# ---- design 1 ----
design_1/layer_met4.png
The bar under the picture is 20 µm long. Supply wires on this layer in grey.
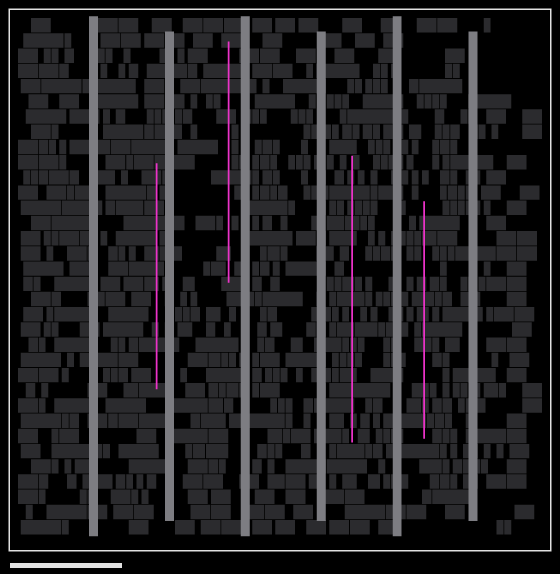

==> src/rtl/fetch_pkg.sv <==
// Shared definitions for the fetch stage and the control unit.
// Contents: fetch FSM state enum, NOP instruction constant, 7-bit opcode
// constants, and the sequential next-PC helper.
// Macro FETCH_MISALIGN_TRAP_EN adds the FAULT state to the enum.
package fetch_pkg;

  localparam int unsigned XLEN  = 32;
  localparam int unsigned OPC_W = 7;

  // addi x0, x0, 0
  localparam logic [XLEN-1:0] NOP_INSTR = 32'h0000_0013;

  localparam logic [OPC_W-1:0] OP_IMM = 7'h13;
  localparam logic [OPC_W-1:0] OP     = 7'h33;
  localparam logic [OPC_W-1:0] BRANCH = 7'h63;
  localparam logic [OPC_W-1:0] SYSTEM = 7'h73;

`ifdef FETCH_MISALIGN_TRAP_EN
  typedef enum logic [1:0] {
    FETCH = 2'd0,
    HOLD  = 2'd1,
    FAULT = 2'd2
  } state_t;
`else
  typedef enum logic [1:0] {
    FETCH = 2'd0,
    HOLD  = 2'd1
  } state_t;
`endif

  // Sequential successor; wraps modulo 2^32 by construction.
  function automatic logic [XLEN-1:0] pc_plus4(input logic [XLEN-1:0] cur);
    return cur + XLEN'(4);
  endfunction

endpackage

==> src/rtl/fetch.sv <==
// Instruction fetch stage: holds the PC and the current instruction, issues
// one instruction-memory request per step and waits for the control unit to
// advance.
// Parameters: RESET_PC - word-aligned PC loaded on reset.
// Ports:
//   clk, reset        clock, synchronous active-high reset
//   pc_enable         advance request from control (honoured only in HOLD)
//   pc_load, target   select branch target instead of pc+4
//   imem_req/addr     instruction memory request, address = pc
//   imem_ack/rdata    memory response
//   instr, opcode     registered instruction and its opcode field
//   pc                address of the current instruction
//   instr_valid       instr holds a fetched word (HOLD)
//   stall             high while fetching (and while faulted)
//   fault             only with FETCH_MISALIGN_TRAP_EN: sticky misaligned
//                     branch trap
module fetch
  import fetch_pkg::*;
#(
  parameter logic [31:0] RESET_PC = 32'h0000_0000
) (
  input  logic              clk,
  input  logic              reset,
  input  logic              pc_enable,
  input  logic              pc_load,
  input  logic [XLEN-1:0]   target,
  output logic              imem_req,
  output logic [XLEN-1:0]   imem_addr,
  input  logic              imem_ack,
  input  logic [XLEN-1:0]   imem_rdata,
  output logic [XLEN-1:0]   instr,
  output logic [OPC_W-1:0]  opcode,
  output logic [XLEN-1:0]   pc,
  output logic              instr_valid,
  output logic              stall
`ifdef FETCH_MISALIGN_TRAP_EN
  ,
  output logic              fault
`endif
);

  state_t          state;
  logic [XLEN-1:0] load_pc;

  // With the trap enabled only aligned targets reach the PC; otherwise the
  // low bits are silently dropped.
`ifdef FETCH_MISALIGN_TRAP_EN
  assign load_pc = target;
`else
  assign load_pc = target & ~XLEN'(3);
`endif

  assign imem_addr = pc;
  assign opcode    = instr[OPC_W-1:0];

  // FSM, PC and instruction register; outputs registered alongside state.
  always_ff @(posedge clk) begin
    if (reset) begin
      state       <= FETCH;
      pc          <= RESET_PC;
      instr       <= NOP_INSTR;
      imem_req    <= 1'b1;
      stall       <= 1'b1;
      instr_valid <= 1'b0;
`ifdef FETCH_MISALIGN_TRAP_EN
      fault       <= 1'b0;
`endif
    end else begin
      case (state)
        FETCH: begin
          if (imem_ack) begin
            instr       <= imem_rdata;
            state       <= HOLD;
            imem_req    <= 1'b0;
            stall       <= 1'b0;
            instr_valid <= 1'b1;
          end
        end
        HOLD: begin
          if (pc_enable) begin
`ifdef FETCH_MISALIGN_TRAP_EN
            if (pc_load && (target[1:0] != 2'b00)) begin
              state       <= FAULT;
              imem_req    <= 1'b0;
              stall       <= 1'b1;
              instr_valid <= 1'b0;
              fault       <= 1'b1;
            end else
`endif
            begin
              pc          <= pc_load ? load_pc : pc_plus4(pc);
              state       <= FETCH;
              imem_req    <= 1'b1;
              stall       <= 1'b1;
              instr_valid <= 1'b0;
            end
          end
        end
`ifdef FETCH_MISALIGN_TRAP_EN
        // Sticky until reset.
        FAULT: ;
`endif
        default: begin
          state       <= FETCH;
          imem_req    <= 1'b1;
          stall       <= 1'b1;
          instr_valid <= 1'b0;
        end
      endcase
    end
  end

endmodule

==> config.mk <==
export PLATFORM = sky130hd
export DESIGN_NAME = fetch
export DESIGN_NICKNAME = d
export VERILOG_FILES = /design/src/rtl/fetch_pkg.sv /design/src/rtl/fetch.sv
export SDC_FILE = /design/constraint.sdc
export NUM_CORES = 1
export LEC_CHECK = 0
export ABC_AREA = 1
export CORE_UTILIZATION = 41
export CTS_CLUSTER_DIAMETER = 120
export DETAILED_ROUTE_END_ITERATION = 7
export GPL_ROUTABILITY_DRIVEN = 0
export PLACE_DENSITY_LB_ADDON = 0.08
export RECOVER_POWER = 25
export SYNTH_ARGS = -nofsm -noshare
export SYNTH_HDL_FRONTEND = slang
export SYNTH_SLANG_ARGS = --single-unit
==> constraint.sdc <==
create_clock -name clk -period 1.7 [get_ports clk]
set_input_delay 0.255 -clock clk [delete_from_list [all_inputs] [get_ports clk]]
set_output_delay 0.255 -clock clk [all_outputs]
set_load 0.01 [all_outputs]
# ---- design 2 ----
**src/rtl/fetch_sequencer.sv**
```systemverilog
// Dual-issue fetch PC sequencer.
// Chooses the next fetch PC from decode redirects, the branch predictor or
// sequential stride. A redirect taken under a fetch stall is parked in HOLD
// until the stall clears. Every redirect passes through a single FLUSH cycle
// that clears the decode pipeline registers.
module fetch_sequencer #(
  parameter logic [31:0] RESET_PC     = 32'h0000_0000,
  parameter int unsigned FETCH_STRIDE = 8
) (
  input  logic        clk,
  input  logic        reset,
  input  logic        stallf,
  input  logic [1:0]  pcsrcd,
  input  logic [1:0]  pcsrcd2,
  input  logic [31:0] pcbranchd,
  input  logic [31:0] pcbranchd2,
  input  logic [31:0] signextd,
  input  logic [31:0] signextd2,
  input  logic        predict_taken,
  input  logic [31:0] predict_target,
  output logic [31:0] pcf,
  output logic        fetch_valid,
  output logic        flushd,
  output logic        clrbp,
  output logic [15:0] redirect_cnt,
  output logic [1:0]  state
);

  typedef enum logic [1:0] {
    ST_IDLE  = 2'b00,
    ST_RUN   = 2'b01,
    ST_FLUSH = 2'b10,
    ST_HOLD  = 2'b11
  } state_t;

  localparam logic [31:0] STRIDE_C = 32'(FETCH_STRIDE);

  state_t      state_r;
  logic [31:0] pcf_r;
  logic [31:0] pending_r;
  logic        pending_br_r;
  logic        flush_br_r;
  logic [15:0] redirect_cnt_r;

  logic        redir_s;
  logic        redir_br_s;
  logic [31:0] redir_tgt_s;
  logic [31:0] seq_pc_s;
  logic [15:0] cnt_inc_s;

  // Instruction fetch is word aligned, so every loaded target drops bits [1:0].
  function automatic logic [31:0] align_word(input logic [31:0] addr);
    return {addr[31:2], 2'b00};
  endfunction

  // Redirect arbitration: slot-1 jump, slot-1 branch, slot-2 jump, slot-2 branch.
  // Slot-2 is only considered when slot 1 requests nothing.
  always_comb begin
    redir_s     = 1'b0;
    redir_br_s  = 1'b0;
    redir_tgt_s = 32'h0000_0000;
    if (pcsrcd[1]) begin
      redir_s     = 1'b1;
      redir_tgt_s = align_word(signextd);
    end else if (pcsrcd[0]) begin
      redir_s     = 1'b1;
      redir_br_s  = 1'b1;
      redir_tgt_s = align_word(pcbranchd);
    end else if (pcsrcd2[1]) begin
      redir_s     = 1'b1;
      redir_tgt_s = align_word(signextd2);
    end else if (pcsrcd2[0]) begin
      redir_s     = 1'b1;
      redir_br_s  = 1'b1;
      redir_tgt_s = align_word(pcbranchd2);
    end else begin
      redir_s     = 1'b0;
    end
  end

  // Non-redirect next PC (predicted or sequential) and saturating counter step.
  always_comb begin
    seq_pc_s  = pcf_r + STRIDE_C;
    cnt_inc_s = redirect_cnt_r + 16'h0001;
    if (predict_taken) begin
      seq_pc_s = align_word(predict_target);
    end else begin
      seq_pc_s = pcf_r + STRIDE_C;
    end
    if (redirect_cnt_r == 16'hFFFF) begin
      cnt_inc_s = redirect_cnt_r;
    end else begin
      cnt_inc_s = redirect_cnt_r + 16'h0001;
    end
  end

  // Sequencer state machine with all PC/pending/counter state registered.
  always_ff @(posedge clk) begin
    if (reset) begin
      state_r        <= ST_IDLE;
      pcf_r          <= RESET_PC;
      pending_r      <= 32'h0000_0000;
      pending_br_r   <= 1'b0;
      flush_br_r     <= 1'b0;
      redirect_cnt_r <= 16'h0000;
    end else begin
      case (state_r)
        ST_IDLE: begin
          state_r    <= ST_RUN;
          flush_br_r <= 1'b0;
        end
        ST_RUN: begin
          if (redir_s) begin
            if (!stallf) begin
              pcf_r          <= redir_tgt_s;
              flush_br_r     <= redir_br_s;
              redirect_cnt_r <= cnt_inc_s;
              state_r        <= ST_FLUSH;
            end else begin
              pending_r    <= redir_tgt_s;
              pending_br_r <= redir_br_s;
              state_r      <= ST_HOLD;
            end
          end else if (!stallf) begin
            pcf_r <= seq_pc_s;
          end
        end
        ST_FLUSH: begin
          if (!stallf) begin
            pcf_r      <= seq_pc_s;
            flush_br_r <= 1'b0;
            state_r    <= ST_RUN;
          end
        end
        ST_HOLD: begin
          if (!stallf) begin
            pcf_r          <= pending_r;
            flush_br_r     <= pending_br_r;
            redirect_cnt_r <= cnt_inc_s;
            state_r        <= ST_FLUSH;
          end
        end
        default: begin
          state_r    <= ST_IDLE;
          pcf_r      <= RESET_PC;
          flush_br_r <= 1'b0;
        end
      endcase
    end
  end

  assign pcf          = pcf_r;
  assign redirect_cnt = redirect_cnt_r;
  assign state        = state_r;
  assign fetch_valid  = (state_r == ST_RUN) || (state_r == ST_FLUSH);
  assign flushd       = (state_r == ST_FLUSH);
  assign clrbp        = (state_r == ST_FLUSH) && flush_br_r;

endmodule
```
**config.mk**
```make
export PLATFORM = sky130hd
export DESIGN_NAME = fetch_sequencer
export DESIGN_NICKNAME = d
export VERILOG_FILES = /design/src/rtl/fetch_sequencer.sv
export SDC_FILE = /design/constraint.sdc
export NUM_CORES = 1
export LEC_CHECK = 0
export CAP_MARGIN = 20
export CORE_MARGIN = 1.5
export CORE_UTILIZATION = 40
export DETAILED_ROUTE_END_ITERATION = 8
export PLACE_DENSITY = 0.76
export SYNTH_ARGS = -nofsm -noshare
export SYNTH_HDL_FRONTEND = slang
export SYNTH_SLANG_ARGS = --single-unit
```
**constraint.sdc**
```tcl
create_clock -name clk -period 7.2 [get_ports clk]
set_input_delay 2.16 -clock clk [delete_from_list [all_inputs] [get_ports clk]]
set_output_delay 2.16 -clock clk [all_outputs]
set_load 0.02 [all_outputs]
```
# ---- design 3 ----
<file path="src/rtl/zorro2_autoconfig_chain.sv">
// Zorro II AutoConfig engine: offers NUM_FUNCS logical boards one at a time
// in the $E80000 config space, captures their assigned bases, decodes hits
// per function and drives the downstream chain-out once all are resolved.
module zorro2_autoconfig_chain #(
  parameter int                         NUM_FUNCS    = 3,
  parameter logic [8*NUM_FUNCS-1:0]     FUNC_ER_TYPE = {8'hC1, 8'hD1, 8'hE0},
  parameter logic [8*NUM_FUNCS-1:0]     FUNC_PROD    = {8'h4A, 8'h49, 8'h48},
  parameter logic [8*NUM_FUNCS-1:0]     FUNC_FLAGS   = {8'h00, 8'h00, 8'h80},
  parameter logic [16*NUM_FUNCS-1:0]    FUNC_MFG     = {16'h07DB, 16'h082C, 16'h07DB},
  parameter logic [16*NUM_FUNCS-1:0]    FUNC_ROMVEC  = {16'h0000, 16'h0008, 16'h0000},
  parameter logic [31:0]                SERIAL       = 32'd421
) (
  input  logic                     CLK,
  input  logic                     RESET_n,
  input  logic [23:1]              ADDR,
  input  logic                     AS_n,
  input  logic                     RW,
  input  logic [3:0]               DIN,
  input  logic                     bus_data,
  input  logic                     cfgin,
  input  logic [NUM_FUNCS-1:0]     func_en,
  output logic [3:0]               DOUT,
  output logic                     dtack,
  output logic                     autoconfig_cycle,
  output logic                     cfgout_n,
  output logic [NUM_FUNCS-1:0]     func_hit,
  output logic [8*NUM_FUNCS-1:0]   func_base
);

  typedef enum logic [1:0] {SEEK, OFFER, DONE} state_t;

  // Size code to number of 64K units; code 0 is the 8MB board.
  function automatic logic [8:0] size_units(input logic [2:0] code);
    if (code == 3'd0) size_units = 9'd128;
    else              size_units = 9'd1 << (code - 3'd1);
  endfunction

  state_t                r_state;
  logic [3:0]            r_idx;
  logic [3:0]            r_base_lo;
  logic [7:0]            r_base [NUM_FUNCS];
  logic [NUM_FUNCS-1:0]  r_cfg;
  logic [NUM_FUNCS-1:0]  r_shut;
  logic [3:0]            r_dout;
  logic                  r_dtack;
  logic                  r_acked;
  logic                  r_as_s1, r_as_s2, r_as_s3;
  logic                  r_cfgout_n;

  logic [7:0]            w_er, w_prod, w_flags;
  logic [15:0]           w_mfg, w_romvec;
  logic                  w_en_cur;
  logic [3:0]            w_rd_nib;
  logic                  w_access;
  logic                  w_unused;

  // A15..A9 play no part in config-space decode.
  assign w_unused = ^ADDR[15:9];

  assign autoconfig_cycle = (ADDR[23:16] == 8'hE8) && cfgin && r_cfgout_n && (r_state == OFFER);
  // One acknowledge per data phase: r_acked holds off re-triggering until bus_data drops.
  assign w_access = bus_data && autoconfig_cycle && !r_dtack && !r_acked;

  assign DOUT     = r_dout;
  assign dtack    = r_dtack;
  assign cfgout_n = r_cfgout_n;

  // Pick out the descriptor of the function currently addressed by r_idx.
  always_comb begin
    w_er     = '0;
    w_prod   = '0;
    w_flags  = '0;
    w_mfg    = '0;
    w_romvec = '0;
    w_en_cur = 1'b0;
    for (int i = 0; i < NUM_FUNCS; i++) begin
      if (r_idx == 4'(i)) begin
        w_er     = FUNC_ER_TYPE[8*i +: 8];
        w_prod   = FUNC_PROD[8*i +: 8];
        w_flags  = FUNC_FLAGS[8*i +: 8];
        w_mfg    = FUNC_MFG[16*i +: 16];
        w_romvec = FUNC_ROMVEC[16*i +: 16];
        w_en_cur = func_en[i];
      end
    end
  end

  // Config ROM image: only ER_TYPE is presented true, everything else inverted.
  always_comb begin
    w_rd_nib = 4'hF;
    case (ADDR[8:1])
      8'h00: w_rd_nib = w_er[7:4];
      8'h01: w_rd_nib = w_er[3:0];
      8'h02: w_rd_nib = ~w_prod[7:4];
      8'h03: w_rd_nib = ~w_prod[3:0];
      8'h04: w_rd_nib = ~w_flags[7:4];
      8'h05: w_rd_nib = ~w_flags[3:0];
      8'h08: w_rd_nib = ~w_mfg[15:12];
      8'h09: w_rd_nib = ~w_mfg[11:8];
      8'h0A: w_rd_nib = ~w_mfg[7:4];
      8'h0B: w_rd_nib = ~w_mfg[3:0];
      8'h0C: w_rd_nib = ~SERIAL[31:28];
      8'h0D: w_rd_nib = ~SERIAL[27:24];
      8'h0E: w_rd_nib = ~SERIAL[23:20];
      8'h0F: w_rd_nib = ~SERIAL[19:16];
      8'h10: w_rd_nib = ~SERIAL[15:12];
      8'h11: w_rd_nib = ~SERIAL[11:8];
      8'h12: w_rd_nib = ~SERIAL[7:4];
      8'h13: w_rd_nib = ~SERIAL[3:0];
      8'h14: w_rd_nib = ~w_romvec[15:12];
      8'h15: w_rd_nib = ~w_romvec[11:8];
      8'h16: w_rd_nib = ~w_romvec[7:4];
      8'h17: w_rd_nib = ~w_romvec[3:0];
      8'h20: w_rd_nib = 4'h0;
      8'h21: w_rd_nib = 4'h0;
      default: w_rd_nib = 4'hF;
    endcase
  end

  // Chain FSM plus bus acknowledge, read data and base capture.
  always_ff @(posedge CLK or negedge RESET_n) begin
    if (!RESET_n) begin
      r_state   <= SEEK;
      r_idx     <= 4'd0;
      r_base_lo <= 4'd0;
      r_cfg     <= '0;
      r_shut    <= '0;
      r_dout    <= 4'd0;
      r_dtack   <= 1'b0;
      r_acked   <= 1'b0;
      for (int i = 0; i < NUM_FUNCS; i++) r_base[i] <= 8'd0;
    end else begin
      r_dtack <= w_access;
      if (!bus_data)     r_acked <= 1'b0;
      else if (w_access) r_acked <= 1'b1;
      if (w_access && RW) r_dout <= w_rd_nib;

      case (r_state)
        SEEK: begin
          if (r_idx == 4'(NUM_FUNCS)) begin
            r_state <= DONE;
          end else if (w_en_cur) begin
            r_state <= OFFER;
          end else begin
            r_idx     <= r_idx + 4'd1;
            r_base_lo <= 4'd0;
          end
        end
        OFFER: begin
          if (w_access && !RW) begin
            case (ADDR[8:1])
              8'h24: begin
                for (int i = 0; i < NUM_FUNCS; i++) begin
                  if (r_idx == 4'(i)) begin
                    r_base[i] <= {DIN, r_base_lo};
                    r_cfg[i]  <= 1'b1;
                  end
                end
                r_idx     <= r_idx + 4'd1;
                r_base_lo <= 4'd0;
                r_state   <= SEEK;
              end
              8'h25: r_base_lo <= DIN;
              8'h26: begin
                for (int i = 0; i < NUM_FUNCS; i++) begin
                  if (r_idx == 4'(i)) r_shut[i] <= 1'b1;
                end
                r_idx     <= r_idx + 4'd1;
                r_base_lo <= 4'd0;
                r_state   <= SEEK;
              end
              default: ;
            endcase
          end
        end
        DONE: ;
        default: r_state <= SEEK;
      endcase
    end
  end

  // Chain-out only changes at the end of a bus cycle (synchronised AS_n rising edge).
  always_ff @(posedge CLK or negedge RESET_n) begin
    if (!RESET_n) begin
      r_as_s1    <= 1'b1;
      r_as_s2    <= 1'b1;
      r_as_s3    <= 1'b1;
      r_cfgout_n <= 1'b1;
    end else begin
      r_as_s1 <= AS_n;
      r_as_s2 <= r_as_s1;
      r_as_s3 <= r_as_s2;
      if (r_as_s2 && !r_as_s3) r_cfgout_n <= !(r_state == DONE);
    end
  end

  // Per-function window decode; the difference form cannot wrap past $FF.
  genvar gi;
  generate
    for (gi = 0; gi < NUM_FUNCS; gi++) begin : g_func
      logic [7:0] w_diff;
      assign w_diff = ADDR[23:16] - r_base[gi];
      assign func_hit[gi] = r_cfg[gi] && !r_shut[gi] &&
                            (ADDR[23:16] >= r_base[gi]) &&
                            ({1'b0, w_diff} < size_units(FUNC_ER_TYPE[8*gi +: 3]));
      assign func_base[8*gi +: 8] = r_base[gi];
    end
  endgenerate

endmodule

</file>
<file path="config.mk">
export PLATFORM = sky130hd
export DESIGN_NAME = zorro2_autoconfig_chain
export DESIGN_NICKNAME = d
export VERILOG_FILES = /design/src/rtl/zorro2_autoconfig_chain.sv
export SDC_FILE = /design/constraint.sdc
export NUM_CORES = 1
export LEC_CHECK = 0
export CAP_MARGIN = 0
export CORE_UTILIZATION = 40
export CTS_CLUSTER_DIAMETER = 100
export CTS_CLUSTER_SIZE = 10
export DETAILED_ROUTE_END_ITERATION = 6
export GPL_ROUTABILITY_DRIVEN = 0
export PLACE_DENSITY = 0.76
export REMOVE_ABC_BUFFERS = 1
export SLEW_MARGIN = 20
export SYNTH_ARGS = -nofsm -noshare
export SYNTH_HDL_FRONTEND = slang
export SYNTH_SLANG_ARGS = --single-unit
</file>
<file path="constraint.sdc">
create_clock -name CLK -period 2.5 [get_ports CLK]
set_input_delay 0.5 -clock CLK [delete_from_list [all_inputs] [get_ports CLK]]
set_output_delay 0.5 -clock CLK [all_outputs]
set_load 0.01 [all_outputs]
</file>
# ---- design 4 ----
`config.mk`:
```
export PLATFORM = sky130hd
export DESIGN_NAME = id_ex_stage
export DESIGN_NICKNAME = d
export VERILOG_FILES = /design/src/rtl/id_ex_stage.sv
export SDC_FILE = /design/constraint.sdc
export NUM_CORES = 1
export LEC_CHECK = 0
export ABC_AREA = 1
export CAP_MARGIN = 20
export CORE_ASPECT_RATIO = 0.8
export CORE_UTILIZATION = 41
export CTS_CLUSTER_DIAMETER = 100
export DETAILED_ROUTE_END_ITERATION = 10
export GPL_TIMING_DRIVEN = 0
export HOLD_SLACK_MARGIN = 0.15
export PLACE_DENSITY = 0.78
export SYNTH_ARGS = -nofsm -noshare
export SYNTH_HDL_FRONTEND = slang
export SYNTH_SLANG_ARGS = --single-unit
export TNS_END_PERCENT = 5
```
`constraint.sdc`:
```
create_clock -name clk -period 1.99 [get_ports clk]
set_input_delay 0.2985 -clock clk [delete_from_list [all_inputs] [get_ports clk]]
set_output_delay 0.2985 -clock clk [all_outputs]
set_load 0.02 [all_outputs]
```
`src/rtl/id_ex_stage.sv`:
```
// ID/EX pipeline register: captures the decoded instruction into EX, inserts
// bubbles on flush or load-use hazard, and freezes under a downstream hold.
module id_ex_stage (
  input  logic        clk,
  input  logic        reset,
  input  logic        ID_load_Instr,
  input  logic        ID_RF_enable,
  input  logic        RAM_Enable,
  input  logic        RAM_RW,
  input  logic        RAM_SE,
  input  logic        JALR_Instr,
  input  logic        JAL_Instr,
  input  logic        AUIPC_Instr,
  input  logic [2:0]  ID_shift_imm,
  input  logic [3:0]  ID_ALU_op,
  input  logic [1:0]  RAM_Size,
  input  logic [9:0]  Comb_OpFunct,
  input  logic [31:0] ID_Instruction,
  input  logic [31:0] ID_PC,
  input  logic [31:0] ID_PA,
  input  logic [31:0] ID_PB,
  input  logic        EX_flush,
  input  logic        EX_hold,
  output logic        EX_load_Instr,
  output logic        EX_RF_enable,
  output logic        EX_RAM_Enable,
  output logic        EX_RAM_RW,
  output logic        EX_RAM_SE,
  output logic        EX_JALR_Instr,
  output logic        EX_JAL_Instr,
  output logic        EX_AUIPC_Instr,
  output logic [2:0]  EX_shift_imm,
  output logic [3:0]  EX_ALU_op,
  output logic [1:0]  EX_RAM_Size,
  output logic [9:0]  EX_Comb_OpFunct,
  output logic [31:0] EX_PC,
  output logic [31:0] EX_PA,
  output logic [31:0] EX_PB,
  output logic [31:0] EX_imm,
  output logic [4:0]  EX_rd,
  output logic        EX_valid,
  output logic        ID_stall,
  output logic [15:0] bubble_cnt
);

  localparam int unsigned XLEN  = 32;
  localparam int unsigned CNT_W = 16;

  typedef struct packed {
    logic             load;
    logic             rf_en;
    logic             ram_en;
    logic             ram_rw;
    logic             ram_se;
    logic             jalr;
    logic             jal;
    logic             auipc;
    logic [2:0]       shift_imm;
    logic [3:0]       alu_op;
    logic [1:0]       ram_size;
    logic [9:0]       op_funct;
    logic [XLEN-1:0]  pc;
    logic [XLEN-1:0]  pa;
    logic [XLEN-1:0]  pb;
    logic [XLEN-1:0]  imm;
    logic [4:0]       rd;
    logic             valid;
  } ex_t;

  ex_t              ex_q, ex_d;
  logic [CNT_W-1:0] cnt_q, cnt_d;
  logic [XLEN-1:0]  imm;
  logic [6:0]       opcode;
  logic [4:0]       rs1, rs2;
  logic             rs1_use, rs2_use, hazard;

  assign opcode = ID_Instruction[6:0];
  assign rs1    = ID_Instruction[19:15];
  assign rs2    = ID_Instruction[24:20];

  // Immediate generation by format
  always_comb begin
    imm = '0;
    case (ID_shift_imm)
      3'b001:  imm = {{20{ID_Instruction[31]}}, ID_Instruction[31:20]};
      3'b010:  imm = {{20{ID_Instruction[31]}}, ID_Instruction[31:25], ID_Instruction[11:7]};
      3'b011:  imm = {ID_Instruction[31:12], 12'b0};
      default: imm = '0;
    endcase
  end

  // Load-use hazard against the instruction currently in EX
  assign rs1_use = !(opcode inside {7'b0110111, 7'b0010111, 7'b1101111, 7'b0000000});
  assign rs2_use = opcode inside {7'b0110011, 7'b0100011, 7'b1100011};
  assign hazard  = ex_q.valid & ex_q.load & ex_q.rf_en & (ex_q.rd != 5'd0) &
                   ((rs1_use & (rs1 == ex_q.rd)) | (rs2_use & (rs2 == ex_q.rd)));
  assign ID_stall = EX_hold | (hazard & ~EX_flush);

  always_comb begin
    ex_d  = ex_q;
    cnt_d = cnt_q;
    if (EX_hold) begin
      ex_d = ex_q;
    end else if (EX_flush || hazard) begin
      ex_d = '0;
      if (cnt_q != {CNT_W{1'b1}}) cnt_d = cnt_q + CNT_W'(1);
    end else begin
      ex_d.load      = ID_load_Instr;
      ex_d.rf_en     = ID_RF_enable;
      ex_d.ram_en    = RAM_Enable;
      ex_d.ram_rw    = RAM_RW;
      ex_d.ram_se    = RAM_SE;
      ex_d.jalr      = JALR_Instr;
      ex_d.jal       = JAL_Instr;
      ex_d.auipc     = AUIPC_Instr;
      ex_d.shift_imm = ID_shift_imm;
      ex_d.alu_op    = ID_ALU_op;
      ex_d.ram_size  = RAM_Size;
      ex_d.op_funct  = Comb_OpFunct;
      ex_d.pc        = ID_PC;
      ex_d.pa        = ID_PA;
      ex_d.pb        = ID_PB;
      ex_d.imm       = imm;
      ex_d.rd        = ID_Instruction[11:7];
      ex_d.valid     = 1'b1;
    end
  end

  always_ff @(posedge clk) begin
    if (reset) begin
      ex_q  <= '0;
      cnt_q <= '0;
    end else begin
      ex_q  <= ex_d;
      cnt_q <= cnt_d;
    end
  end

  assign EX_load_Instr   = ex_q.load;
  assign EX_RF_enable    = ex_q.rf_en;
  assign EX_RAM_Enable   = ex_q.ram_en;
  assign EX_RAM_RW       = ex_q.ram_rw;
  assign EX_RAM_SE       = ex_q.ram_se;
  assign EX_JALR_Instr   = ex_q.jalr;
  assign EX_JAL_Instr    = ex_q.jal;
  assign EX_AUIPC_Instr  = ex_q.auipc;
  assign EX_shift_imm    = ex_q.shift_imm;
  assign EX_ALU_op       = ex_q.alu_op;
  assign EX_RAM_Size     = ex_q.ram_size;
  assign EX_Comb_OpFunct = ex_q.op_funct;
  assign EX_PC           = ex_q.pc;
  assign EX_PA           = ex_q.pa;
  assign EX_PB           = ex_q.pb;
  assign EX_imm          = ex_q.imm;
  assign EX_rd           = ex_q.rd;
  assign EX_valid        = ex_q.valid;
  assign bubble_cnt      = cnt_q;

endmodule

```

==> screenshots <==
Placement density heat map.
(a)
The die is cut into 10 by 10 equal tiles; white is low, dark blue is high, 0 to 100% covered.
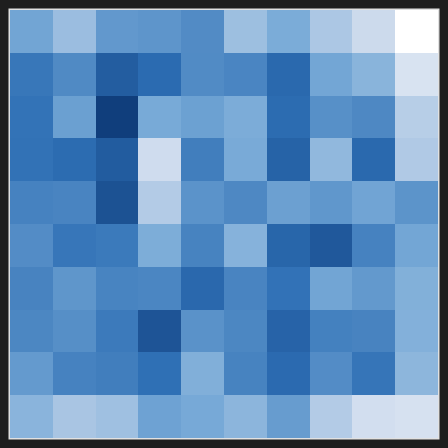
(b)
The die is cut into 15 by 12 equal tiles; white is low, dark blue is high, 0 to 100% covered.
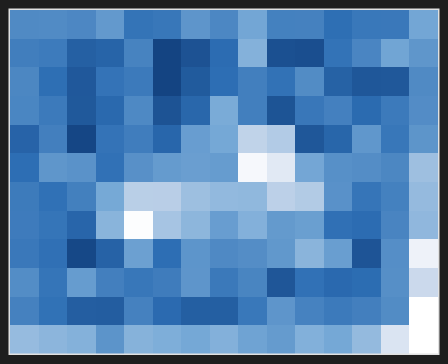
(c)
The die is cut into 12 by 12 equal tiles; white is low, dark blue is high, 0 to 100% covered.
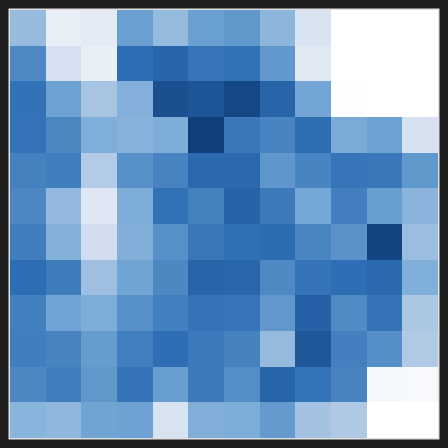
(d)
The die is cut into 9 by 9 equal tiles; white is low, dark blue is high, 0 to 100% covered.
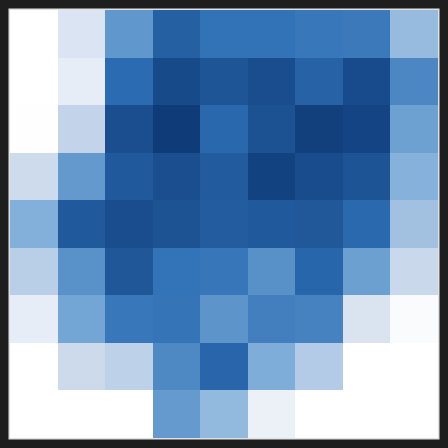
| from | picture |
|---|---|
| design 3 | (d) |
| design 4 | (b) |
| design 2 | (c) |
| design 1 | (a) |

Key to (c):
nearly empty tiles: 7.6%
emptiest ninth of the die: top right
mean over tiles: 53%

design_3/placement_by_type.png
The bar under the picture is 20 µm long. Fill, decap, tap and diode cells in grey.
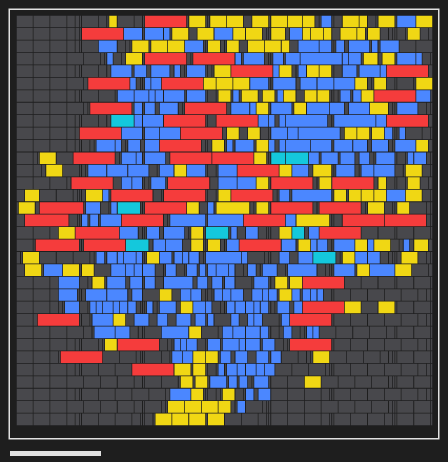
| colour | class | cells |
|---|---|---|
| red | sequential cells | 50 |
| cyan | clock drivers and dummy loads | 8 |
| blue | combinational and other logic | 269 |
| yellow | remaining buffers and delay cells | 136 |

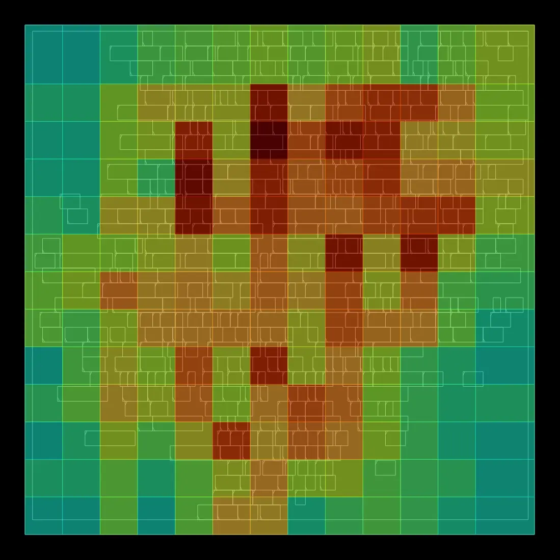
design_3/congestion.png
GRT Total Usage: 22.1%
routing usage on met1: 28.5%

==> CHANGELOG.md, design 3 <==
## Flow update

- Postcts setup bufs: 6
- Multi-input gates: 241
- FF-to-FF End: DOUT[0]$_DFFE_PN0P_
- Slowest CP cell: or4_4
- Setup WS pre-CTS: -1320 ps
- Seq/total area: 26.1%
- Worst setup margin: -620 ps
- Die height: 93.6 µm
- Signal buffers share of area: 24.2%
- HP Class: input pin to asynchronous set/reset pin
- Final WL: 9.58 mm
- Post-Place Cells: 549
- Area growth from synthesis to layout: 43.5%
- FF+latch area: 1260 µm²
- TNS Setup: -1160 ps
- CP cell instances: dlygate4sd2_1, inv_2, ha_1, nor2b_4, o211a_1, o311a_1, or4_4, a211oi_2, buf_2
- Final Cell Area: 4820 µm²
- Vias in the first global route: 3150
- Area fraction in compound gates: 14.3%
- Sequential power: 828 µW
- Number of logged tool warnings: 38
- Count of final setup violators: 2
- Sink Count: 50
- Die area: 8770 µm²
- Nonclk buf count: 136
- Failing checks: negative setup slack
- Nets@finish: 526
- Unique cell types: 61
- Status: finished with violations
- Most frequent logic cell in the layout: buf_4
## design 3: how the worst min path moves through the flow
stage	start	endpoint
after floorplan	RESET_n	DOUT[0]$_DFFE_PN0P_
after global placement	r_as_s1$_DFF_PN1_	r_as_s2$_DFF_PN1_
after detailed placement	r_as_s1$_DFF_PN1_	r_as_s2$_DFF_PN1_
after CTS	RESET_n	r_cfg[0]$_DFFE_PN0P_
after global routing	RESET_n	func_base[13]$_DFFE_PN0P_
final	RESET_n	func_base[13]$_DFFE_PN0P_
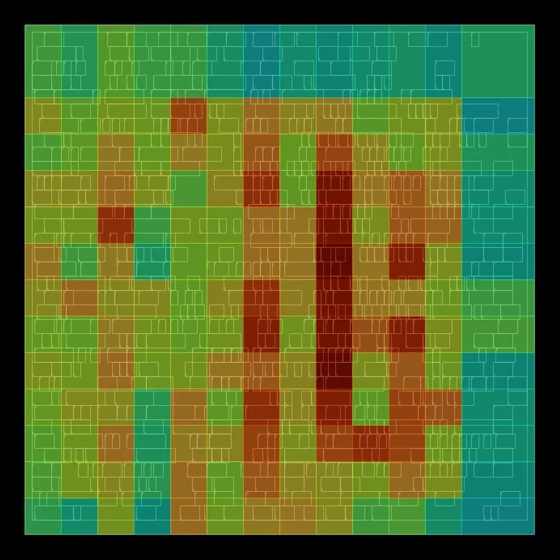
design_1/congestion.png
final core occ: 63.8%
DR WL/cell: 12.7 µm
routing usage on met1: 26.7%
most used routing layer: met2

About design_1/layer_met4.png:
share of all routed wire: 1.7%
wire length on this layer: 176 µm

==> CHANGELOG.md, design 1 <==
## Flow update

- Status: finished clean
- Arr. time, crit path: 1410 ps
- I/O pin cnt: 175
- Count of final setup violators: 0
- Root Buffer: clkbuf_8
- Worst hold start: stall$_SDFFE_PP1P_
- Final slew viol count: 0
- Signal buffers share of area: 33.7%
- Die area: 9330 µm²
- Yosys Instances: 586
- Yosys chip area: 3670 µm²
- HP Class: flop to flop
- FP Util: 42.3%
- Metal2 WL: 5.15 mm
- Postcts setup bufs: 0
- Synth top cells by count: 149 x nand2_1, 148 x nor2_1, 64 x dfxtp_1, 51 x o21ai_0, 42 x buf_4
- Largest Register: instr
- Setup WS pre-CTS: 128 ps
- Fin crit share: 98.2%
- FF+latch area: 1300 µm²
- Fill cell count: 838
- Fmax: 599 MHz
- Routed Antenna Nets: 0
- Setup crit end: pc[13]
- Post-Place Cells: 825
- Vias: 4021
- Synth warn: 0
- Area leader share: 34.9%
- Cell count after synthesis: 586
- Comb area leader: simple AND/OR/NAND/NOR gates
- Share of cells above drive strength 1: 8.59%
- EDFF count, synth: 0
- Post-Synth XOR/XNOR Area: 1.43%
- Syn Area/Cell: 6.26 µm²
- Clk power: 1670 µW
- Final Non-Filler Cells: 841
- Seq/total area: 23.4%
- Combinational share of cell area: 33.1%
- First-pass GRT wire length: 16.8 mm
-- design 1: what timing repair did --
action / 4_1_cts / 5_1_grt
hold buffers: 0 / 0
setup endpoints to repair: 0 / 24
gates resized: 0 / 14
-- design 1: cells in the final DEF (no fill, tap or decap), types with 6 or more instances in the layout --
cell type and count:
dfxtp_2 12, clkbuf_8 10, nor2_1 148, o22ai_1 6, buf_4 18, clkdlybuf4s50_1 166, dfxtp_1 52, inv_1 40
o21ai_0 51, nand3_1 36, nand2_1 149
-- design 1: worst min-delay path: stages, from the launching register on --
cell and delay [ps]:
dfxtp_1 330, nand2_1 60, nand2_1 40
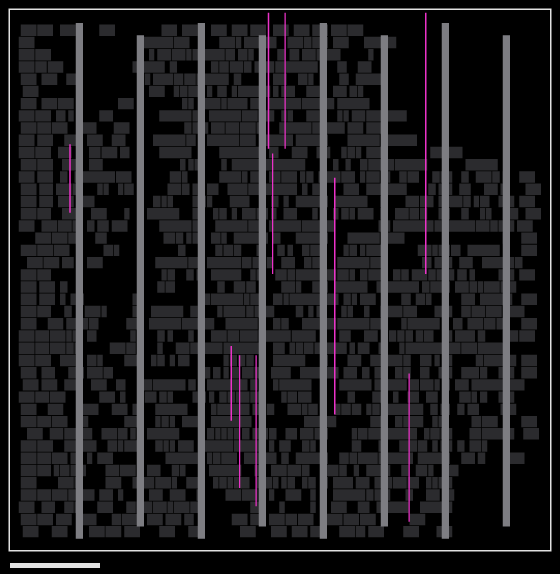
design_2/layer_met4.png
The bar under the picture is 20 µm long. Supply wires on this layer in grey.
longest straight run: 57.8 µm
main direction: vertical
share of all routed wire: 1.7%
nets with wire on the layer: 9
wire length on this layer: 323 µm

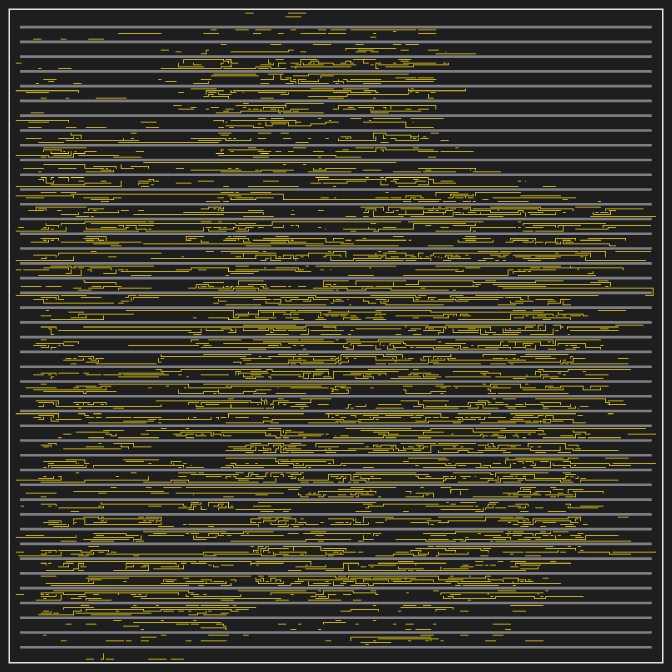
design_2/layer_met1.png
Supply wires on this layer in grey.
wire length on this layer: 8440 µm
main direction: horizontal
share of all routed wire: 43%
longest straight run: 46.5 µm
nets with wire on the layer: 925
Vias: 6299
final WL: 19.4 mm
routing usage on met1: 36.6%

==> CHANGELOG.md, design 2 <==
## Flow update

- Switch Pwr: 523 µW
- Status: finished clean
- Die height: 120 µm
- P_leak: 0.00272 µW
- Unique cell types: 70
- Count of final setup violators: 0
- 1st-iter DRT viols: 892
- Dominant flop cell: dfxtp_1
- Sequential power: 560 µW
- Max_slew headroom: 34.8%
- GRT Total Usage: 26.4%
- Clk pwr share: 31.2%
- DR WL/cell: 18.1 µm
- Final core occ: 59.6%
- Sink Count: 82
- Detailed-route vias per instance: 5.88
- Worst stage delay on the critical path: 790 ps
- Area leader share: 29.9%
- Final HPWL DP: 14.4 mm
- CP Buf/Inv Count: 1
- Slowest CP cell: and2_1
- Syn Std Cell Area: 5490 µm²
- Required time of the critical path: 7430 ps
- Unrepaired setup endpoints after global routing: false
- Routed Antenna Nets: 0
- Initial antenna violation count: 0
- First-pass GRT wire length: 30.2 mm
- Area leader, netlist: dfxtp_1
- Fill cell count: 1213
- Setup WS pre-CTS: 1710 ps
- Final Cell Area: 7920 µm²
- Top sig layer: met4
- Residual DRC: 0
- Synth top cells by count: 82 x dfxtp_1, 82 x nor2_1, 78 x nand2_1, 57 x a21oi_1, 40 x clkbuf_1
- GRT overflow: 0
- CTS resizes: 0
[design 2: logic make-up after synthesis]
kind of cell,share of synthesized area (%)
buffers and inverters,6.36
and+or+nand+nor,25.2
DFF,29.9
muxes,0.798
AOI/OAI and AO/OA,31.6
xor gates and xnor gates,4.79
adders and majority gates,1.37
[design 2: area by class of cell]
| class | instances | share of cell area (%) |
|---|---|---|
| repair buffers | 220 | 27.4 |
| clock inverters | 1 | 0.379 |
| inverters | 17 | 0.806 |
| clock buffers | 15 | 3.63 |
| flip-flops and latches | 82 | 20.7 |
| multi-input cells | 560 | 44.2 |
| well taps | 176 | 2.78 |
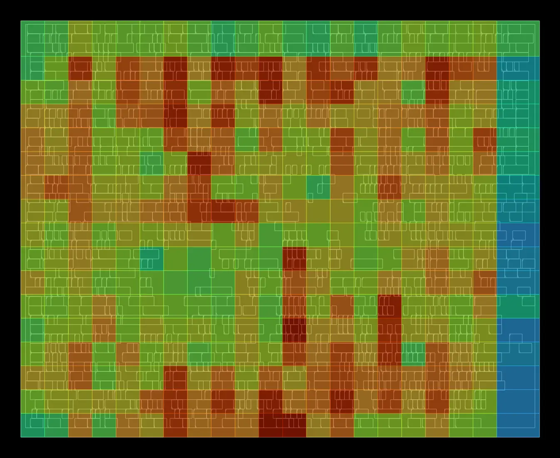
design_4/congestion.png
most used routing layer: met2
M3 GR Usage: 7.51%
final core occ: 66.8%
DR WL/cell: 15.4 µm
GRT Total Usage: 26.6%

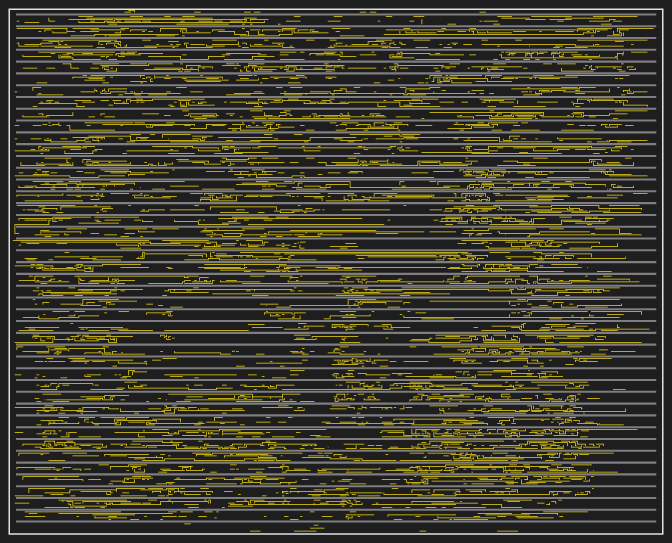
design_4/layer_met1.png
Supply wires on this layer in grey.
nets with wire on the layer: 1378
wire length on this layer: 11000 µm
share of all routed wire: 44%
longest straight run: 54.7 µm
main direction: horizontal

==> CHANGELOG.md, design 4 <==
## Flow update

- Final WL: 24.9 mm
- #FFs+latches synth: 177
- Clk pwr share: 41.0%
- Clock network contribution to total cell area: 5.20%
- Top cells excl fill/tap: 393 x nand2_1, 327 x clkdlybuf4s50_1, 172 x dfxtp_1
- MUX share of area: 0%
- Worst-path maximum fanout: 2
- Chip Width: 150 µm
- Top Consumer: sequential cells
- Multi-input gates: 709
- Worst hold stages: 5
- Syn Std Cell Area: 7220 µm²
- VDD IR max: 572 µV
- Latency at later pin: 440 ps
- First-pass iteration count of the detailed router: 4
- Clock Pin Slew Worst Setup and Hold Paths: 70 ps
- Final slew viol count: 0
- Synth top cell by count: nand2_1
- Status: finished clean
- Switch Pwr: 2250 µW
- Vias in the first global route: 7033
- Clock skew: 11.6 ps
- Final HPWL DP: 18.8 mm
- Max cap viols: 0
- Clock Path Buffers: 2
- Setup crit end: ID_stall
- Fill cell count: 1497
- Core region area: 17300 µm²
- Combinational share of cell area: 26.9%
- Worst setup EP type: primary output
- Switch share: 26.7%
- TNS Setup: 0 ps
- Nonclk buf count: 403
- Setup crit start kind: input pin
- RR Startpoint: EX_rd[4]$_SDFFE_PP0N_
- Share of cells above drive strength 1: 5.04%
- WL met3: 1.71 mm
- H-Tree Depth: 4
- Detailed-route vias per instance: 4.85
- Final Non-Filler Cells: 1616
- Tapcells: 225
design 4: timing repair:
item / CTS / global route
gates cloned: 0 / 1
pin swaps: 0 / 2
gates resized: 18 / 10
endpoints found under the setup margin: 5 / 114
setup buffers: 0 / 2
design 4: flip-flops by register name, indices dropped and copies added (netlist names), 2 cells and up:
name,cells
EX_shift_imm,3
EX_RAM_Size,2
EX_imm,32
EX_Comb_OpFunct,10
EX_PC,32
EX_rd,5
EX_ALU_op,4
EX_PA,32
EX_PB,32
bubble_cnt,16

# ---- design 5 ----
design_5/placement_by_type.png
The bar under the picture is 20 µm long. Fill, decap, tap and diode cells in grey.
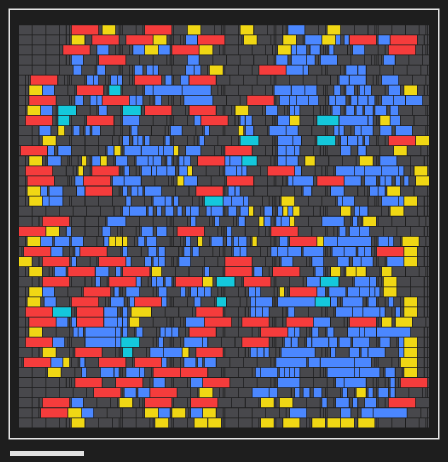

<file path="src/rtl/bnn_psum_binarizer.sv">
// Accumulates GROUPS signed partial sums per neuron, thresholds each sum to one bit,
// and packs the bits into 27-bit words. Define BNN_ACC_SATURATE_EN for a saturating accumulator.
module bnn_psum_binarizer #(
  parameter int WIDTH     = 14,
  parameter int ACC_WIDTH = 18,
  parameter int GROUPS    = 4
) (
  input  logic                 clk_in,
  input  logic                 rst_in,
  input  logic                 psum_valid_in,
  input  logic [WIDTH-1:0]     psum_in,
  output logic                 psum_ready_out,
  input  logic [ACC_WIDTH-1:0] threshold_in,
  input  logic                 flush_in,
  output logic                 act_valid_out,
  input  logic                 act_ready_in,
  output logic [26:0]          activation_out,
  output logic [4:0]           act_count_out
);
  localparam int PACK_W = 27;
  localparam logic [7:0] GRP_LAST = 8'(GROUPS - 1);
  localparam logic [4:0] IDX_LAST = 5'(PACK_W - 1);

  logic [ACC_WIDTH-1:0] acc_q, acc_d;
  logic [7:0]           grp_q, grp_d;
  logic [4:0]           idx_q, idx_d;
  logic [PACK_W-1:0]    pack_q, pack_d;
  logic                 act_valid_q, act_valid_d;
  logic [PACK_W-1:0]    act_word_q, act_word_d;
  logic [4:0]           act_count_q, act_count_d;

  logic                 beat, flush_ok, last_beat, bit_val, word_done;
  logic [ACC_WIDTH-1:0] psum_ext, sum;
  logic [PACK_W-1:0]    pack_upd;
  logic [4:0]           idx_upd;

  assign psum_ready_out = !act_valid_q || act_ready_in;
  assign beat           = psum_valid_in && psum_ready_out;
  assign flush_ok       = flush_in && psum_ready_out;
  assign psum_ext       = {{(ACC_WIDTH-WIDTH){psum_in[WIDTH-1]}}, psum_in};

`ifdef BNN_ACC_SATURATE_EN
  logic [ACC_WIDTH:0] sum_wide;
  assign sum_wide = {acc_q[ACC_WIDTH-1], acc_q} + {psum_ext[ACC_WIDTH-1], psum_ext};
  always_comb begin
    sum = sum_wide[ACC_WIDTH-1:0];
    // Sign bits disagree only on overflow; clamp toward the sign of the true result.
    if (sum_wide[ACC_WIDTH] != sum_wide[ACC_WIDTH-1])
      sum = sum_wide[ACC_WIDTH] ? {1'b1, {(ACC_WIDTH-1){1'b0}}}
                                : {1'b0, {(ACC_WIDTH-1){1'b1}}};
  end
`else
  assign sum = acc_q + psum_ext;
`endif

  assign last_beat = beat && (grp_q == GRP_LAST);
  assign bit_val   = $signed(sum) >= $signed(threshold_in);
  assign word_done = last_beat && (idx_q == IDX_LAST);
  assign idx_upd   = last_beat ? idx_q + 5'd1 : idx_q;

  genvar gi;
  generate
    for (gi = 0; gi < PACK_W; gi++) begin : g_pack
      assign pack_upd[gi] = (last_beat && idx_q == 5'(gi)) ? bit_val : pack_q[gi];
    end
  endgenerate

  always_comb begin
    acc_d       = acc_q;
    grp_d       = grp_q;
    pack_d      = pack_upd;
    idx_d       = idx_upd;
    act_valid_d = act_valid_q;
    act_word_d  = act_word_q;
    act_count_d = act_count_q;

    if (beat) begin
      if (last_beat) begin
        acc_d = '0;
        grp_d = '0;
      end else begin
        acc_d = sum;
        grp_d = grp_q + 8'd1;
      end
    end
    if (flush_ok) begin
      acc_d = '0;
      grp_d = '0;
    end

    if (act_valid_q && act_ready_in)
      act_valid_d = 1'b0;

    // A beat that completes the word takes precedence; a same-cycle flush then has nothing left.
    if (word_done) begin
      act_valid_d = 1'b1;
      act_word_d  = pack_upd;
      act_count_d = 5'(PACK_W);
      pack_d      = '0;
      idx_d       = '0;
    end else if (flush_ok && idx_upd != 5'd0) begin
      act_valid_d = 1'b1;
      act_word_d  = pack_upd;
      act_count_d = idx_upd;
      pack_d      = '0;
      idx_d       = '0;
    end
  end

  always_ff @(posedge clk_in) begin
    if (rst_in) begin
      acc_q       <= '0;
      grp_q       <= '0;
      idx_q       <= '0;
      pack_q      <= '0;
      act_valid_q <= 1'b0;
      act_word_q  <= '0;
      act_count_q <= '0;
    end else begin
      acc_q       <= acc_d;
      grp_q       <= grp_d;
      idx_q       <= idx_d;
      pack_q      <= pack_d;
      act_valid_q <= act_valid_d;
      act_word_q  <= act_word_d;
      act_count_q <= act_count_d;
    end
  end

  assign act_valid_out  = act_valid_q;
  assign activation_out = act_word_q;
  assign act_count_out  = act_count_q;

endmodule

</file>
<file path="config.mk">
export PLATFORM = sky130hd
export DESIGN_NAME = bnn_psum_binarizer
export DESIGN_NICKNAME = d
export VERILOG_FILES = /design/src/rtl/bnn_psum_binarizer.sv
export SDC_FILE = /design/constraint.sdc
export NUM_CORES = 1
export LEC_CHECK = 0
export CAP_MARGIN = 40
export CELL_PAD_IN_SITES_DETAIL_PLACEMENT = 0
export CELL_PAD_IN_SITES_GLOBAL_PLACEMENT = 1
export CORE_MARGIN = 2
export CORE_UTILIZATION = 39
export CTS_BUF_LIST = sky130_fd_sc_hd__clkbuf_4 sky130_fd_sc_hd__clkbuf_8
export CTS_CLUSTER_SIZE = 12
export DETAILED_ROUTE_END_ITERATION = 8
export GPL_TIMING_DRIVEN = 0
export PLACE_DENSITY_LB_ADDON = 0.05
export SYNTH_ARGS = -nofsm -noshare
export SYNTH_HDL_FRONTEND = slang
export SYNTH_SLANG_ARGS = --single-unit
</file>
<file path="constraint.sdc">
create_clock -name clk_in -period 4.08 [get_ports clk_in]
set_input_delay 0.408 -clock clk_in [delete_from_list [all_inputs] [get_ports clk_in]]
set_output_delay 0.408 -clock clk_in [all_outputs]
set_load 0.05 [all_outputs]
</file>
# ---- design 6 ----
### src/rtl/ahb_dma_master.sv
// ahb_dma_master
// Single-channel AHB-Lite initiator. It copies len_words 32-bit words from
// src_addr to dst_addr using single-beat NONSEQ transfers. Only one transfer
// is in flight at a time, so a zero-wait copy takes 4 cycles per word.
//
// Optional feature: define DMA_FILL_MODE_EN to enable pattern fill. When
// fill_mode=1 at start, every write carries fill_data and no reads are issued.
// When the macro is undefined, fill_mode and fill_data are ignored.
//
// Ports:
//   CLK, RST              clock; synchronous active-high reset
//   start                 command strobe, sampled only in IDLE
//   src_addr, dst_addr    byte addresses; bits [1:0] are forced to 0
//   len_words             number of words to move
//   src_inc, dst_inc      1 = advance the address by 4 per word
//   fill_mode, fill_data  pattern fill request and pattern
//   busy, done, err       status; done and err are one-cycle pulses
//   words_done            count of completed writes; holds after completion
//   haddr..hmastlock      AHB-Lite master outputs
//   hrdata, hready, hresp AHB-Lite master inputs
module ahb_dma_master #(
    parameter int ADDR_WIDTH = 32,
    parameter int DATA_WIDTH = 32,
    parameter int LEN_WIDTH  = 16
) (
    input  logic                  CLK,
    input  logic                  RST,
    input  logic                  start,
    input  logic [ADDR_WIDTH-1:0] src_addr,
    input  logic [ADDR_WIDTH-1:0] dst_addr,
    input  logic [LEN_WIDTH-1:0]  len_words,
    input  logic                  src_inc,
    input  logic                  dst_inc,
    input  logic                  fill_mode,
    input  logic [DATA_WIDTH-1:0] fill_data,
    output logic                  busy,
    output logic                  done,
    output logic                  err,
    output logic [LEN_WIDTH-1:0]  words_done,
    output logic [ADDR_WIDTH-1:0] haddr,
    output logic [DATA_WIDTH-1:0] hwdata,
    input  logic [DATA_WIDTH-1:0] hrdata,
    output logic                  hwrite,
    output logic [1:0]            htrans,
    output logic [2:0]            hsize,
    output logic [2:0]            hburst,
    output logic [3:0]            hprot,
    output logic                  hmastlock,
    input  logic                  hready,
    input  logic                  hresp
);

    typedef enum logic [2:0] {
        S_IDLE,
        S_RD_ADDR,
        S_RD_DATA,
        S_WR_ADDR,
        S_WR_DATA,
        S_FIN
    } state_t;

    localparam logic [1:0] HTRANS_IDLE   = 2'b00;
    localparam logic [1:0] HTRANS_NONSEQ = 2'b10;

    state_t                state_q, state_d;
    logic [ADDR_WIDTH-1:0] src_q, src_d;
    logic [ADDR_WIDTH-1:0] dst_q, dst_d;
    logic [LEN_WIDTH-1:0]  len_q, len_d;
    logic [LEN_WIDTH-1:0]  wdone_q, wdone_d;
    logic [DATA_WIDTH-1:0] data_q, data_d;   // read holding register / fill pattern
    logic                  sinc_q, sinc_d;
    logic                  dinc_q, dinc_d;
    logic                  fill_q, fill_d;
    logic                  err_q, err_d;
    logic                  fill_start;
    logic [LEN_WIDTH-1:0]  wdone_inc;

`ifdef DMA_FILL_MODE_EN
    assign fill_start = fill_mode;
    logic unused_ok;
    assign unused_ok = ^{src_addr[1:0], dst_addr[1:0]};
`else
    assign fill_start = 1'b0;
    logic unused_ok;
    assign unused_ok = ^{src_addr[1:0], dst_addr[1:0], fill_mode, fill_data};
`endif

    assign wdone_inc = wdone_q + 1'b1;

    always_ff @(posedge CLK) begin
        if (RST) begin
            state_q <= S_IDLE;
            src_q   <= '0;
            dst_q   <= '0;
            len_q   <= '0;
            wdone_q <= '0;
            data_q  <= '0;
            sinc_q  <= 1'b0;
            dinc_q  <= 1'b0;
            fill_q  <= 1'b0;
            err_q   <= 1'b0;
        end else begin
            state_q <= state_d;
            src_q   <= src_d;
            dst_q   <= dst_d;
            len_q   <= len_d;
            wdone_q <= wdone_d;
            data_q  <= data_d;
            sinc_q  <= sinc_d;
            dinc_q  <= dinc_d;
            fill_q  <= fill_d;
            err_q   <= err_d;
        end
    end

    always_comb begin
        state_d = state_q;
        src_d   = src_q;
        dst_d   = dst_q;
        len_d   = len_q;
        wdone_d = wdone_q;
        data_d  = data_q;
        sinc_d  = sinc_q;
        dinc_d  = dinc_q;
        fill_d  = fill_q;
        err_d   = 1'b0;

        case (state_q)
            S_IDLE: begin
                if (start) begin
                    src_d   = {src_addr[ADDR_WIDTH-1:2], 2'b00};
                    dst_d   = {dst_addr[ADDR_WIDTH-1:2], 2'b00};
                    len_d   = len_words;
                    sinc_d  = src_inc;
                    dinc_d  = dst_inc;
                    fill_d  = fill_start;
                    wdone_d = '0;
                    if (fill_start) begin
                        data_d = fill_data;
                    end
                    if (len_words == '0) begin
                        state_d = S_FIN;
                    end else if (fill_start) begin
                        state_d = S_WR_ADDR;
                    end else begin
                        state_d = S_RD_ADDR;
                    end
                end
            end
            S_RD_ADDR: begin
                if (hready) begin
                    state_d = S_RD_DATA;
                end
            end
            S_RD_DATA: begin
                // First cycle of a two-cycle ERROR response aborts; htrans is
                // already IDLE so the second cycle needs nothing from us.
                if (hresp) begin
                    state_d = S_IDLE;
                    err_d   = 1'b1;
                end else if (hready) begin
                    data_d  = hrdata;
                    state_d = S_WR_ADDR;
                end
            end
            S_WR_ADDR: begin
                if (hready) begin
                    state_d = S_WR_DATA;
                end
            end
            S_WR_DATA: begin
                if (hresp) begin
                    state_d = S_IDLE;
                    err_d   = 1'b1;
                end else if (hready) begin
                    wdone_d = wdone_inc;
                    // Fill never reads, so the source pointer stays put.
                    if (sinc_q && !fill_q) begin
                        src_d = src_q + ADDR_WIDTH'(4);
                    end
                    if (dinc_q) begin
                        dst_d = dst_q + ADDR_WIDTH'(4);
                    end
                    if (wdone_inc < len_q) begin
                        state_d = fill_q ? S_WR_ADDR : S_RD_ADDR;
                    end else begin
                        state_d = S_FIN;
                    end
                end
            end
            S_FIN: begin
                state_d = S_IDLE;
            end
            default: begin
                state_d = S_IDLE;
            end
        endcase
    end

    // Outputs decode straight from state; the state register holds them
    // steady across wait states.
    assign busy       = (state_q == S_RD_ADDR) || (state_q == S_RD_DATA) ||
                        (state_q == S_WR_ADDR) || (state_q == S_WR_DATA);
    assign done       = (state_q == S_FIN);
    assign err        = err_q;
    assign words_done = wdone_q;

    assign htrans     = ((state_q == S_RD_ADDR) || (state_q == S_WR_ADDR)) ?
                        HTRANS_NONSEQ : HTRANS_IDLE;
    assign haddr      = (state_q == S_RD_ADDR) ? src_q :
                        (state_q == S_WR_ADDR) ? dst_q : '0;
    assign hwrite     = (state_q == S_WR_ADDR);
    assign hwdata     = data_q;
    assign hsize      = 3'b010;
    assign hburst     = 3'b000;
    assign hprot      = 4'b0011;
    assign hmastlock  = 1'b0;

endmodule

### config.mk
export PLATFORM = sky130hd
export DESIGN_NAME = ahb_dma_master
export DESIGN_NICKNAME = d
export VERILOG_FILES = /design/src/rtl/ahb_dma_master.sv
export SDC_FILE = /design/constraint.sdc
export NUM_CORES = 1
export LEC_CHECK = 0
export CORE_ASPECT_RATIO = 1.2
export CORE_MARGIN = 1
export CORE_UTILIZATION = 47
export CTS_CLUSTER_SIZE = 40
export DETAILED_ROUTE_END_ITERATION = 8
export PLACE_DENSITY = 0.81
export SYNTH_ARGS = -nofsm -noshare
export SYNTH_HDL_FRONTEND = slang
export SYNTH_SLANG_ARGS = --single-unit
export TNS_END_PERCENT = 5
### constraint.sdc
create_clock -name CLK -period 2.5 [get_ports CLK]
set_input_delay 0.25 -clock CLK [delete_from_list [all_inputs] [get_ports CLK]]
set_output_delay 0.25 -clock CLK [all_outputs]
set_load 0.02 [all_outputs]
# ---- design 7 ----
$ cat config.mk
export PLATFORM = sky130hd
export DESIGN_NAME = inst_fetch
export DESIGN_NICKNAME = d
export VERILOG_FILES = /design/src/rtl/inst_fetch.sv
export SDC_FILE = /design/constraint.sdc
export NUM_CORES = 1
export LEC_CHECK = 0
export CORE_MARGIN = 8
export CORE_UTILIZATION = 46
export DETAILED_ROUTE_END_ITERATION = 8
export PLACE_DENSITY = 0.82
export SYNTH_ARGS = -nofsm -noshare
export SYNTH_HDL_FRONTEND = slang
export SYNTH_SLANG_ARGS = --single-unit
$ cat constraint.sdc
create_clock -name CLK -period 9.09 [get_ports CLK]
set_input_delay 0.909 -clock CLK [delete_from_list [all_inputs] [get_ports CLK]]
set_output_delay 0.909 -clock CLK [all_outputs]
set_load 0.01 [all_outputs]
$ cat src/rtl/inst_fetch.sv
// Instruction fetch stage: word PC, 1-cycle ROM, 2-entry FIFO to decoder.
// Ports: CLK/RST, IMEM_* ROM port, REDIRECT_* flush, OUT_* handshake, FETCH_DONE.
module inst_fetch #(
  parameter int ADDR_W   = 8,
  parameter int LAST_PC  = 18,
  parameter int RESET_PC = 0
) (
  input  logic              CLK,
  input  logic              RST,
  output logic              IMEM_EN,
  output logic [ADDR_W-1:0] IMEM_ADDR,
  input  logic [31:0]       IMEM_DATA,
  input  logic              REDIRECT_VALID,
  input  logic [31:0]       REDIRECT_PC,
  output logic              OUT_VALID,
  input  logic              OUT_READY,
  output logic [31:0]       OUT_INST,
  output logic [31:0]       OUT_PC,
  output logic              FETCH_DONE
);

  typedef struct packed {
    logic [31:0] inst;
    logic [31:0] pc;
  } entry_t;

  localparam logic [31:0] LAST = 32'(LAST_PC);
  localparam logic [31:0] RPC  = 32'(RESET_PC);

  logic [31:0] fpc;
  logic [31:0] resp_pc;
  logic        resp_valid;
  logic [1:0]  occ;
  entry_t      q0;
  entry_t      q1;
  entry_t      nxt;

  logic        pop;
  logic        push;
  logic        in_range;
  logic        redir_ok;
  logic        credit;
  logic        empty;
  logic        full;
  logic [2:0]  level;

  always_comb begin
    in_range  = fpc <= LAST;
    redir_ok  = REDIRECT_PC <= LAST;
    empty     = occ == 2'd0;
    full      = occ == 2'd2;
    OUT_VALID = !RST & !REDIRECT_VALID & !empty;
    pop       = OUT_VALID & OUT_READY;
    push      = resp_valid & !REDIRECT_VALID;
    // Occupancy after this cycle counting the word still in flight;
    // issuing only below 2 means a push never meets a full FIFO.
    level     = {1'b0, occ} + {2'b0, resp_valid} - {2'b0, pop};
    credit    = level < 3'd2;
    IMEM_EN   = !RST &
                (REDIRECT_VALID ? redir_ok : (in_range & credit));
    IMEM_ADDR = REDIRECT_VALID ? REDIRECT_PC[ADDR_W-1:0]
                               : fpc[ADDR_W-1:0];
    OUT_INST  = empty ? 32'd0 : q0.inst;
    OUT_PC    = empty ? 32'd0 : q0.pc;
    FETCH_DONE = !in_range & empty & !resp_valid;
    nxt.inst  = IMEM_DATA;
    nxt.pc    = resp_pc;
  end

  always_ff @(posedge CLK) begin
    if (RST) begin
      fpc        <= RPC;
      occ        <= 2'd0;
      resp_valid <= 1'b0;
      resp_pc    <= 32'd0;
      q0         <= '0;
      q1         <= '0;
    end else begin
      resp_valid <= IMEM_EN;
      resp_pc    <= REDIRECT_VALID ? REDIRECT_PC : fpc;
      if (REDIRECT_VALID) begin
        occ <= 2'd0;
        fpc <= redir_ok ? REDIRECT_PC + 32'd1 : REDIRECT_PC;
      end else begin
        if (IMEM_EN)
          fpc <= fpc + 32'd1;
        occ <= level[1:0];
        // q0 is always the head; entries shift down on pop.
        unique case (1'b1)
          push & pop & full: begin
            q0 <= q1;
            q1 <= nxt;
          end
          push & pop & !full: q0 <= nxt;
          pop & !push:        q0 <= q1;
          push & !pop & empty:  q0 <= nxt;
          push & !pop & !empty: q1 <= nxt;
          default: ;
        endcase
      end
    end
  end

endmodule

# ---- design 8 ----
===== src/rtl/decimal_to_binary_pkg.sv =====
// decimal_to_binary_pkg: shared constants and state encoding for the BCD-to-binary converter
package decimal_to_binary_pkg;
  localparam int BCD_DIGIT_W = 4;
  localparam int RESULT_W = 13;
  localparam int MAX_VALUE = (1 << RESULT_W) - 1;
  localparam logic [3:0] DIGIT_MAX = 4'd9;
  typedef enum logic [1:0] {IDLE, CONVERT, DONE} state_t;
endpackage


===== src/rtl/decimal_to_binary_if.sv =====
// decimal_to_binary_if: request/result bundle between a requester and the converter
interface decimal_to_binary_if #(parameter int DIGITS = 4, parameter int WIDTH = 13);
  logic start;
  logic [4*DIGITS-1:0] bcd;
  logic busy;
  logic valid;
  logic [WIDTH-1:0] result;
  logic error;
  logic overflow;
  modport master (output start, bcd, input busy, valid, result, error, overflow);
  modport slave (input start, bcd, output busy, valid, result, error, overflow);
endinterface


===== src/rtl/decimal_to_binary_times_ten_plus_digit.sv =====
// times_ten_plus_digit: acc*10 + d as shift-and-add, widened so nothing is lost
module times_ten_plus_digit #(parameter int WIDTH = 13) (
  input  logic [WIDTH-1:0] i_acc,
  input  logic [3:0]       i_digit,
  output logic [WIDTH+3:0] o_next
);
  logic [WIDTH+3:0] w_acc;
  assign w_acc = {4'b0, i_acc};
  assign o_next = (w_acc << 3) + (w_acc << 1) + {{WIDTH{1'b0}}, i_digit};
endmodule


===== src/rtl/decimal_to_binary.sv =====
// decimal_to_binary: sequential BCD-to-binary converter, one digit per clock, MSB digit first
// DECIMAL_TO_BINARY_SATURATE_EN: clamp accumulator to the max value on overflow instead of wrapping
module decimal_to_binary
  import decimal_to_binary_pkg::*;
#(
  parameter int DIGITS = 4,
  parameter int WIDTH = RESULT_W
) (
  input logic i_clk,
  input logic i_rst,
  decimal_to_binary_if.slave bus
);
  localparam int CW = DIGITS > 1 ? $clog2(DIGITS) : 1;
  state_t r_state, w_state_next;
  logic [4*DIGITS-1:0] r_sr, w_sr_next;
  logic [WIDTH-1:0] r_acc, w_acc_next, r_result, w_result_next, w_acc_upd;
  logic [CW-1:0] r_cnt, w_cnt_next;
  logic r_err, w_err_next, r_ovf, w_ovf_next;
  logic [3:0] w_digit;
  logic [WIDTH+3:0] w_mul;
  logic w_over, w_bad;
  assign w_digit = r_sr[4*DIGITS-1 -: BCD_DIGIT_W];
  times_ten_plus_digit #(.WIDTH(WIDTH)) u_mul (.i_acc(r_acc), .i_digit(w_digit), .o_next(w_mul));
  assign w_over = w_mul > {4'b0, {WIDTH{1'b1}}};
  assign w_bad = w_digit > DIGIT_MAX;
`ifdef DECIMAL_TO_BINARY_SATURATE_EN
  assign w_acc_upd = w_over ? {WIDTH{1'b1}} : w_mul[WIDTH-1:0];
`else
  assign w_acc_upd = w_mul[WIDTH-1:0];
`endif
  always_comb begin
    w_state_next = r_state;
    w_sr_next = r_sr;
    w_acc_next = r_acc;
    w_cnt_next = r_cnt;
    w_err_next = r_err;
    w_ovf_next = r_ovf;
    w_result_next = r_result;
    case (r_state)
      IDLE: if (bus.start) begin
        w_state_next = CONVERT;
        w_sr_next = bus.bcd;
        w_acc_next = '0;
        w_cnt_next = '0;
        w_err_next = 1'b0;
        w_ovf_next = 1'b0;
      end
      CONVERT: begin
        w_sr_next = r_sr << BCD_DIGIT_W;
        w_cnt_next = r_cnt + 1'b1;
        w_acc_next = w_acc_upd;
        w_err_next = r_err | w_bad;
        w_ovf_next = r_ovf | w_over;
        if (r_cnt == CW'(DIGITS - 1)) begin
          w_state_next = DONE;
          w_result_next = (r_err | w_bad) ? '0 : w_acc_upd;
        end
      end
      default: w_state_next = IDLE;
    endcase
  end
  always_ff @(posedge i_clk) begin
    if (i_rst) begin
      r_state <= IDLE;
      r_sr <= '0;
      r_acc <= '0;
      r_cnt <= '0;
      r_err <= 1'b0;
      r_ovf <= 1'b0;
      r_result <= '0;
    end else begin
      r_state <= w_state_next;
      r_sr <= w_sr_next;
      r_acc <= w_acc_next;
      r_cnt <= w_cnt_next;
      r_err <= w_err_next;
      r_ovf <= w_ovf_next;
      r_result <= w_result_next;
    end
  end
  assign bus.busy = r_state != IDLE;
  assign bus.valid = r_state == DONE;
  assign bus.result = r_result;
  assign bus.error = r_err;
  assign bus.overflow = r_ovf;
endmodule


===== src/flat_wrapper.sv =====
// flat-port wrapper written by rule: the top's interface ports become plain ports
module decimal_to_binary_flat import decimal_to_binary_pkg::*;
#(
  parameter int DIGITS = 4,
  parameter int WIDTH = RESULT_W
)
  (i_clk, i_rst, bus_start, bus_bcd, bus_busy, bus_valid, bus_result, bus_error, bus_overflow);
  decimal_to_binary_if #(.DIGITS(DIGITS), .WIDTH(WIDTH)) bus_i ();
  input logic i_clk;
  input logic i_rst;
  input wire logic [$bits(bus_i.start)-1:0] bus_start;
  input wire logic [$bits(bus_i.bcd)-1:0] bus_bcd;
  output wire logic [$bits(bus_i.busy)-1:0] bus_busy;
  output wire logic [$bits(bus_i.valid)-1:0] bus_valid;
  output wire logic [$bits(bus_i.result)-1:0] bus_result;
  output wire logic [$bits(bus_i.error)-1:0] bus_error;
  output wire logic [$bits(bus_i.overflow)-1:0] bus_overflow;
  assign bus_i.start = bus_start;
  assign bus_i.bcd = bus_bcd;
  assign bus_busy = bus_i.busy;
  assign bus_valid = bus_i.valid;
  assign bus_result = bus_i.result;
  assign bus_error = bus_i.error;
  assign bus_overflow = bus_i.overflow;
  decimal_to_binary #(.DIGITS(DIGITS), .WIDTH(WIDTH)) u_core (.i_clk(i_clk), .i_rst(i_rst), .bus(bus_i));
endmodule

===== config.mk =====
export PLATFORM = sky130hd
export DESIGN_NAME = decimal_to_binary_flat
export DESIGN_NICKNAME = d
export VERILOG_FILES = /design/src/rtl/decimal_to_binary_pkg.sv /design/src/rtl/decimal_to_binary_if.sv /design/src/rtl/decimal_to_binary_times_ten_plus_digit.sv /design/src/rtl/decimal_to_binary.sv /design/src/flat_wrapper.sv
export SDC_FILE = /design/constraint.sdc
export NUM_CORES = 1
export LEC_CHECK = 0
export ABC_AREA = 1
export CAP_MARGIN = 5
export CORE_MARGIN = 4
export CORE_UTILIZATION = 41
export DETAILED_ROUTE_END_ITERATION = 7
export PLACE_DENSITY = 0.62
export SLEW_MARGIN = 20
export SYNTH_ARGS = -nofsm -noshare
export SYNTH_HDL_FRONTEND = slang
export SYNTH_SLANG_ARGS = --single-unit

===== constraint.sdc =====
create_clock -name i_clk -period 2.26 [get_ports i_clk]
set_input_delay 0.452 -clock i_clk [delete_from_list [all_inputs] [get_ports i_clk]]
set_output_delay 0.452 -clock i_clk [all_outputs]
set_load 0.02 [all_outputs]

design_6/layer_met4.png
The bar under the picture is 20 µm long. Supply wires on this layer in grey.
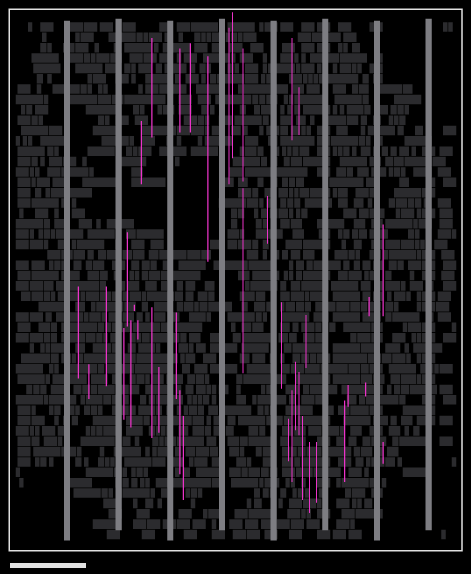
longest straight run: 53.7 µm
main direction: vertical
share of all routed wire: 3.5%
nets with wire on the layer: 37
Vias: 8377
final WL: 23.7 mm

==> CHANGELOG.md, design 6 <==
## Flow update

- Status: finished clean
- Worst Hold End: words_done[6]$_SDFFE_PP0P_
- Fill cell count: 1361
- Final Cell Area: 10400 µm²
- Detailed-route vias per instance: 5.88
- Cell count after synthesis: 1027
- Diodes inserted: 1
- Pwr Total: 5560 µW
- Inverters excl. clock: 24
- Row count: 50
- Synth warn: 0
- Flop2flop setup slack: 150 ps
- Yosys chip area: 7660 µm²
- Fin crit share: 94.2%
- Nonclk buf count: 238
- Worst hold start: RST
- H-Tree Depth: 4
- Seq/total area: 25.0%
- Combinational Power Share: 15.3%
- Num CTS Buffers: 17
- Final Non-Filler Cells: 1424
- Top sig layer: met5
- GRT overflow: 0
- EDFF count, synth: 0
- RR Startpoint: words_done[0]$_SDFFE_PP0P_
- Switch share: 26.9%
- Clk pwr share: 43.0%
- Most used routing layer: met2
- CP Buf/Inv Count: 2
- WP depth: 4
- Routing usage on met1: 32.2%
- Worst setup EP type: primary output
- HP Class: input pin to flop
- CP cell instances: buf_12, mux2i_1, nor2_1, clkdlybuf4s50_1
- Chip Width: 119 µm
- Area leader share: 34.0%
- WL met3: 1.94 mm
- Residual DRC: 0
- Clock Path Buffers: 2
- Worst setup margin: 145 ps
- Logic area: 4580 µm²
- Worst Max-Slew Pin Slew: 529 ps
- Number of logged tool warnings: 63
## design 6: state kept, by name, summed over array words and instances, names as in the netlist
register	cells
words_done	16
dst_q	30
state_q	3
sinc_q	1
len_q	16
dinc_q	1
src_q	30
err	1
hwdata	32
## design 6: logic make-up (layout without fill, tap and decap cells)
group	after synthesis	after routing	synth area share, %
AOI/OAI and AO/OA	263	263	21.8
other	2	15	0.0981
and+or+nand+nor	447	447	27.8
xor gates and xnor gates	16	16	1.83
adders and majority gates	18	18	2.94
muxes	34	34	4.46
DFF	130	130	34.0
buffers and inverters	117	293	7.03
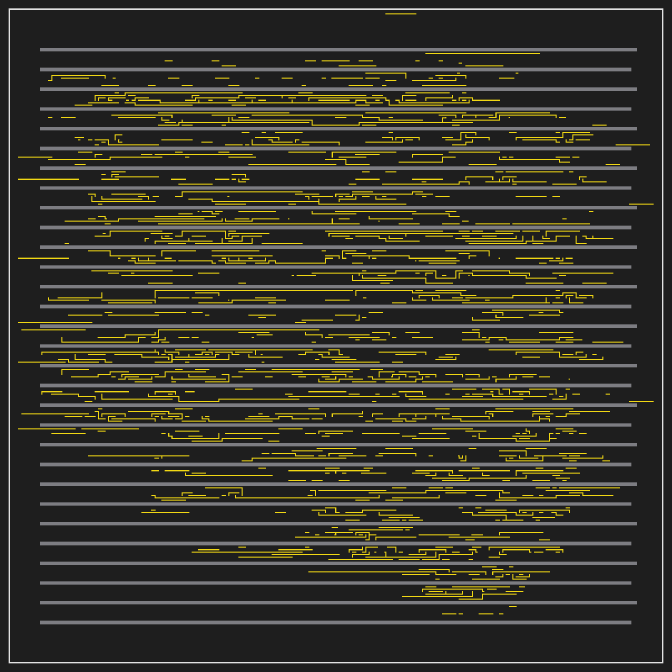
design_8/layer_met1.png
Supply wires on this layer in grey.
share of all routed wire: 49%
nets with wire on the layer: 453
Vias: 2523
final WL: 6.80 mm
routing usage on met1: 23.5%

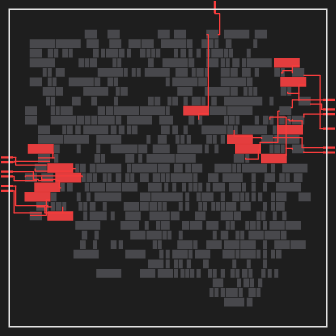
design_8/io_fan.png
| colour | port | bits | direction | end cells | buffers | wire |
|---|---|---|---|---|---|---|
| red | `bus_result` | 13 | output | 13 | 13 | 325 µm |
Port Buffer Count: 35
I/O pin cnt: 36

==> CHANGELOG.md, design 8 <==
## Flow update

- Status: finished clean
- Unique cell types: 31
- Die area: 8060 µm²
- Adder Share, Synth: 13.3%
- GRT overflow: 0
- Most used routing layer: met2
- Pwr Total: 1760 µW
- CP Buf/Inv Count: 2
- Sequential power: 903 µW
- PwrDens: 509 nW/µm²
- Setup WS pre-CTS: -63.8 ps
- P_leak: 0.00158 µW
- Fill cell count: 638
- TNS Setup: 0 ps
- Clk power: 606 µW
- Final Hold Slack: 467 ps
- Seq pwr share: 51.2%
- Clock network contribution to total cell area: 3.11%
- Synth top cells by count: 133 x nand2_1, 49 x a21oi_1, 48 x dfxtp_1, 29 x inv_1, 29 x nor2_1
- CTS resizes: 6
- Dominant flop cell: dfxtp_1
- 1st-iter DRT viols: 126
- #FFs+latches synth: 48
- Clk pwr share: 34.4%
- Signal buffers share of area: 13.4%
- Worst setup EP type: flop
- Area leader share: 35.0%
- Core region area: 6420 µm²
- First-pass iteration count of the detailed router: 4
- Final Non-Filler Cells: 508
- Nonclk buf count: 48
- Unrepaired setup endpoints after global routing: true
- Latency at later pin: 300 ps
- Switch Pwr: 447 µW
- Row count: 29
- Detailed-route vias per instance: 4.97
- Final hold violation count: 0
- Nets@finish: 477
- WL met1: 3.31 mm
- Worst Hold End: u_core.bus.result[10]$_SDFFE_PP0P_
- Chip Width: 89.8 µm
- Number of logged tool warnings: 27
- Worst hold start: u_core.bus.result[10]$_SDFFE_PP0P_
- Diodes inserted: 0
design 8: logic make-up after synthesis:
kind of cell / after synthesis
buffers and inverters: 48
adder cells (fa/ha/maj): 28
XOR/XNOR: 9
AND/OR/NAND/NOR: 183
AND-OR/OR-AND: 73
flip-flops: 48
design 8: registers in the layout, indices dropped and copies added (netlist names):
| register | flops |
|---|---|
| u_core.bus.error | 1 |
| u_core.bus.overflow | 1 |
| u_core.bus.result | 13 |
| u_core.r_acc | 13 |
| u_core.r_cnt | 2 |
| u_core.r_sr | 16 |
| u_core.r_state | 2 |
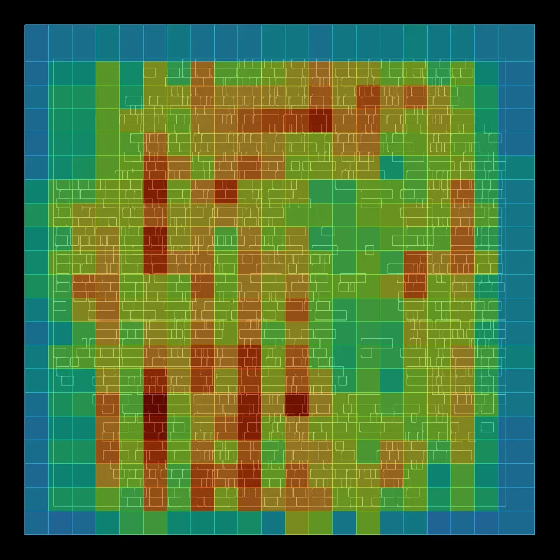
design_7/congestion.png
most used routing layer: met2
DR WL/cell: 15.4 µm
grt met2 use: 27.6%
M3 GR Usage: 4.25%
GRT Total Usage: 16.7%

==> CHANGELOG.md, design 7 <==
## Flow update

- Leading cell kind: sequential cells
- Setup crit start kind: input pin
- CLK BUF: 17
- Final slew viol count: 0
- Area growth from synthesis to layout: 23.9%
- Root Buffer: clkbuf_16
- Clock Path Buffers: 2
- Max_slew headroom: 14.4%
- Final HPWL DP: 12.4 mm
- Worst hold start: resp_pc[1]$_SDFF_PP0_
- Status: finished clean
- Final WL: 18.6 mm
- Syn Area/Cell: 9.23 µm²
- Residual DRC: 0
- Fill cell count: 1503
- Tapcells: 225
- Die height: 149 µm
- Synth top area cells: dfxtp_1 48%, mux2i_1 9.2%, nand2_1 6.1%, a211oi_1 6.0%, nor2b_1 6.0%
- PwrDens: 169 nW/µm²
- Core region area: 17200 µm²
- GRT overflow: 0
- Setup crit end: IMEM_EN
- Nets@finish: 1048
- Fin crit share: 60.5%
- H-Tree Depth: 4
- Signal buffers share of area: 14.8%
- Top cells excl fill/tap: 195 x dfxtp_1, 141 x clkdlybuf4s50_1, 132 x nand2_1
- Synth top cell by count: dfxtp_1
- #FFs+latches synth: 195
- Syn Std Cell Area: 8090 µm²
- Nonclk buf count: 150
- First-pass GRT wire length: 30.1 mm
- Sequential cells: 195
- Flop2flop setup slack: 6040 ps
- Clock network contribution to total cell area: 5.73%
- Routed Antenna Nets: 0
- Arr. time, crit path: 4590 ps
- WL met3: 1.05 mm
- Cell count after synthesis: 876
- VDD IR max: 123 µV
[design 7: where the power goes]
| part | internal (µW) | switching [µW] | leakage [µW] | total, µW |
|---|---|---|---|---|
| combinational | 52.4 | 46.9 | 0.00130 | 99.4 |
| clock | 364 | 346 | 0.000277 | 711 |
| sequential | 872 | 12.8 | 0.00158 | 884 |
[design 7: logic make-up after synthesis]
logic type / share of synthesized area [%]
compound gates: 14.7
xor+xnor: 0.758
buf+inv: 5.76
fa+ha+maj: 1.18
mux: 10.1
simple gates: 19.2
flops: 48.3
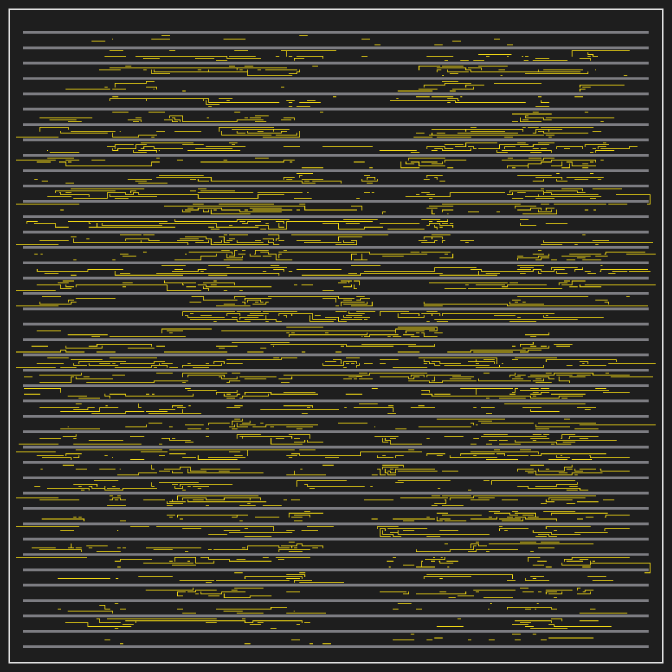
design_5/layer_met1.png
Supply wires on this layer in grey.
main direction: horizontal
wire length on this layer: 5660 µm
routing usage on met1: 23.8%
final WL: 12.4 mm
Vias: 4121

Notes on design_5/placement_by_type.png above:
| colour | class | cells |
|---|---|---|
| red | sequential cells | 91 |
| blue | combinational and other logic | 435 |
| yellow | remaining buffers and delay cells | 107 |
| cyan | clock drivers and dummy loads | 16 |
Seq/total area: 28.8%
final core occ: 52.5%
Final Cell Area: 6330 µm²

==> CHANGELOG.md, design 5 <==
## Flow update

- Nets@finish: 723
- Worst Max-Slew Pin Slew: 721 ps
- Placed cell area: 5760 µm²
- Synth top cell by count: dfxtp_1
- Synth top cells by count: 91 x dfxtp_1, 68 x nor2_1, 41 x ha_1, 34 x a21oi_1, 32 x nand2_1
- Grt met2 use: 33.3%
- Routed Antenna Nets: 0
- Vias in the first global route: 4153
- Area leader share: 37.6%
- Clock network contribution to total cell area: 3.08%
- Number of logged tool warnings: 29
- Latency at later pin: 380 ps
- Tapcells: 168
- Yosys chip area: 4850 µm²
- Post-Place Cells: 788
- M3 GR Usage: 4.76%
- Count of final setup violators: 0
- CLK BUF: 9
- Status: finished clean
- Fill cell count: 1160
- GRT overflow: 0
- P_leak: 0.00243 µW
- WL met1: 5.66 mm
- RR Startpoint: acc_q[1]$_SDFFE_PP0P_
- TNS Setup: 0 ps
- Dominant flop cell: dfxtp_1
- Sequential cells: 91
- Area fraction in compound gates: 19.6%
- Worst hold stages: 1
- Num CTS Buffers: 9
- Sink Count: 91
- 1st-iter DRT viols: 154
- Fin crit share: 96.2%
- MUX share of area: 4.15%
- Syn Std Cell Area: 4850 µm²
- #FFs+latches synth: 91
## design 5: power breakdown
part,leakage [µW],total (µW),switching (µW),internal [µW]
Combinational,0.00161,357,187,169
Clock,0.0000922,602,365,237
Sequential,0.000734,903,6.72,897
Total,0.00243,1860,559,1300
## design 5: flip-flops by register name, indices dropped and copies added, names as in the netlist
signal and flops:
idx_q 5, pack_q 27, activation_out 27, act_count_out 5
acc_q 18, grp_q 8, act_valid_out 1
## design 5: critical path: cells and delay by family
family	cells	cell delay, ps
buf+inv	3	750
xor+xnor	2	330
simple gates	4	1080
mux	1	250
fa+ha+maj	2	620
compound gates	5	800

==> layout pictures side by side <==
Placement density heat map.
image #1
The die is cut into 12 by 14 equal tiles; white is low, dark blue is high, 0 to 100% covered.
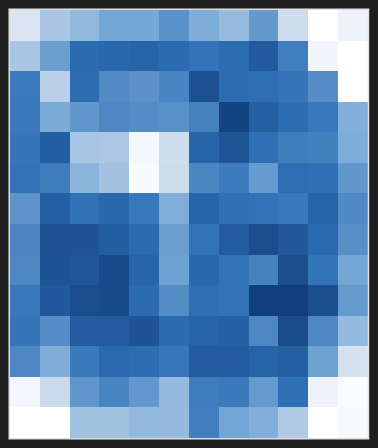
image #2
The die is cut into 9 by 9 equal tiles; white is low, dark blue is high, 0 to 100% covered.
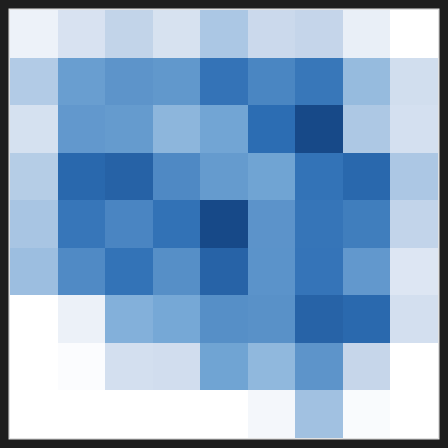
image #3
The die is cut into 12 by 12 equal tiles; white is low, dark blue is high, 0 to 100% covered.
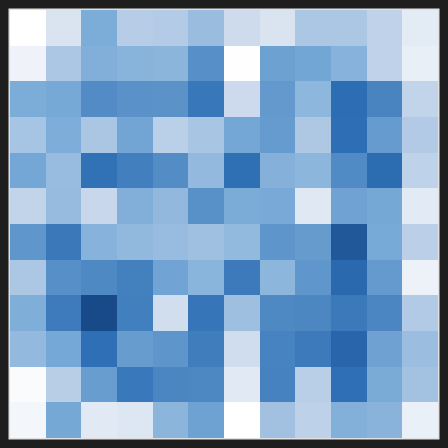
image #4
The die is cut into 15 by 15 equal tiles; white is low, dark blue is high, 0 to 100% covered.
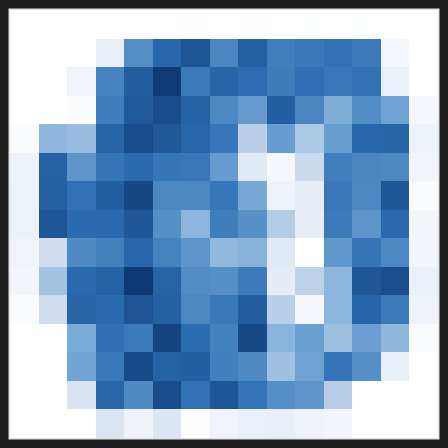
| picture | from |
|---|---|
| image #2 | design 8 |
| image #4 | design 7 |
| image #3 | design 5 |
| image #1 | design 6 |


# ---- design 9 ----
design_9/placement_by_type.png
The bar under the picture is 20 µm long. Fill, decap, tap and diode cells in grey.
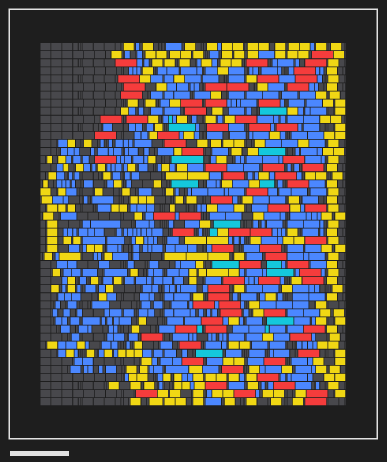

$ cat config.mk
export PLATFORM = sky130hd
export DESIGN_NAME = regfile_wb_arbiter
export DESIGN_NICKNAME = d
export VERILOG_FILES = /design/src/rtl/regfile_wb_pkg.sv /design/src/rtl/regfile_wb_rr_select.sv /design/src/rtl/regfile_wb_arbiter.sv
export SDC_FILE = /design/constraint.sdc
export NUM_CORES = 1
export LEC_CHECK = 0
export CAP_MARGIN = 30
export CORE_ASPECT_RATIO = 1.2
export CORE_MARGIN = 10
export CORE_UTILIZATION = 47
export CTS_CLUSTER_SIZE = 16
export DETAILED_ROUTE_END_ITERATION = 10
export PLACE_DENSITY = 0.83
export SYNTH_ARGS = -nofsm -noshare
export SYNTH_HDL_FRONTEND = slang
export SYNTH_HIERARCHICAL = 1
export SYNTH_SLANG_ARGS = --single-unit
$ cat constraint.sdc
create_clock -name clk_i -period 5.22 [get_ports clk_i]
set_input_delay 1.044 -clock clk_i [delete_from_list [all_inputs] [get_ports clk_i]]
set_output_delay 1.044 -clock clk_i [all_outputs]
set_load 0.01 [all_outputs]
$ cat src/rtl/regfile_wb_pkg.sv
// Shared types and helpers for the register-file writeback arbiter.
// Source indices, source count and the write-request bundle.
package regfile_wb_pkg;

  localparam int unsigned SRC_N       = 3;
  localparam int unsigned SRC_ALU     = 0;
  localparam int unsigned SRC_LSU     = 1;
  localparam int unsigned SRC_MDU     = 2;
  localparam int unsigned WB_MAX_XLEN = 64;

  typedef logic [1:0] src_idx_t;

  // data is sized for the widest supported XLEN; users zero-extend
  typedef struct packed {
    logic [4:0]             addr;
    logic [WB_MAX_XLEN-1:0] data;
  } wb_req_t;

  function automatic src_idx_t rr_inc(src_idx_t i);
    return (i == src_idx_t'(SRC_N - 1)) ? '0 : i + 2'd1;
  endfunction

endpackage

$ cat src/rtl/regfile_wb_rr_select.sv
// Two-winner round-robin selection with same-address conflict refusal.
// Address 0 requests are accepted but never occupy a write port.
import regfile_wb_pkg::*;

module regfile_wb_rr_select (
  input  logic                  en_i,
  input  src_idx_t              rr_i,
  input  logic [SRC_N-1:0]      valid_i,
  input  logic [SRC_N-1:0][4:0] addr_i,
  output logic [SRC_N-1:0]      ready_o,
  output logic                  gnt_a_o,
  output src_idx_t              gnt_a_idx_o,
  output logic                  gnt_b_o,
  output src_idx_t              gnt_b_idx_o,
  output logic                  refused_o
);

  src_idx_t idx;

  always_comb begin
    ready_o     = '0;
    gnt_a_o     = 1'b0;
    gnt_a_idx_o = '0;
    gnt_b_o     = 1'b0;
    gnt_b_idx_o = '0;
    refused_o   = 1'b0;
    idx         = rr_i;
    for (int k = 0; k < SRC_N; k++) begin
      if (en_i && valid_i[idx]) begin
        if (addr_i[idx] == 5'd0) begin
          ready_o[idx] = 1'b1;
        end else if (!gnt_a_o) begin
          gnt_a_o      = 1'b1;
          gnt_a_idx_o  = idx;
          ready_o[idx] = 1'b1;
        end else if (!gnt_b_o &&
                     addr_i[idx] != addr_i[gnt_a_idx_o]) begin
          gnt_b_o      = 1'b1;
          gnt_b_idx_o  = idx;
          ready_o[idx] = 1'b1;
        end else begin
          refused_o = 1'b1;
        end
      end
      idx = rr_inc(idx);
    end
  end

endmodule

$ cat src/rtl/regfile_wb_arbiter.sv
// Three-source, two-port register-file writeback arbiter.
// Optional forwarding of registered writes under REGFILE_WB_BYPASS_EN.
import regfile_wb_pkg::*;

module regfile_wb_arbiter #(
  parameter int unsigned C_XLEN = 32
) (
  input  logic              clk_i,
  input  logic              reset_i,
  input  logic              clk_en_i,
  input  logic              src0_valid_i,
  input  logic [4:0]        src0_addr_i,
  input  logic [C_XLEN-1:0] src0_data_i,
  output logic              src0_ready_o,
  input  logic              src1_valid_i,
  input  logic [4:0]        src1_addr_i,
  input  logic [C_XLEN-1:0] src1_data_i,
  output logic              src1_ready_o,
  input  logic              src2_valid_i,
  input  logic [4:0]        src2_addr_i,
  input  logic [C_XLEN-1:0] src2_data_i,
  output logic              src2_ready_o,
`ifdef REGFILE_WB_BYPASS_EN
  input  logic [4:0]        rreg_a_addr_i,
  input  logic [4:0]        rreg_b_addr_i,
  output logic              byp_a_hit_o,
  output logic [C_XLEN-1:0] byp_a_data_o,
  output logic              byp_b_hit_o,
  output logic [C_XLEN-1:0] byp_b_data_o,
`endif
  output logic              wreg_a_wr_o,
  output logic [4:0]        wreg_a_addr_o,
  output logic [C_XLEN-1:0] wreg_a_data_o,
  output logic              wreg_b_wr_o,
  output logic [4:0]        wreg_b_addr_o,
  output logic [C_XLEN-1:0] wreg_b_data_o
);

  logic [SRC_N-1:0]      valid;
  logic [SRC_N-1:0]      ready;
  logic [SRC_N-1:0][4:0] addr;
  wb_req_t [SRC_N-1:0]   req;
  logic                  gnt_a, gnt_b, refused;
  src_idx_t              gnt_a_idx, gnt_b_idx;

  src_idx_t          rr_q, rr_d;
  logic              wr_a_q, wr_a_d, wr_b_q, wr_b_d;
  logic [4:0]        addr_a_q, addr_a_d, addr_b_q, addr_b_d;
  logic [C_XLEN-1:0] data_a_q, data_a_d, data_b_q, data_b_d;

  always_comb begin
    valid = {src2_valid_i, src1_valid_i, src0_valid_i};
    req[SRC_ALU] = '{addr: src0_addr_i,
                     data: WB_MAX_XLEN'(src0_data_i)};
    req[SRC_LSU] = '{addr: src1_addr_i,
                     data: WB_MAX_XLEN'(src1_data_i)};
    req[SRC_MDU] = '{addr: src2_addr_i,
                     data: WB_MAX_XLEN'(src2_data_i)};
    for (int i = 0; i < SRC_N; i++) addr[i] = req[i].addr;
  end

  regfile_wb_rr_select u_sel (
    .en_i        (clk_en_i & ~reset_i),
    .rr_i        (rr_q),
    .valid_i     (valid),
    .addr_i      (addr),
    .ready_o     (ready),
    .gnt_a_o     (gnt_a),
    .gnt_a_idx_o (gnt_a_idx),
    .gnt_b_o     (gnt_b),
    .gnt_b_idx_o (gnt_b_idx),
    .refused_o   (refused)
  );

  assign src0_ready_o = ready[SRC_ALU];
  assign src1_ready_o = ready[SRC_LSU];
  assign src2_ready_o = ready[SRC_MDU];

  // addr/data hold when a port idles; only the strobe drops
  always_comb begin
    rr_d     = rr_q;
    wr_a_d   = wr_a_q;
    addr_a_d = addr_a_q;
    data_a_d = data_a_q;
    wr_b_d   = wr_b_q;
    addr_b_d = addr_b_q;
    data_b_d = data_b_q;
    if (clk_en_i) begin
      wr_a_d = gnt_a;
      wr_b_d = gnt_b;
      if (gnt_a) begin
        addr_a_d = req[gnt_a_idx].addr;
        data_a_d = C_XLEN'(req[gnt_a_idx].data);
      end
      if (gnt_b) begin
        addr_b_d = req[gnt_b_idx].addr;
        data_b_d = C_XLEN'(req[gnt_b_idx].data);
      end
      if (refused) rr_d = rr_inc(rr_q);
    end
  end

  always_ff @(posedge clk_i) begin
    if (reset_i) begin
      rr_q     <= '0;
      wr_a_q   <= 1'b0;
      addr_a_q <= '0;
      data_a_q <= '0;
      wr_b_q   <= 1'b0;
      addr_b_q <= '0;
      data_b_q <= '0;
    end else begin
      rr_q     <= rr_d;
      wr_a_q   <= wr_a_d;
      addr_a_q <= addr_a_d;
      data_a_q <= data_a_d;
      wr_b_q   <= wr_b_d;
      addr_b_q <= addr_b_d;
      data_b_q <= data_b_d;
    end
  end

  assign wreg_a_wr_o   = wr_a_q;
  assign wreg_a_addr_o = addr_a_q;
  assign wreg_a_data_o = data_a_q;
  assign wreg_b_wr_o   = wr_b_q;
  assign wreg_b_addr_o = addr_b_q;
  assign wreg_b_data_o = data_b_q;

`ifdef REGFILE_WB_BYPASS_EN
  always_comb begin
    byp_a_hit_o  = 1'b0;
    byp_a_data_o = '0;
    if (rreg_a_addr_i != 5'd0) begin
      if (wr_a_q && addr_a_q == rreg_a_addr_i) begin
        byp_a_hit_o  = 1'b1;
        byp_a_data_o = data_a_q;
      end else if (wr_b_q && addr_b_q == rreg_a_addr_i) begin
        byp_a_hit_o  = 1'b1;
        byp_a_data_o = data_b_q;
      end
    end
  end

  always_comb begin
    byp_b_hit_o  = 1'b0;
    byp_b_data_o = '0;
    if (rreg_b_addr_i != 5'd0) begin
      if (wr_a_q && addr_a_q == rreg_b_addr_i) begin
        byp_b_hit_o  = 1'b1;
        byp_b_data_o = data_a_q;
      end else if (wr_b_q && addr_b_q == rreg_b_addr_i) begin
        byp_b_hit_o  = 1'b1;
        byp_b_data_o = data_b_q;
      end
    end
  end
`endif

endmodule

# ---- design 10 ----
File: config.mk
export PLATFORM = sky130hd
export DESIGN_NAME = ring_client_port
export DESIGN_NICKNAME = d
export VERILOG_FILES = /design/src/rtl/ring_pkg.sv /design/src/rtl/ring_client_fifo.sv /design/src/rtl/ring_client_port.sv
export SDC_FILE = /design/constraint.sdc
export NUM_CORES = 1
export LEC_CHECK = 0
export CAP_MARGIN = 20
export CORE_AREA = 2 2 80 90
export CTS_CLUSTER_SIZE = 24
export DETAILED_ROUTE_END_ITERATION = 12
export DIE_AREA = 0 0 82 92
export GPL_ROUTABILITY_DRIVEN = 1
export PLACE_DENSITY = 0.82
export SLEW_MARGIN = 40
export SYNTH_ARGS = -nofsm -noshare
export SYNTH_HDL_FRONTEND = slang
export SYNTH_SLANG_ARGS = --single-unit
File: constraint.sdc
create_clock -name clk -period 3.1 [get_ports clk]
set_input_delay 0.93 -clock clk [delete_from_list [all_inputs] [get_ports clk]]
set_output_delay 0.93 -clock clk [all_outputs]
set_load 0.05 [all_outputs]
File: src/rtl/ring_pkg.sv
// Shared definitions for the ring client port: packet field positions,
// payload width helper, reference packet layout and the TX FSM state type.
package ring_pkg;

    localparam int DEF_WIDTH = 16;
    localparam int DEF_ABITS = 3;

    function automatic int pbits(input int width, input int abits);
        return width - 2 - 2 * abits;
    endfunction

    function automatic int full_pos(input int width);
        return width - 1;
    endfunction

    function automatic int ack_pos(input int width);
        return width - 2;
    endfunction

    function automatic int dst_msb(input int width);
        return width - 3;
    endfunction

    function automatic int src_msb(input int width, input int abits);
        return width - 3 - abits;
    endfunction

    localparam int DEF_PBITS = pbits(DEF_WIDTH, DEF_ABITS);

    typedef struct packed {
        logic                 full;
        logic                 ack;
        logic [DEF_ABITS-1:0] dst;
        logic [DEF_ABITS-1:0] src;
        logic [DEF_PBITS-1:0] payload;
    } ring_pkt_t;

    typedef enum logic [1:0] {
        TX_IDLE  = 2'd0,
        TX_WAIT  = 2'd1,
        TX_GUARD = 2'd2
    } tx_state_t;

endpackage

File: src/rtl/ring_client_fifo.sv
// Small synchronous FIFO with full/empty flags. Push and pop may occur in the
// same cycle, including when full, as long as the caller pops in that cycle.
module ring_client_fifo #(
    parameter int DEPTH = 2,
    parameter int DW    = 8
) (
    input  logic          clk,
    input  logic          rst_n,
    input  logic          push,
    input  logic [DW-1:0] wdata,
    input  logic          pop,
    output logic [DW-1:0] rdata,
    output logic          full,
    output logic          empty
);
    localparam int AW = $clog2(DEPTH);

    logic [DW-1:0] mem_q [DEPTH];
    logic [AW:0]   wptr_q, wptr_d;
    logic [AW:0]   rptr_q, rptr_d;

    always_comb begin
        wptr_d = wptr_q + {{AW{1'b0}}, push};
        rptr_d = rptr_q + {{AW{1'b0}}, pop};
    end

    // Pointer registers; the extra MSB distinguishes full from empty.
    always_ff @(posedge clk) begin
        if (!rst_n) begin
            wptr_q <= '0;
            rptr_q <= '0;
        end else begin
            wptr_q <= wptr_d;
            rptr_q <= rptr_d;
        end
    end

    // Storage write port.
    always_ff @(posedge clk) begin
        if (push) begin
            mem_q[wptr_q[AW-1:0]] <= wdata;
        end
    end

    assign rdata = mem_q[rptr_q[AW-1:0]];
    assign empty = (wptr_q == rptr_q);
    assign full  = (wptr_q[AW-1:0] == rptr_q[AW-1:0]) && (wptr_q[AW] != rptr_q[AW]);

endmodule

File: src/rtl/ring_client_port.sv
// Client endpoint of a ring node: launches queued packets to the node and
// unpacks received packets, using two-phase toggle handshakes across clocks.
module ring_client_port
    import ring_pkg::*;
#(
    parameter  int WIDTH   = 16,
    parameter  int ABITS   = 3,
    parameter  int TXDEPTH = 2,
    parameter  int RXDEPTH = 2,
    localparam int PBITS   = pbits(WIDTH, ABITS)
) (
    input  logic             clk,
    input  logic             rst_n,
    input  logic             tx_valid,
    output logic             tx_ready,
    input  logic [ABITS-1:0] tx_dst,
    input  logic [PBITS-1:0] tx_data,
    output logic             rx_valid,
    input  logic             rx_ready,
    output logic [ABITS-1:0] rx_src,
    output logic [PBITS-1:0] rx_data,
    output logic [WIDTH-1:0] mosi_data,
    output logic             mosivalid,
    input  logic             mosiack,
    input  logic             txready,
    input  logic [WIDTH-1:0] miso_data,
    input  logic             misovalid,
    output logic             misoack
);
    localparam int QW = ABITS + PBITS;

    logic          ack_s1_q, ack_s_q, txr_s1_q, txr_s_q, val_s1_q, val_s_q;
    logic [QW-1:0] miso_s1_q, miso_s_q;
    logic          rst_done_q;
    tx_state_t     state_q, state_d;
    logic          guard_q, guard_d;
    logic          mosivalid_q, mosivalid_d;
    logic [WIDTH-1:0] mosi_data_q, mosi_data_d;
    logic          misoack_q, misoack_d;
    logic          tx_push, tx_pop, tx_full, tx_empty;
    logic [QW-1:0] tx_head;
    logic          rx_push, rx_pop, rx_full, rx_empty;
    logic [QW-1:0] rx_head;
    logic          unused_hdr_s;

    // The node has already filtered on DST, so the header bits are not needed here.
    assign unused_hdr_s = ^miso_data[WIDTH-1 -: (2 + ABITS)];

    // Two-flop synchronisers for everything driven from the node clock domain.
    always_ff @(posedge clk) begin
        if (!rst_n) begin
            ack_s1_q  <= 1'b0;
            ack_s_q   <= 1'b0;
            txr_s1_q  <= 1'b0;
            txr_s_q   <= 1'b0;
            val_s1_q  <= 1'b0;
            val_s_q   <= 1'b0;
            miso_s1_q <= '0;
            miso_s_q  <= '0;
        end else begin
            ack_s1_q  <= mosiack;
            ack_s_q   <= ack_s1_q;
            txr_s1_q  <= txready;
            txr_s_q   <= txr_s1_q;
            val_s1_q  <= misovalid;
            val_s_q   <= val_s1_q;
            miso_s1_q <= miso_data[src_msb(WIDTH, ABITS) -: QW];
            miso_s_q  <= miso_s1_q;
        end
    end

    assign tx_ready = rst_done_q && !tx_full;
    assign tx_push  = tx_valid && tx_ready;

    ring_client_fifo #(.DEPTH(TXDEPTH), .DW(QW)) u_tx_fifo (
        .clk   (clk),
        .rst_n (rst_n),
        .push  (tx_push),
        .wdata ({tx_dst, tx_data}),
        .pop   (tx_pop),
        .rdata (tx_head),
        .full  (tx_full),
        .empty (tx_empty)
    );

    // TX launch FSM: one outstanding toggle at a time, then a guard so the
    // synchronised txready has caught up with the node before the next launch.
    always_comb begin
        state_d     = state_q;
        guard_d     = guard_q;
        mosivalid_d = mosivalid_q;
        mosi_data_d = mosi_data_q;
        tx_pop      = 1'b0;
        case (state_q)
            TX_IDLE: begin
                if (!tx_empty && (ack_s_q == mosivalid_q) && txr_s_q) begin
                    mosi_data_d = {1'b1, 1'b0, tx_head[QW-1 -: ABITS], {ABITS{1'b0}}, tx_head[PBITS-1:0]};
                    tx_pop      = 1'b1;
                    mosivalid_d = ~mosivalid_q;
                    state_d     = TX_WAIT;
                end else begin
                    state_d = TX_IDLE;
                end
            end
            TX_WAIT: begin
                if (ack_s_q == mosivalid_q) begin
                    guard_d = 1'b0;
                    state_d = TX_GUARD;
                end else begin
                    state_d = TX_WAIT;
                end
            end
            TX_GUARD: begin
                guard_d = ~guard_q;
                if (guard_q) begin
                    state_d = TX_IDLE;
                end else begin
                    state_d = TX_GUARD;
                end
            end
            default: begin
                state_d = TX_IDLE;
            end
        endcase
    end

    assign rx_pop    = !rx_empty && rx_ready;
    assign rx_push   = (val_s_q != misoack_q) && (!rx_full || rx_pop);
    assign misoack_d = misoack_q ^ rx_push;

    ring_client_fifo #(.DEPTH(RXDEPTH), .DW(QW)) u_rx_fifo (
        .clk   (clk),
        .rst_n (rst_n),
        .push  (rx_push),
        .wdata (miso_s_q),
        .pop   (rx_pop),
        .rdata (rx_head),
        .full  (rx_full),
        .empty (rx_empty)
    );

    // Control and handshake output registers.
    always_ff @(posedge clk) begin
        if (!rst_n) begin
            state_q     <= TX_IDLE;
            guard_q     <= 1'b0;
            mosivalid_q <= 1'b0;
            mosi_data_q <= '0;
            misoack_q   <= 1'b0;
            rst_done_q  <= 1'b0;
        end else begin
            state_q     <= state_d;
            guard_q     <= guard_d;
            mosivalid_q <= mosivalid_d;
            mosi_data_q <= mosi_data_d;
            misoack_q   <= misoack_d;
            rst_done_q  <= 1'b1;
        end
    end

    assign mosi_data = mosi_data_q;
    assign mosivalid = mosivalid_q;
    assign misoack   = misoack_q;
    assign rx_valid  = !rx_empty;
    assign rx_src    = rx_head[QW-1 -: ABITS];
    assign rx_data   = rx_head[PBITS-1:0];

endmodule
design_9/cell_density.png
The die is cut into 12 by 14 equal tiles; white is low, dark blue is high, 0 to 100% covered.
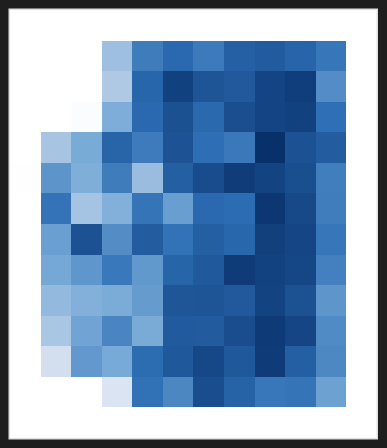
fullest tile: 100%
emptiest ninth of the die: top left
densest ninth of the die: middle
nearly empty tiles: 33%
FP Util: 48.0%
core region area: 12600 µm²
final core occ: 69.9%

About design_9/placement_by_type.png:
| colour | class | cells |
|---|---|---|
| yellow | remaining buffers and delay cells | 269 |
| red | sequential cells | 78 |
| blue | combinational and other logic | 490 |
| cyan | clock drivers and dummy loads | 16 |

==> CHANGELOG.md, design 9 <==
## Flow update

- Final GP Congestion: 0.914
- MUX share of area: 19.6%
- Seq/Total Area, Yosys: 25.8%
- Top Consumer: sequential cells
- Arr. time, crit path: 4080 ps
- #FFs+latches synth: 78
- Setup WS pre-CTS: -324 ps
- Max_slew headroom: 42.4%
- HP Class: flop to flop
- Dominant flop cell: dfxtp_1
- Clock Pin Slew Worst Setup and Hold Paths: 60 ps
- CP most frequent cell: nor4_4
- Clock skew: 7.47 ps
- Top cells excl fill/tap: 189 x clkdlybuf4s50_1, 90 x nor2_1, 80 x nor3_1
- Fin crit share: 98.1%
- Crit path time final: 5120 ps
- Worst setup EP type: primary output
- Placed cell area: 8420 µm²
- Seq pwr share: 35.9%
- Clock Path Buffers: 2
- Yosys chip area: 6050 µm²
- Count of final setup violators: 0
- Synth top cell by count: nor2_1
- Area fraction in compound gates: 24.5%
- TNS Setup: 0 ps
- Kind of critical path: input pin to primary output
- Initial antenna violation count: 3
- P_leak: 0.00334 µW
- Crit path launch: src0_addr_i[2]
- Synth top cells by count: 90 x nor2_1, 82 x nor3_1, 78 x dfxtp_1, 61 x mux2_4, 60 x a221oi_2
- Unrepaired setup endpoints after global routing: false
- Port Buffer Count: 195
- Status: finished clean
- EDFF count, synth: 0
- Row count: 45
- Worst setup margin: 101 ps
- Final Cell Area: 8820 µm²
- Combinational Power Share: 28.4%
- Vias in the first global route: 6276
- I/O pin cnt: 196
-- design 9: final cells by class --
cell class	instances	area, µm²
antenna	2	5.00
clock buffer	13	260
clock inverter	3	42.5
fill	928	3790
inverter	8	30.0
multi-input combinational	482	4110
sequential	78	1560
tap	164	205
timing repair buffer	269	2610
-- design 9: per-layer routing --
| metal | vias up | global-route usage (%) | part of all wire [%] |
|---|---|---|---|
| met5 | - | 0 | 0.030 |
| met3 | 54 | 5.42 | 8.4 |
| li1 | 2835 | - | - |
| met4 | 2 | 10.7 | 3.7 |
| met2 | 307 | 44.6 | 50 |
| met1 | 3001 | 29.0 | 37 |
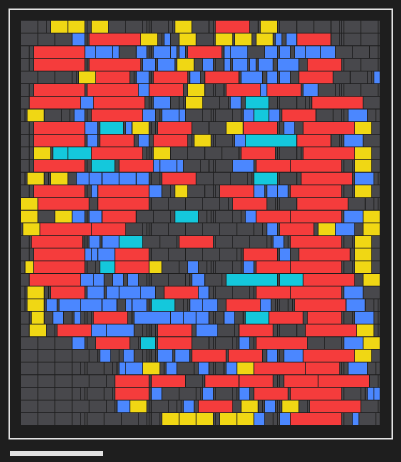
design_10/placement_by_type.png
The bar under the picture is 20 µm long. Fill, decap, tap and diode cells in grey.
| colour | class | cells |
|---|---|---|
| red | sequential cells | 99 |
| cyan | clock drivers and dummy loads | 16 |
| yellow | remaining buffers and delay cells | 57 |
| blue | combinational and other logic | 140 |
row count: 32
Seq/total area: 55.5%
final core occ: 64.9%
Final Cell Area: 4370 µm²
core region area: 6730 µm²

==> CHANGELOG.md, design 10 <==
## Flow update

- Synth warn: 0
- Root Buffer: clkbuf_8
- Final WL: 4.93 mm
- Syn Std Cell Area: 3550 µm²
- Seq pwr share: 54.2%
- P_leak: 0.00167 µW
- Status: finished clean
- First-pass GRT wire length: 8.09 mm
- Synth top cell by count: dfxtp_1
- Crit path time final: 2980 ps
- Synth top area cells: edfxtp_1 37%, dfxtp_1 31%, and2_1 6.5%, mux2i_1 3.7%, mux2_2 3.5%
- Most used routing layer: met2
- Unique cell types: 29
- Max cap viols: 0
- Share of cells above drive strength 1: 10.9%
- Clock Pin Slew Worst Setup and Hold Paths: 90 ps
- Worst Hold End: u_rx_fifo.mem_q[0][4]$_DFFE_PP_
- EDFF count, synth: 44
- Sink Count: 99
- Final GP Congestion: 0.708
- Yosys chip area: 3550 µm²
- Comb. pwr: 319 µW
- Clk pwr share: 33.8%
==> design 10: worst max-delay path: stages, from the launching register on <==
cell,delay [ps]
dfxtp_1,610
mux2_2,390
clkdlybuf4s50_1,700
==> design 10: layout make-up <==
| cell class | count | area, µm² | share of cell area, % |
|---|---|---|---|
| Multi-Input combinational cell | 137 | 1040 | 23.7 |
| Tap cell | 85 | 106 | 2.43 |
| Clock inverter | 6 | 95.1 | 2.18 |
| Clock buffer | 10 | 138 | 3.15 |
| Sequential cell | 99 | 2420 | 55.5 |
| Timing Repair Buffer | 57 | 558 | 12.8 |
| Inverter | 3 | 11.3 | 0.258 |

# ---- design 11 ----
[src/rtl/fetch_stage.sv]
// Instruction-fetch stage that sits directly in front of a combinational instruction memory.
// It owns the fetch PC, drives the memory address and captures each returned word into a
// small circular queue. Decode takes entries {pc, instr, fault} over a valid/ready handshake.
//
// Ports:
//   clk            rising-edge clock
//   rst            synchronous active-high reset
//   imem_pc        byte address to instruction memory (the current fetch PC)
//   imem_instr     word returned combinationally for imem_pc
//   redirect_valid branch/jump taken: flush the queue and restart at redirect_pc
//   redirect_pc    new fetch address
//   out_valid      queue head valid
//   out_ready      decode accepts the head this cycle
//   out_pc         PC of the head entry (0 when empty)
//   out_instr      instruction of the head entry (0 when empty)
//   out_fault      head entry is a misaligned or out-of-range fetch (0 when empty)
module fetch_stage #(
  parameter logic [31:0] RESET_PC    = 32'h0000_0000,
  parameter int unsigned QUEUE_DEPTH = 2,
  parameter int unsigned MEM_BYTES   = 4096,
  parameter logic [31:0] NOP_INSTR   = 32'h0000_0013
) (
  input  logic        clk,
  input  logic        rst,
  output logic [31:0] imem_pc,
  input  logic [31:0] imem_instr,
  input  logic        redirect_valid,
  input  logic [31:0] redirect_pc,
  output logic        out_valid,
  input  logic        out_ready,
  output logic [31:0] out_pc,
  output logic [31:0] out_instr,
  output logic        out_fault
);

  localparam int unsigned PtrW   = (QUEUE_DEPTH > 1) ? $clog2(QUEUE_DEPTH) : 1;
  localparam int unsigned CntW   = PtrW + 1;
  localparam logic [31:0] LastPc = 32'(MEM_BYTES - 4);
  localparam logic [CntW-1:0] Depth = CntW'(QUEUE_DEPTH);

  typedef enum logic [0:0] {StRun, StHalt} state_e;

  state_e          state_q, state_d;
  logic [31:0]     fetch_pc_q, fetch_pc_d;
  logic [CntW-1:0] count_q, count_d;
  logic [PtrW-1:0] rptr_q, rptr_d;
  logic [PtrW-1:0] wptr_q, wptr_d;

  logic [31:0] pc_mem_q    [QUEUE_DEPTH];
  logic [31:0] instr_mem_q [QUEUE_DEPTH];
  logic        fault_mem_q [QUEUE_DEPTH];

  logic fetch_fault;
  logic push;
  logic pop;

  assign imem_pc     = fetch_pc_q;
  assign fetch_fault = (fetch_pc_q[1:0] != 2'b00) || (fetch_pc_q > LastPc);

  assign out_valid = (count_q != '0);
  assign pop       = out_valid & out_ready;
  // Pushing into a full queue is fine when the head leaves in the same cycle.
  assign push      = (state_q == StRun) & ~redirect_valid & ((count_q < Depth) | pop);

  // Empty queue drives zeros so stale entries never leak onto the outputs.
  assign out_pc    = out_valid ? pc_mem_q[rptr_q]    : '0;
  assign out_instr = out_valid ? instr_mem_q[rptr_q] : '0;
  assign out_fault = out_valid ? fault_mem_q[rptr_q] : 1'b0;

  always_comb begin
    state_d    = state_q;
    fetch_pc_d = fetch_pc_q;
    count_d    = count_q;
    rptr_d     = rptr_q;
    wptr_d     = wptr_q;

    if (redirect_valid) begin
      // A same-cycle pop is dropped along with the rest of the queue.
      state_d    = StRun;
      fetch_pc_d = redirect_pc;
      count_d    = '0;
      rptr_d     = '0;
      wptr_d     = '0;
    end else begin
      if (push) begin
        wptr_d = wptr_q + 1'b1;
        if (fetch_fault) begin
          // Park on the faulting address until a redirect arrives.
          state_d = StHalt;
        end else begin
          fetch_pc_d = fetch_pc_q + 32'd4;
        end
      end
      if (pop) begin
        rptr_d = rptr_q + 1'b1;
      end
      case ({push, pop})
        2'b10:   count_d = count_q + 1'b1;
        2'b01:   count_d = count_q - 1'b1;
        default: count_d = count_q;
      endcase
    end
  end

  always_ff @(posedge clk) begin
    if (rst) begin
      state_q    <= StRun;
      fetch_pc_q <= RESET_PC;
      count_q    <= '0;
      rptr_q     <= '0;
      wptr_q     <= '0;
    end else begin
      state_q    <= state_d;
      fetch_pc_q <= fetch_pc_d;
      count_q    <= count_d;
      rptr_q     <= rptr_d;
      wptr_q     <= wptr_d;
    end
  end

  // Entry storage needs no reset: the count gates visibility.
  always_ff @(posedge clk) begin
    if (push) begin
      pc_mem_q[wptr_q]    <= fetch_pc_q;
      instr_mem_q[wptr_q] <= fetch_fault ? NOP_INSTR : imem_instr;
      fault_mem_q[wptr_q] <= fetch_fault;
    end
  end

endmodule
[config.mk]
export PLATFORM = sky130hd
export DESIGN_NAME = fetch_stage
export DESIGN_NICKNAME = d
export VERILOG_FILES = /design/src/rtl/fetch_stage.sv
export SDC_FILE = /design/constraint.sdc
export NUM_CORES = 1
export LEC_CHECK = 0
export CAP_MARGIN = 20
export CORE_ASPECT_RATIO = 1.2
export CORE_UTILIZATION = 50
export CTS_CLUSTER_DIAMETER = 30
export DETAILED_ROUTE_END_ITERATION = 7
export GPL_ROUTABILITY_DRIVEN = 0
export HOLD_SLACK_MARGIN = 0.12
export PLACE_DENSITY = 0.8
export SYNTH_ARGS = -nofsm -noshare
export SYNTH_HDL_FRONTEND = slang
export SYNTH_SLANG_ARGS = --single-unit
[constraint.sdc]
create_clock -name clk -period 6 [get_ports clk]
set_clock_uncertainty 0.2 [all_clocks]
set_input_delay 1.2 -clock clk [delete_from_list [all_inputs] [get_ports clk]]
set_output_delay 1.2 -clock clk [all_outputs]
set_load 0.02 [all_outputs]
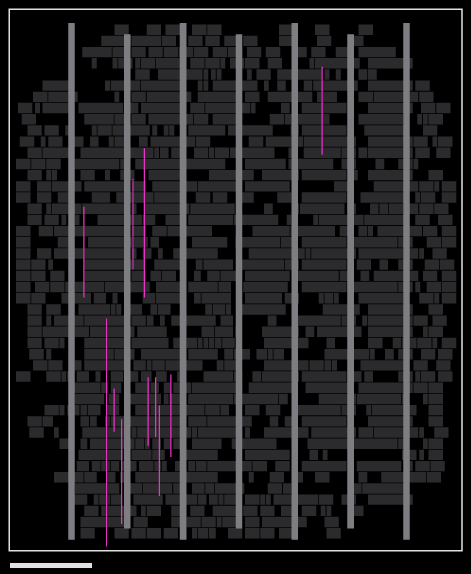
design_11/layer_met4.png
The bar under the picture is 20 µm long. Supply wires on this layer in grey.
nets with wire on the layer: 10
main direction: vertical
share of all routed wire: 1.7%

==> CHANGELOG.md <==
## Flow update

- Clock network contribution to total cell area: 6.30%
- Final Cell Area: 9360 µm²
- Sequential cells: 168
- CLK BUF: 27
- M3 GR Usage: 5.11%
- I/O pin cnt: 166
- Fill cell count: 948
- Port Buffer Count: 165
- Combinational Power Share: 11.5%
- Share of cells above drive strength 1: 6.08%
- Setup WS pre-CTS: 1920 ps
- Logic area: 2160 µm²
- Area leader, netlist: edfxtp_1
- Status: finished clean
- Latency at later pin: 410 ps
- H-Tree Depth: 4
- Top sig layer: met4
- GRT overflow: 0
- Post-Place Cells: 826
- Adder Share, Synth: 0.359%
- Leading cell kind: sequential cells
- Seq/Total Area, Yosys: 67.0%
- Row count: 46
- Top cells excl fill/tap: 164 x clkdlybuf4s50_1, 130 x edfxtp_1, 94 x nor2_1
- Sink Count: 168
- Post-Synth XOR/XNOR Area: 0.629%
- First-pass iteration count of the detailed router: 7
- Yosys chip area: 6960 µm²
[cells in the mapped netlist (3+ instances only)]
library cell and number:
mux2i_1 87, or4_1 3, o211ai_1 3, buf_1 4, nand3_1 10, nor3_1 5
edfxtp_1 130, nand4_1 9, and2_1 31, nor4_1 3, nand2_1 13, a211o_1 4
and4_1 4, buf_2 8, nor2_1 96, dfxtp_1 38, xnor2_1 4, or3_1 5
a311oi_1 3, inv_1 7, o221ai_1 5, clkbuf_1 20
[worst max-delay path, stage by stage (launching register included)]
cell and delay, ps:
dfxtp_1 350, nor2_4 460, buf_4 530, nor2_1 150, clkdlybuf4s50_1 570


==> screenshots <==
Placement by cell class.
panel A
The bar under the picture is 20 µm long. Fill, decap, tap and diode cells in grey.
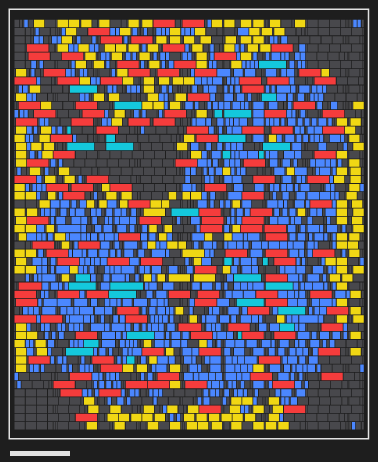
panel B
The bar under the picture is 20 µm long. Fill, decap, tap and diode cells in grey.
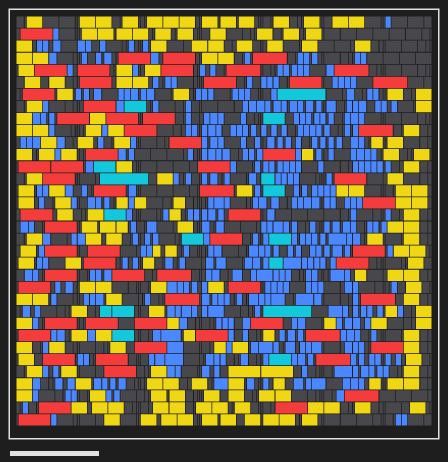
panel C
The bar under the picture is 20 µm long. Fill, decap, tap and diode cells in grey.
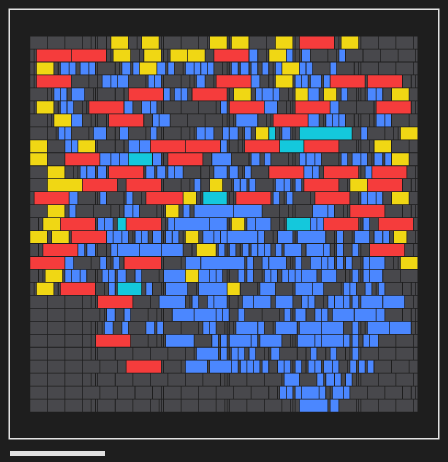
panel D
The bar under the picture is 50 µm long. Fill, decap, tap and diode cells in grey.
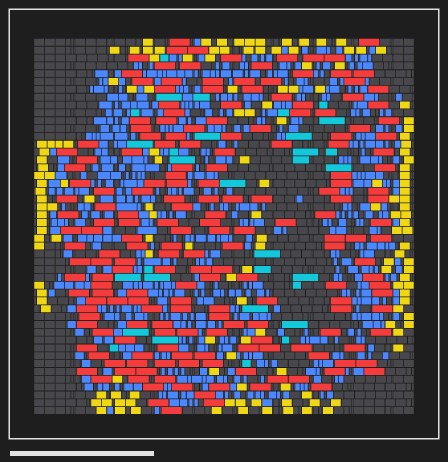
panel E
The bar under the picture is 20 µm long. Fill, decap, tap and diode cells in grey.
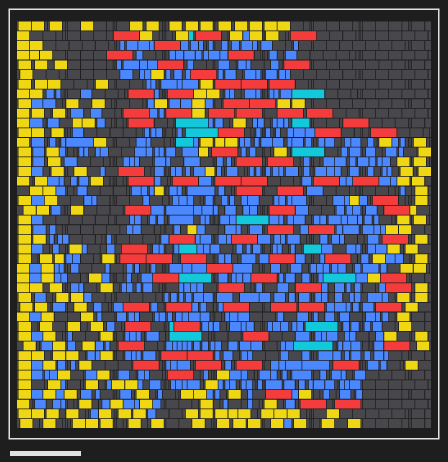
panel F
The bar under the picture is 20 µm long. Fill, decap, tap and diode cells in grey.
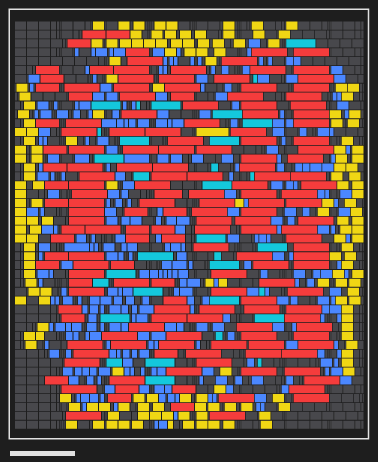
design 1 -> panel B
design 8 -> panel C
design 11 -> panel F
design 7 -> panel D
design 2 -> panel E
design 6 -> panel A
The one with the smallest die is panel C.
The one with the fewest cells is panel C.

Key to panel E:
| colour | class | cells |
|---|---|---|
| cyan | clock drivers and dummy loads | 16 |
| blue | combinational and other logic | 577 |
| yellow | remaining buffers and delay cells | 220 |
| red | sequential cells | 82 |


==> layout pictures side by side <==
Track usage over the die.
Plate I
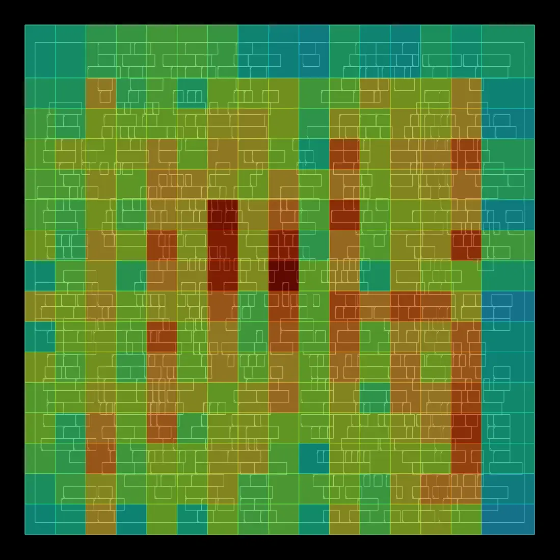
Plate II
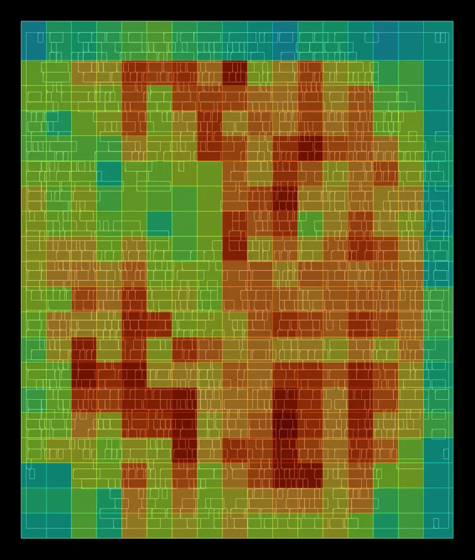
Plate III
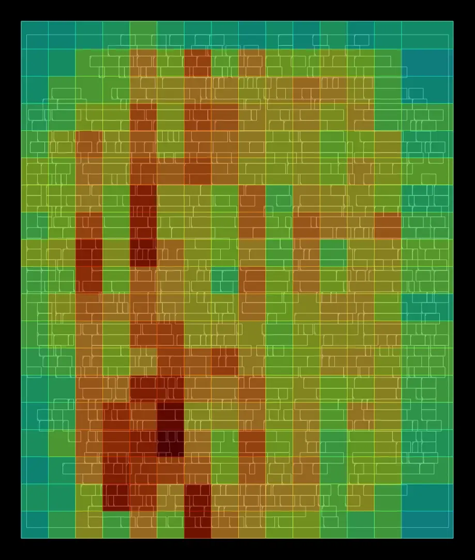
Plate IV
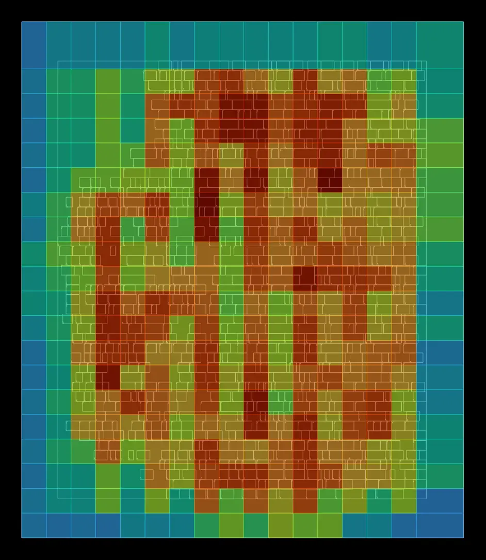
Plate V
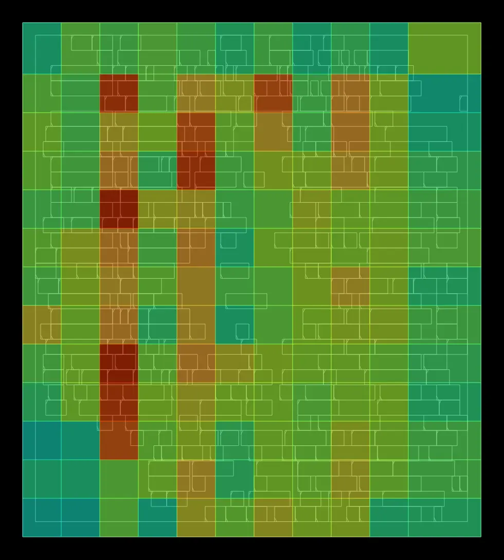
Plate VI
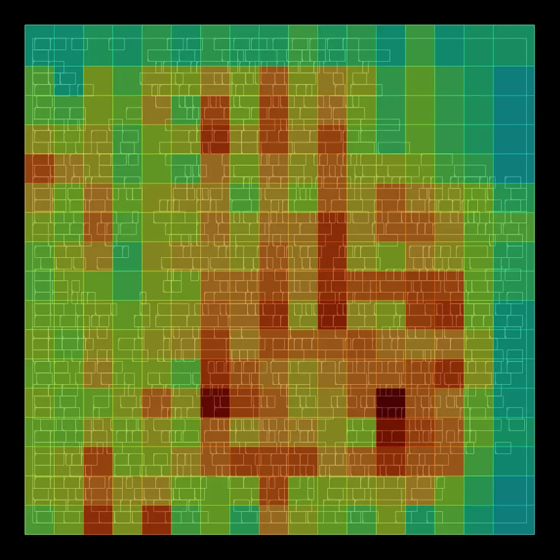
Plate III is design 11.
Plate I is design 5.
Plate VI is design 2.
Plate II is design 6.
Plate V is design 10.
Plate IV is design 9.
Of these, most wire per cell: Plate IV
Of these, least wire per cell: Plate V

Power and IR drop assume default switching activity.
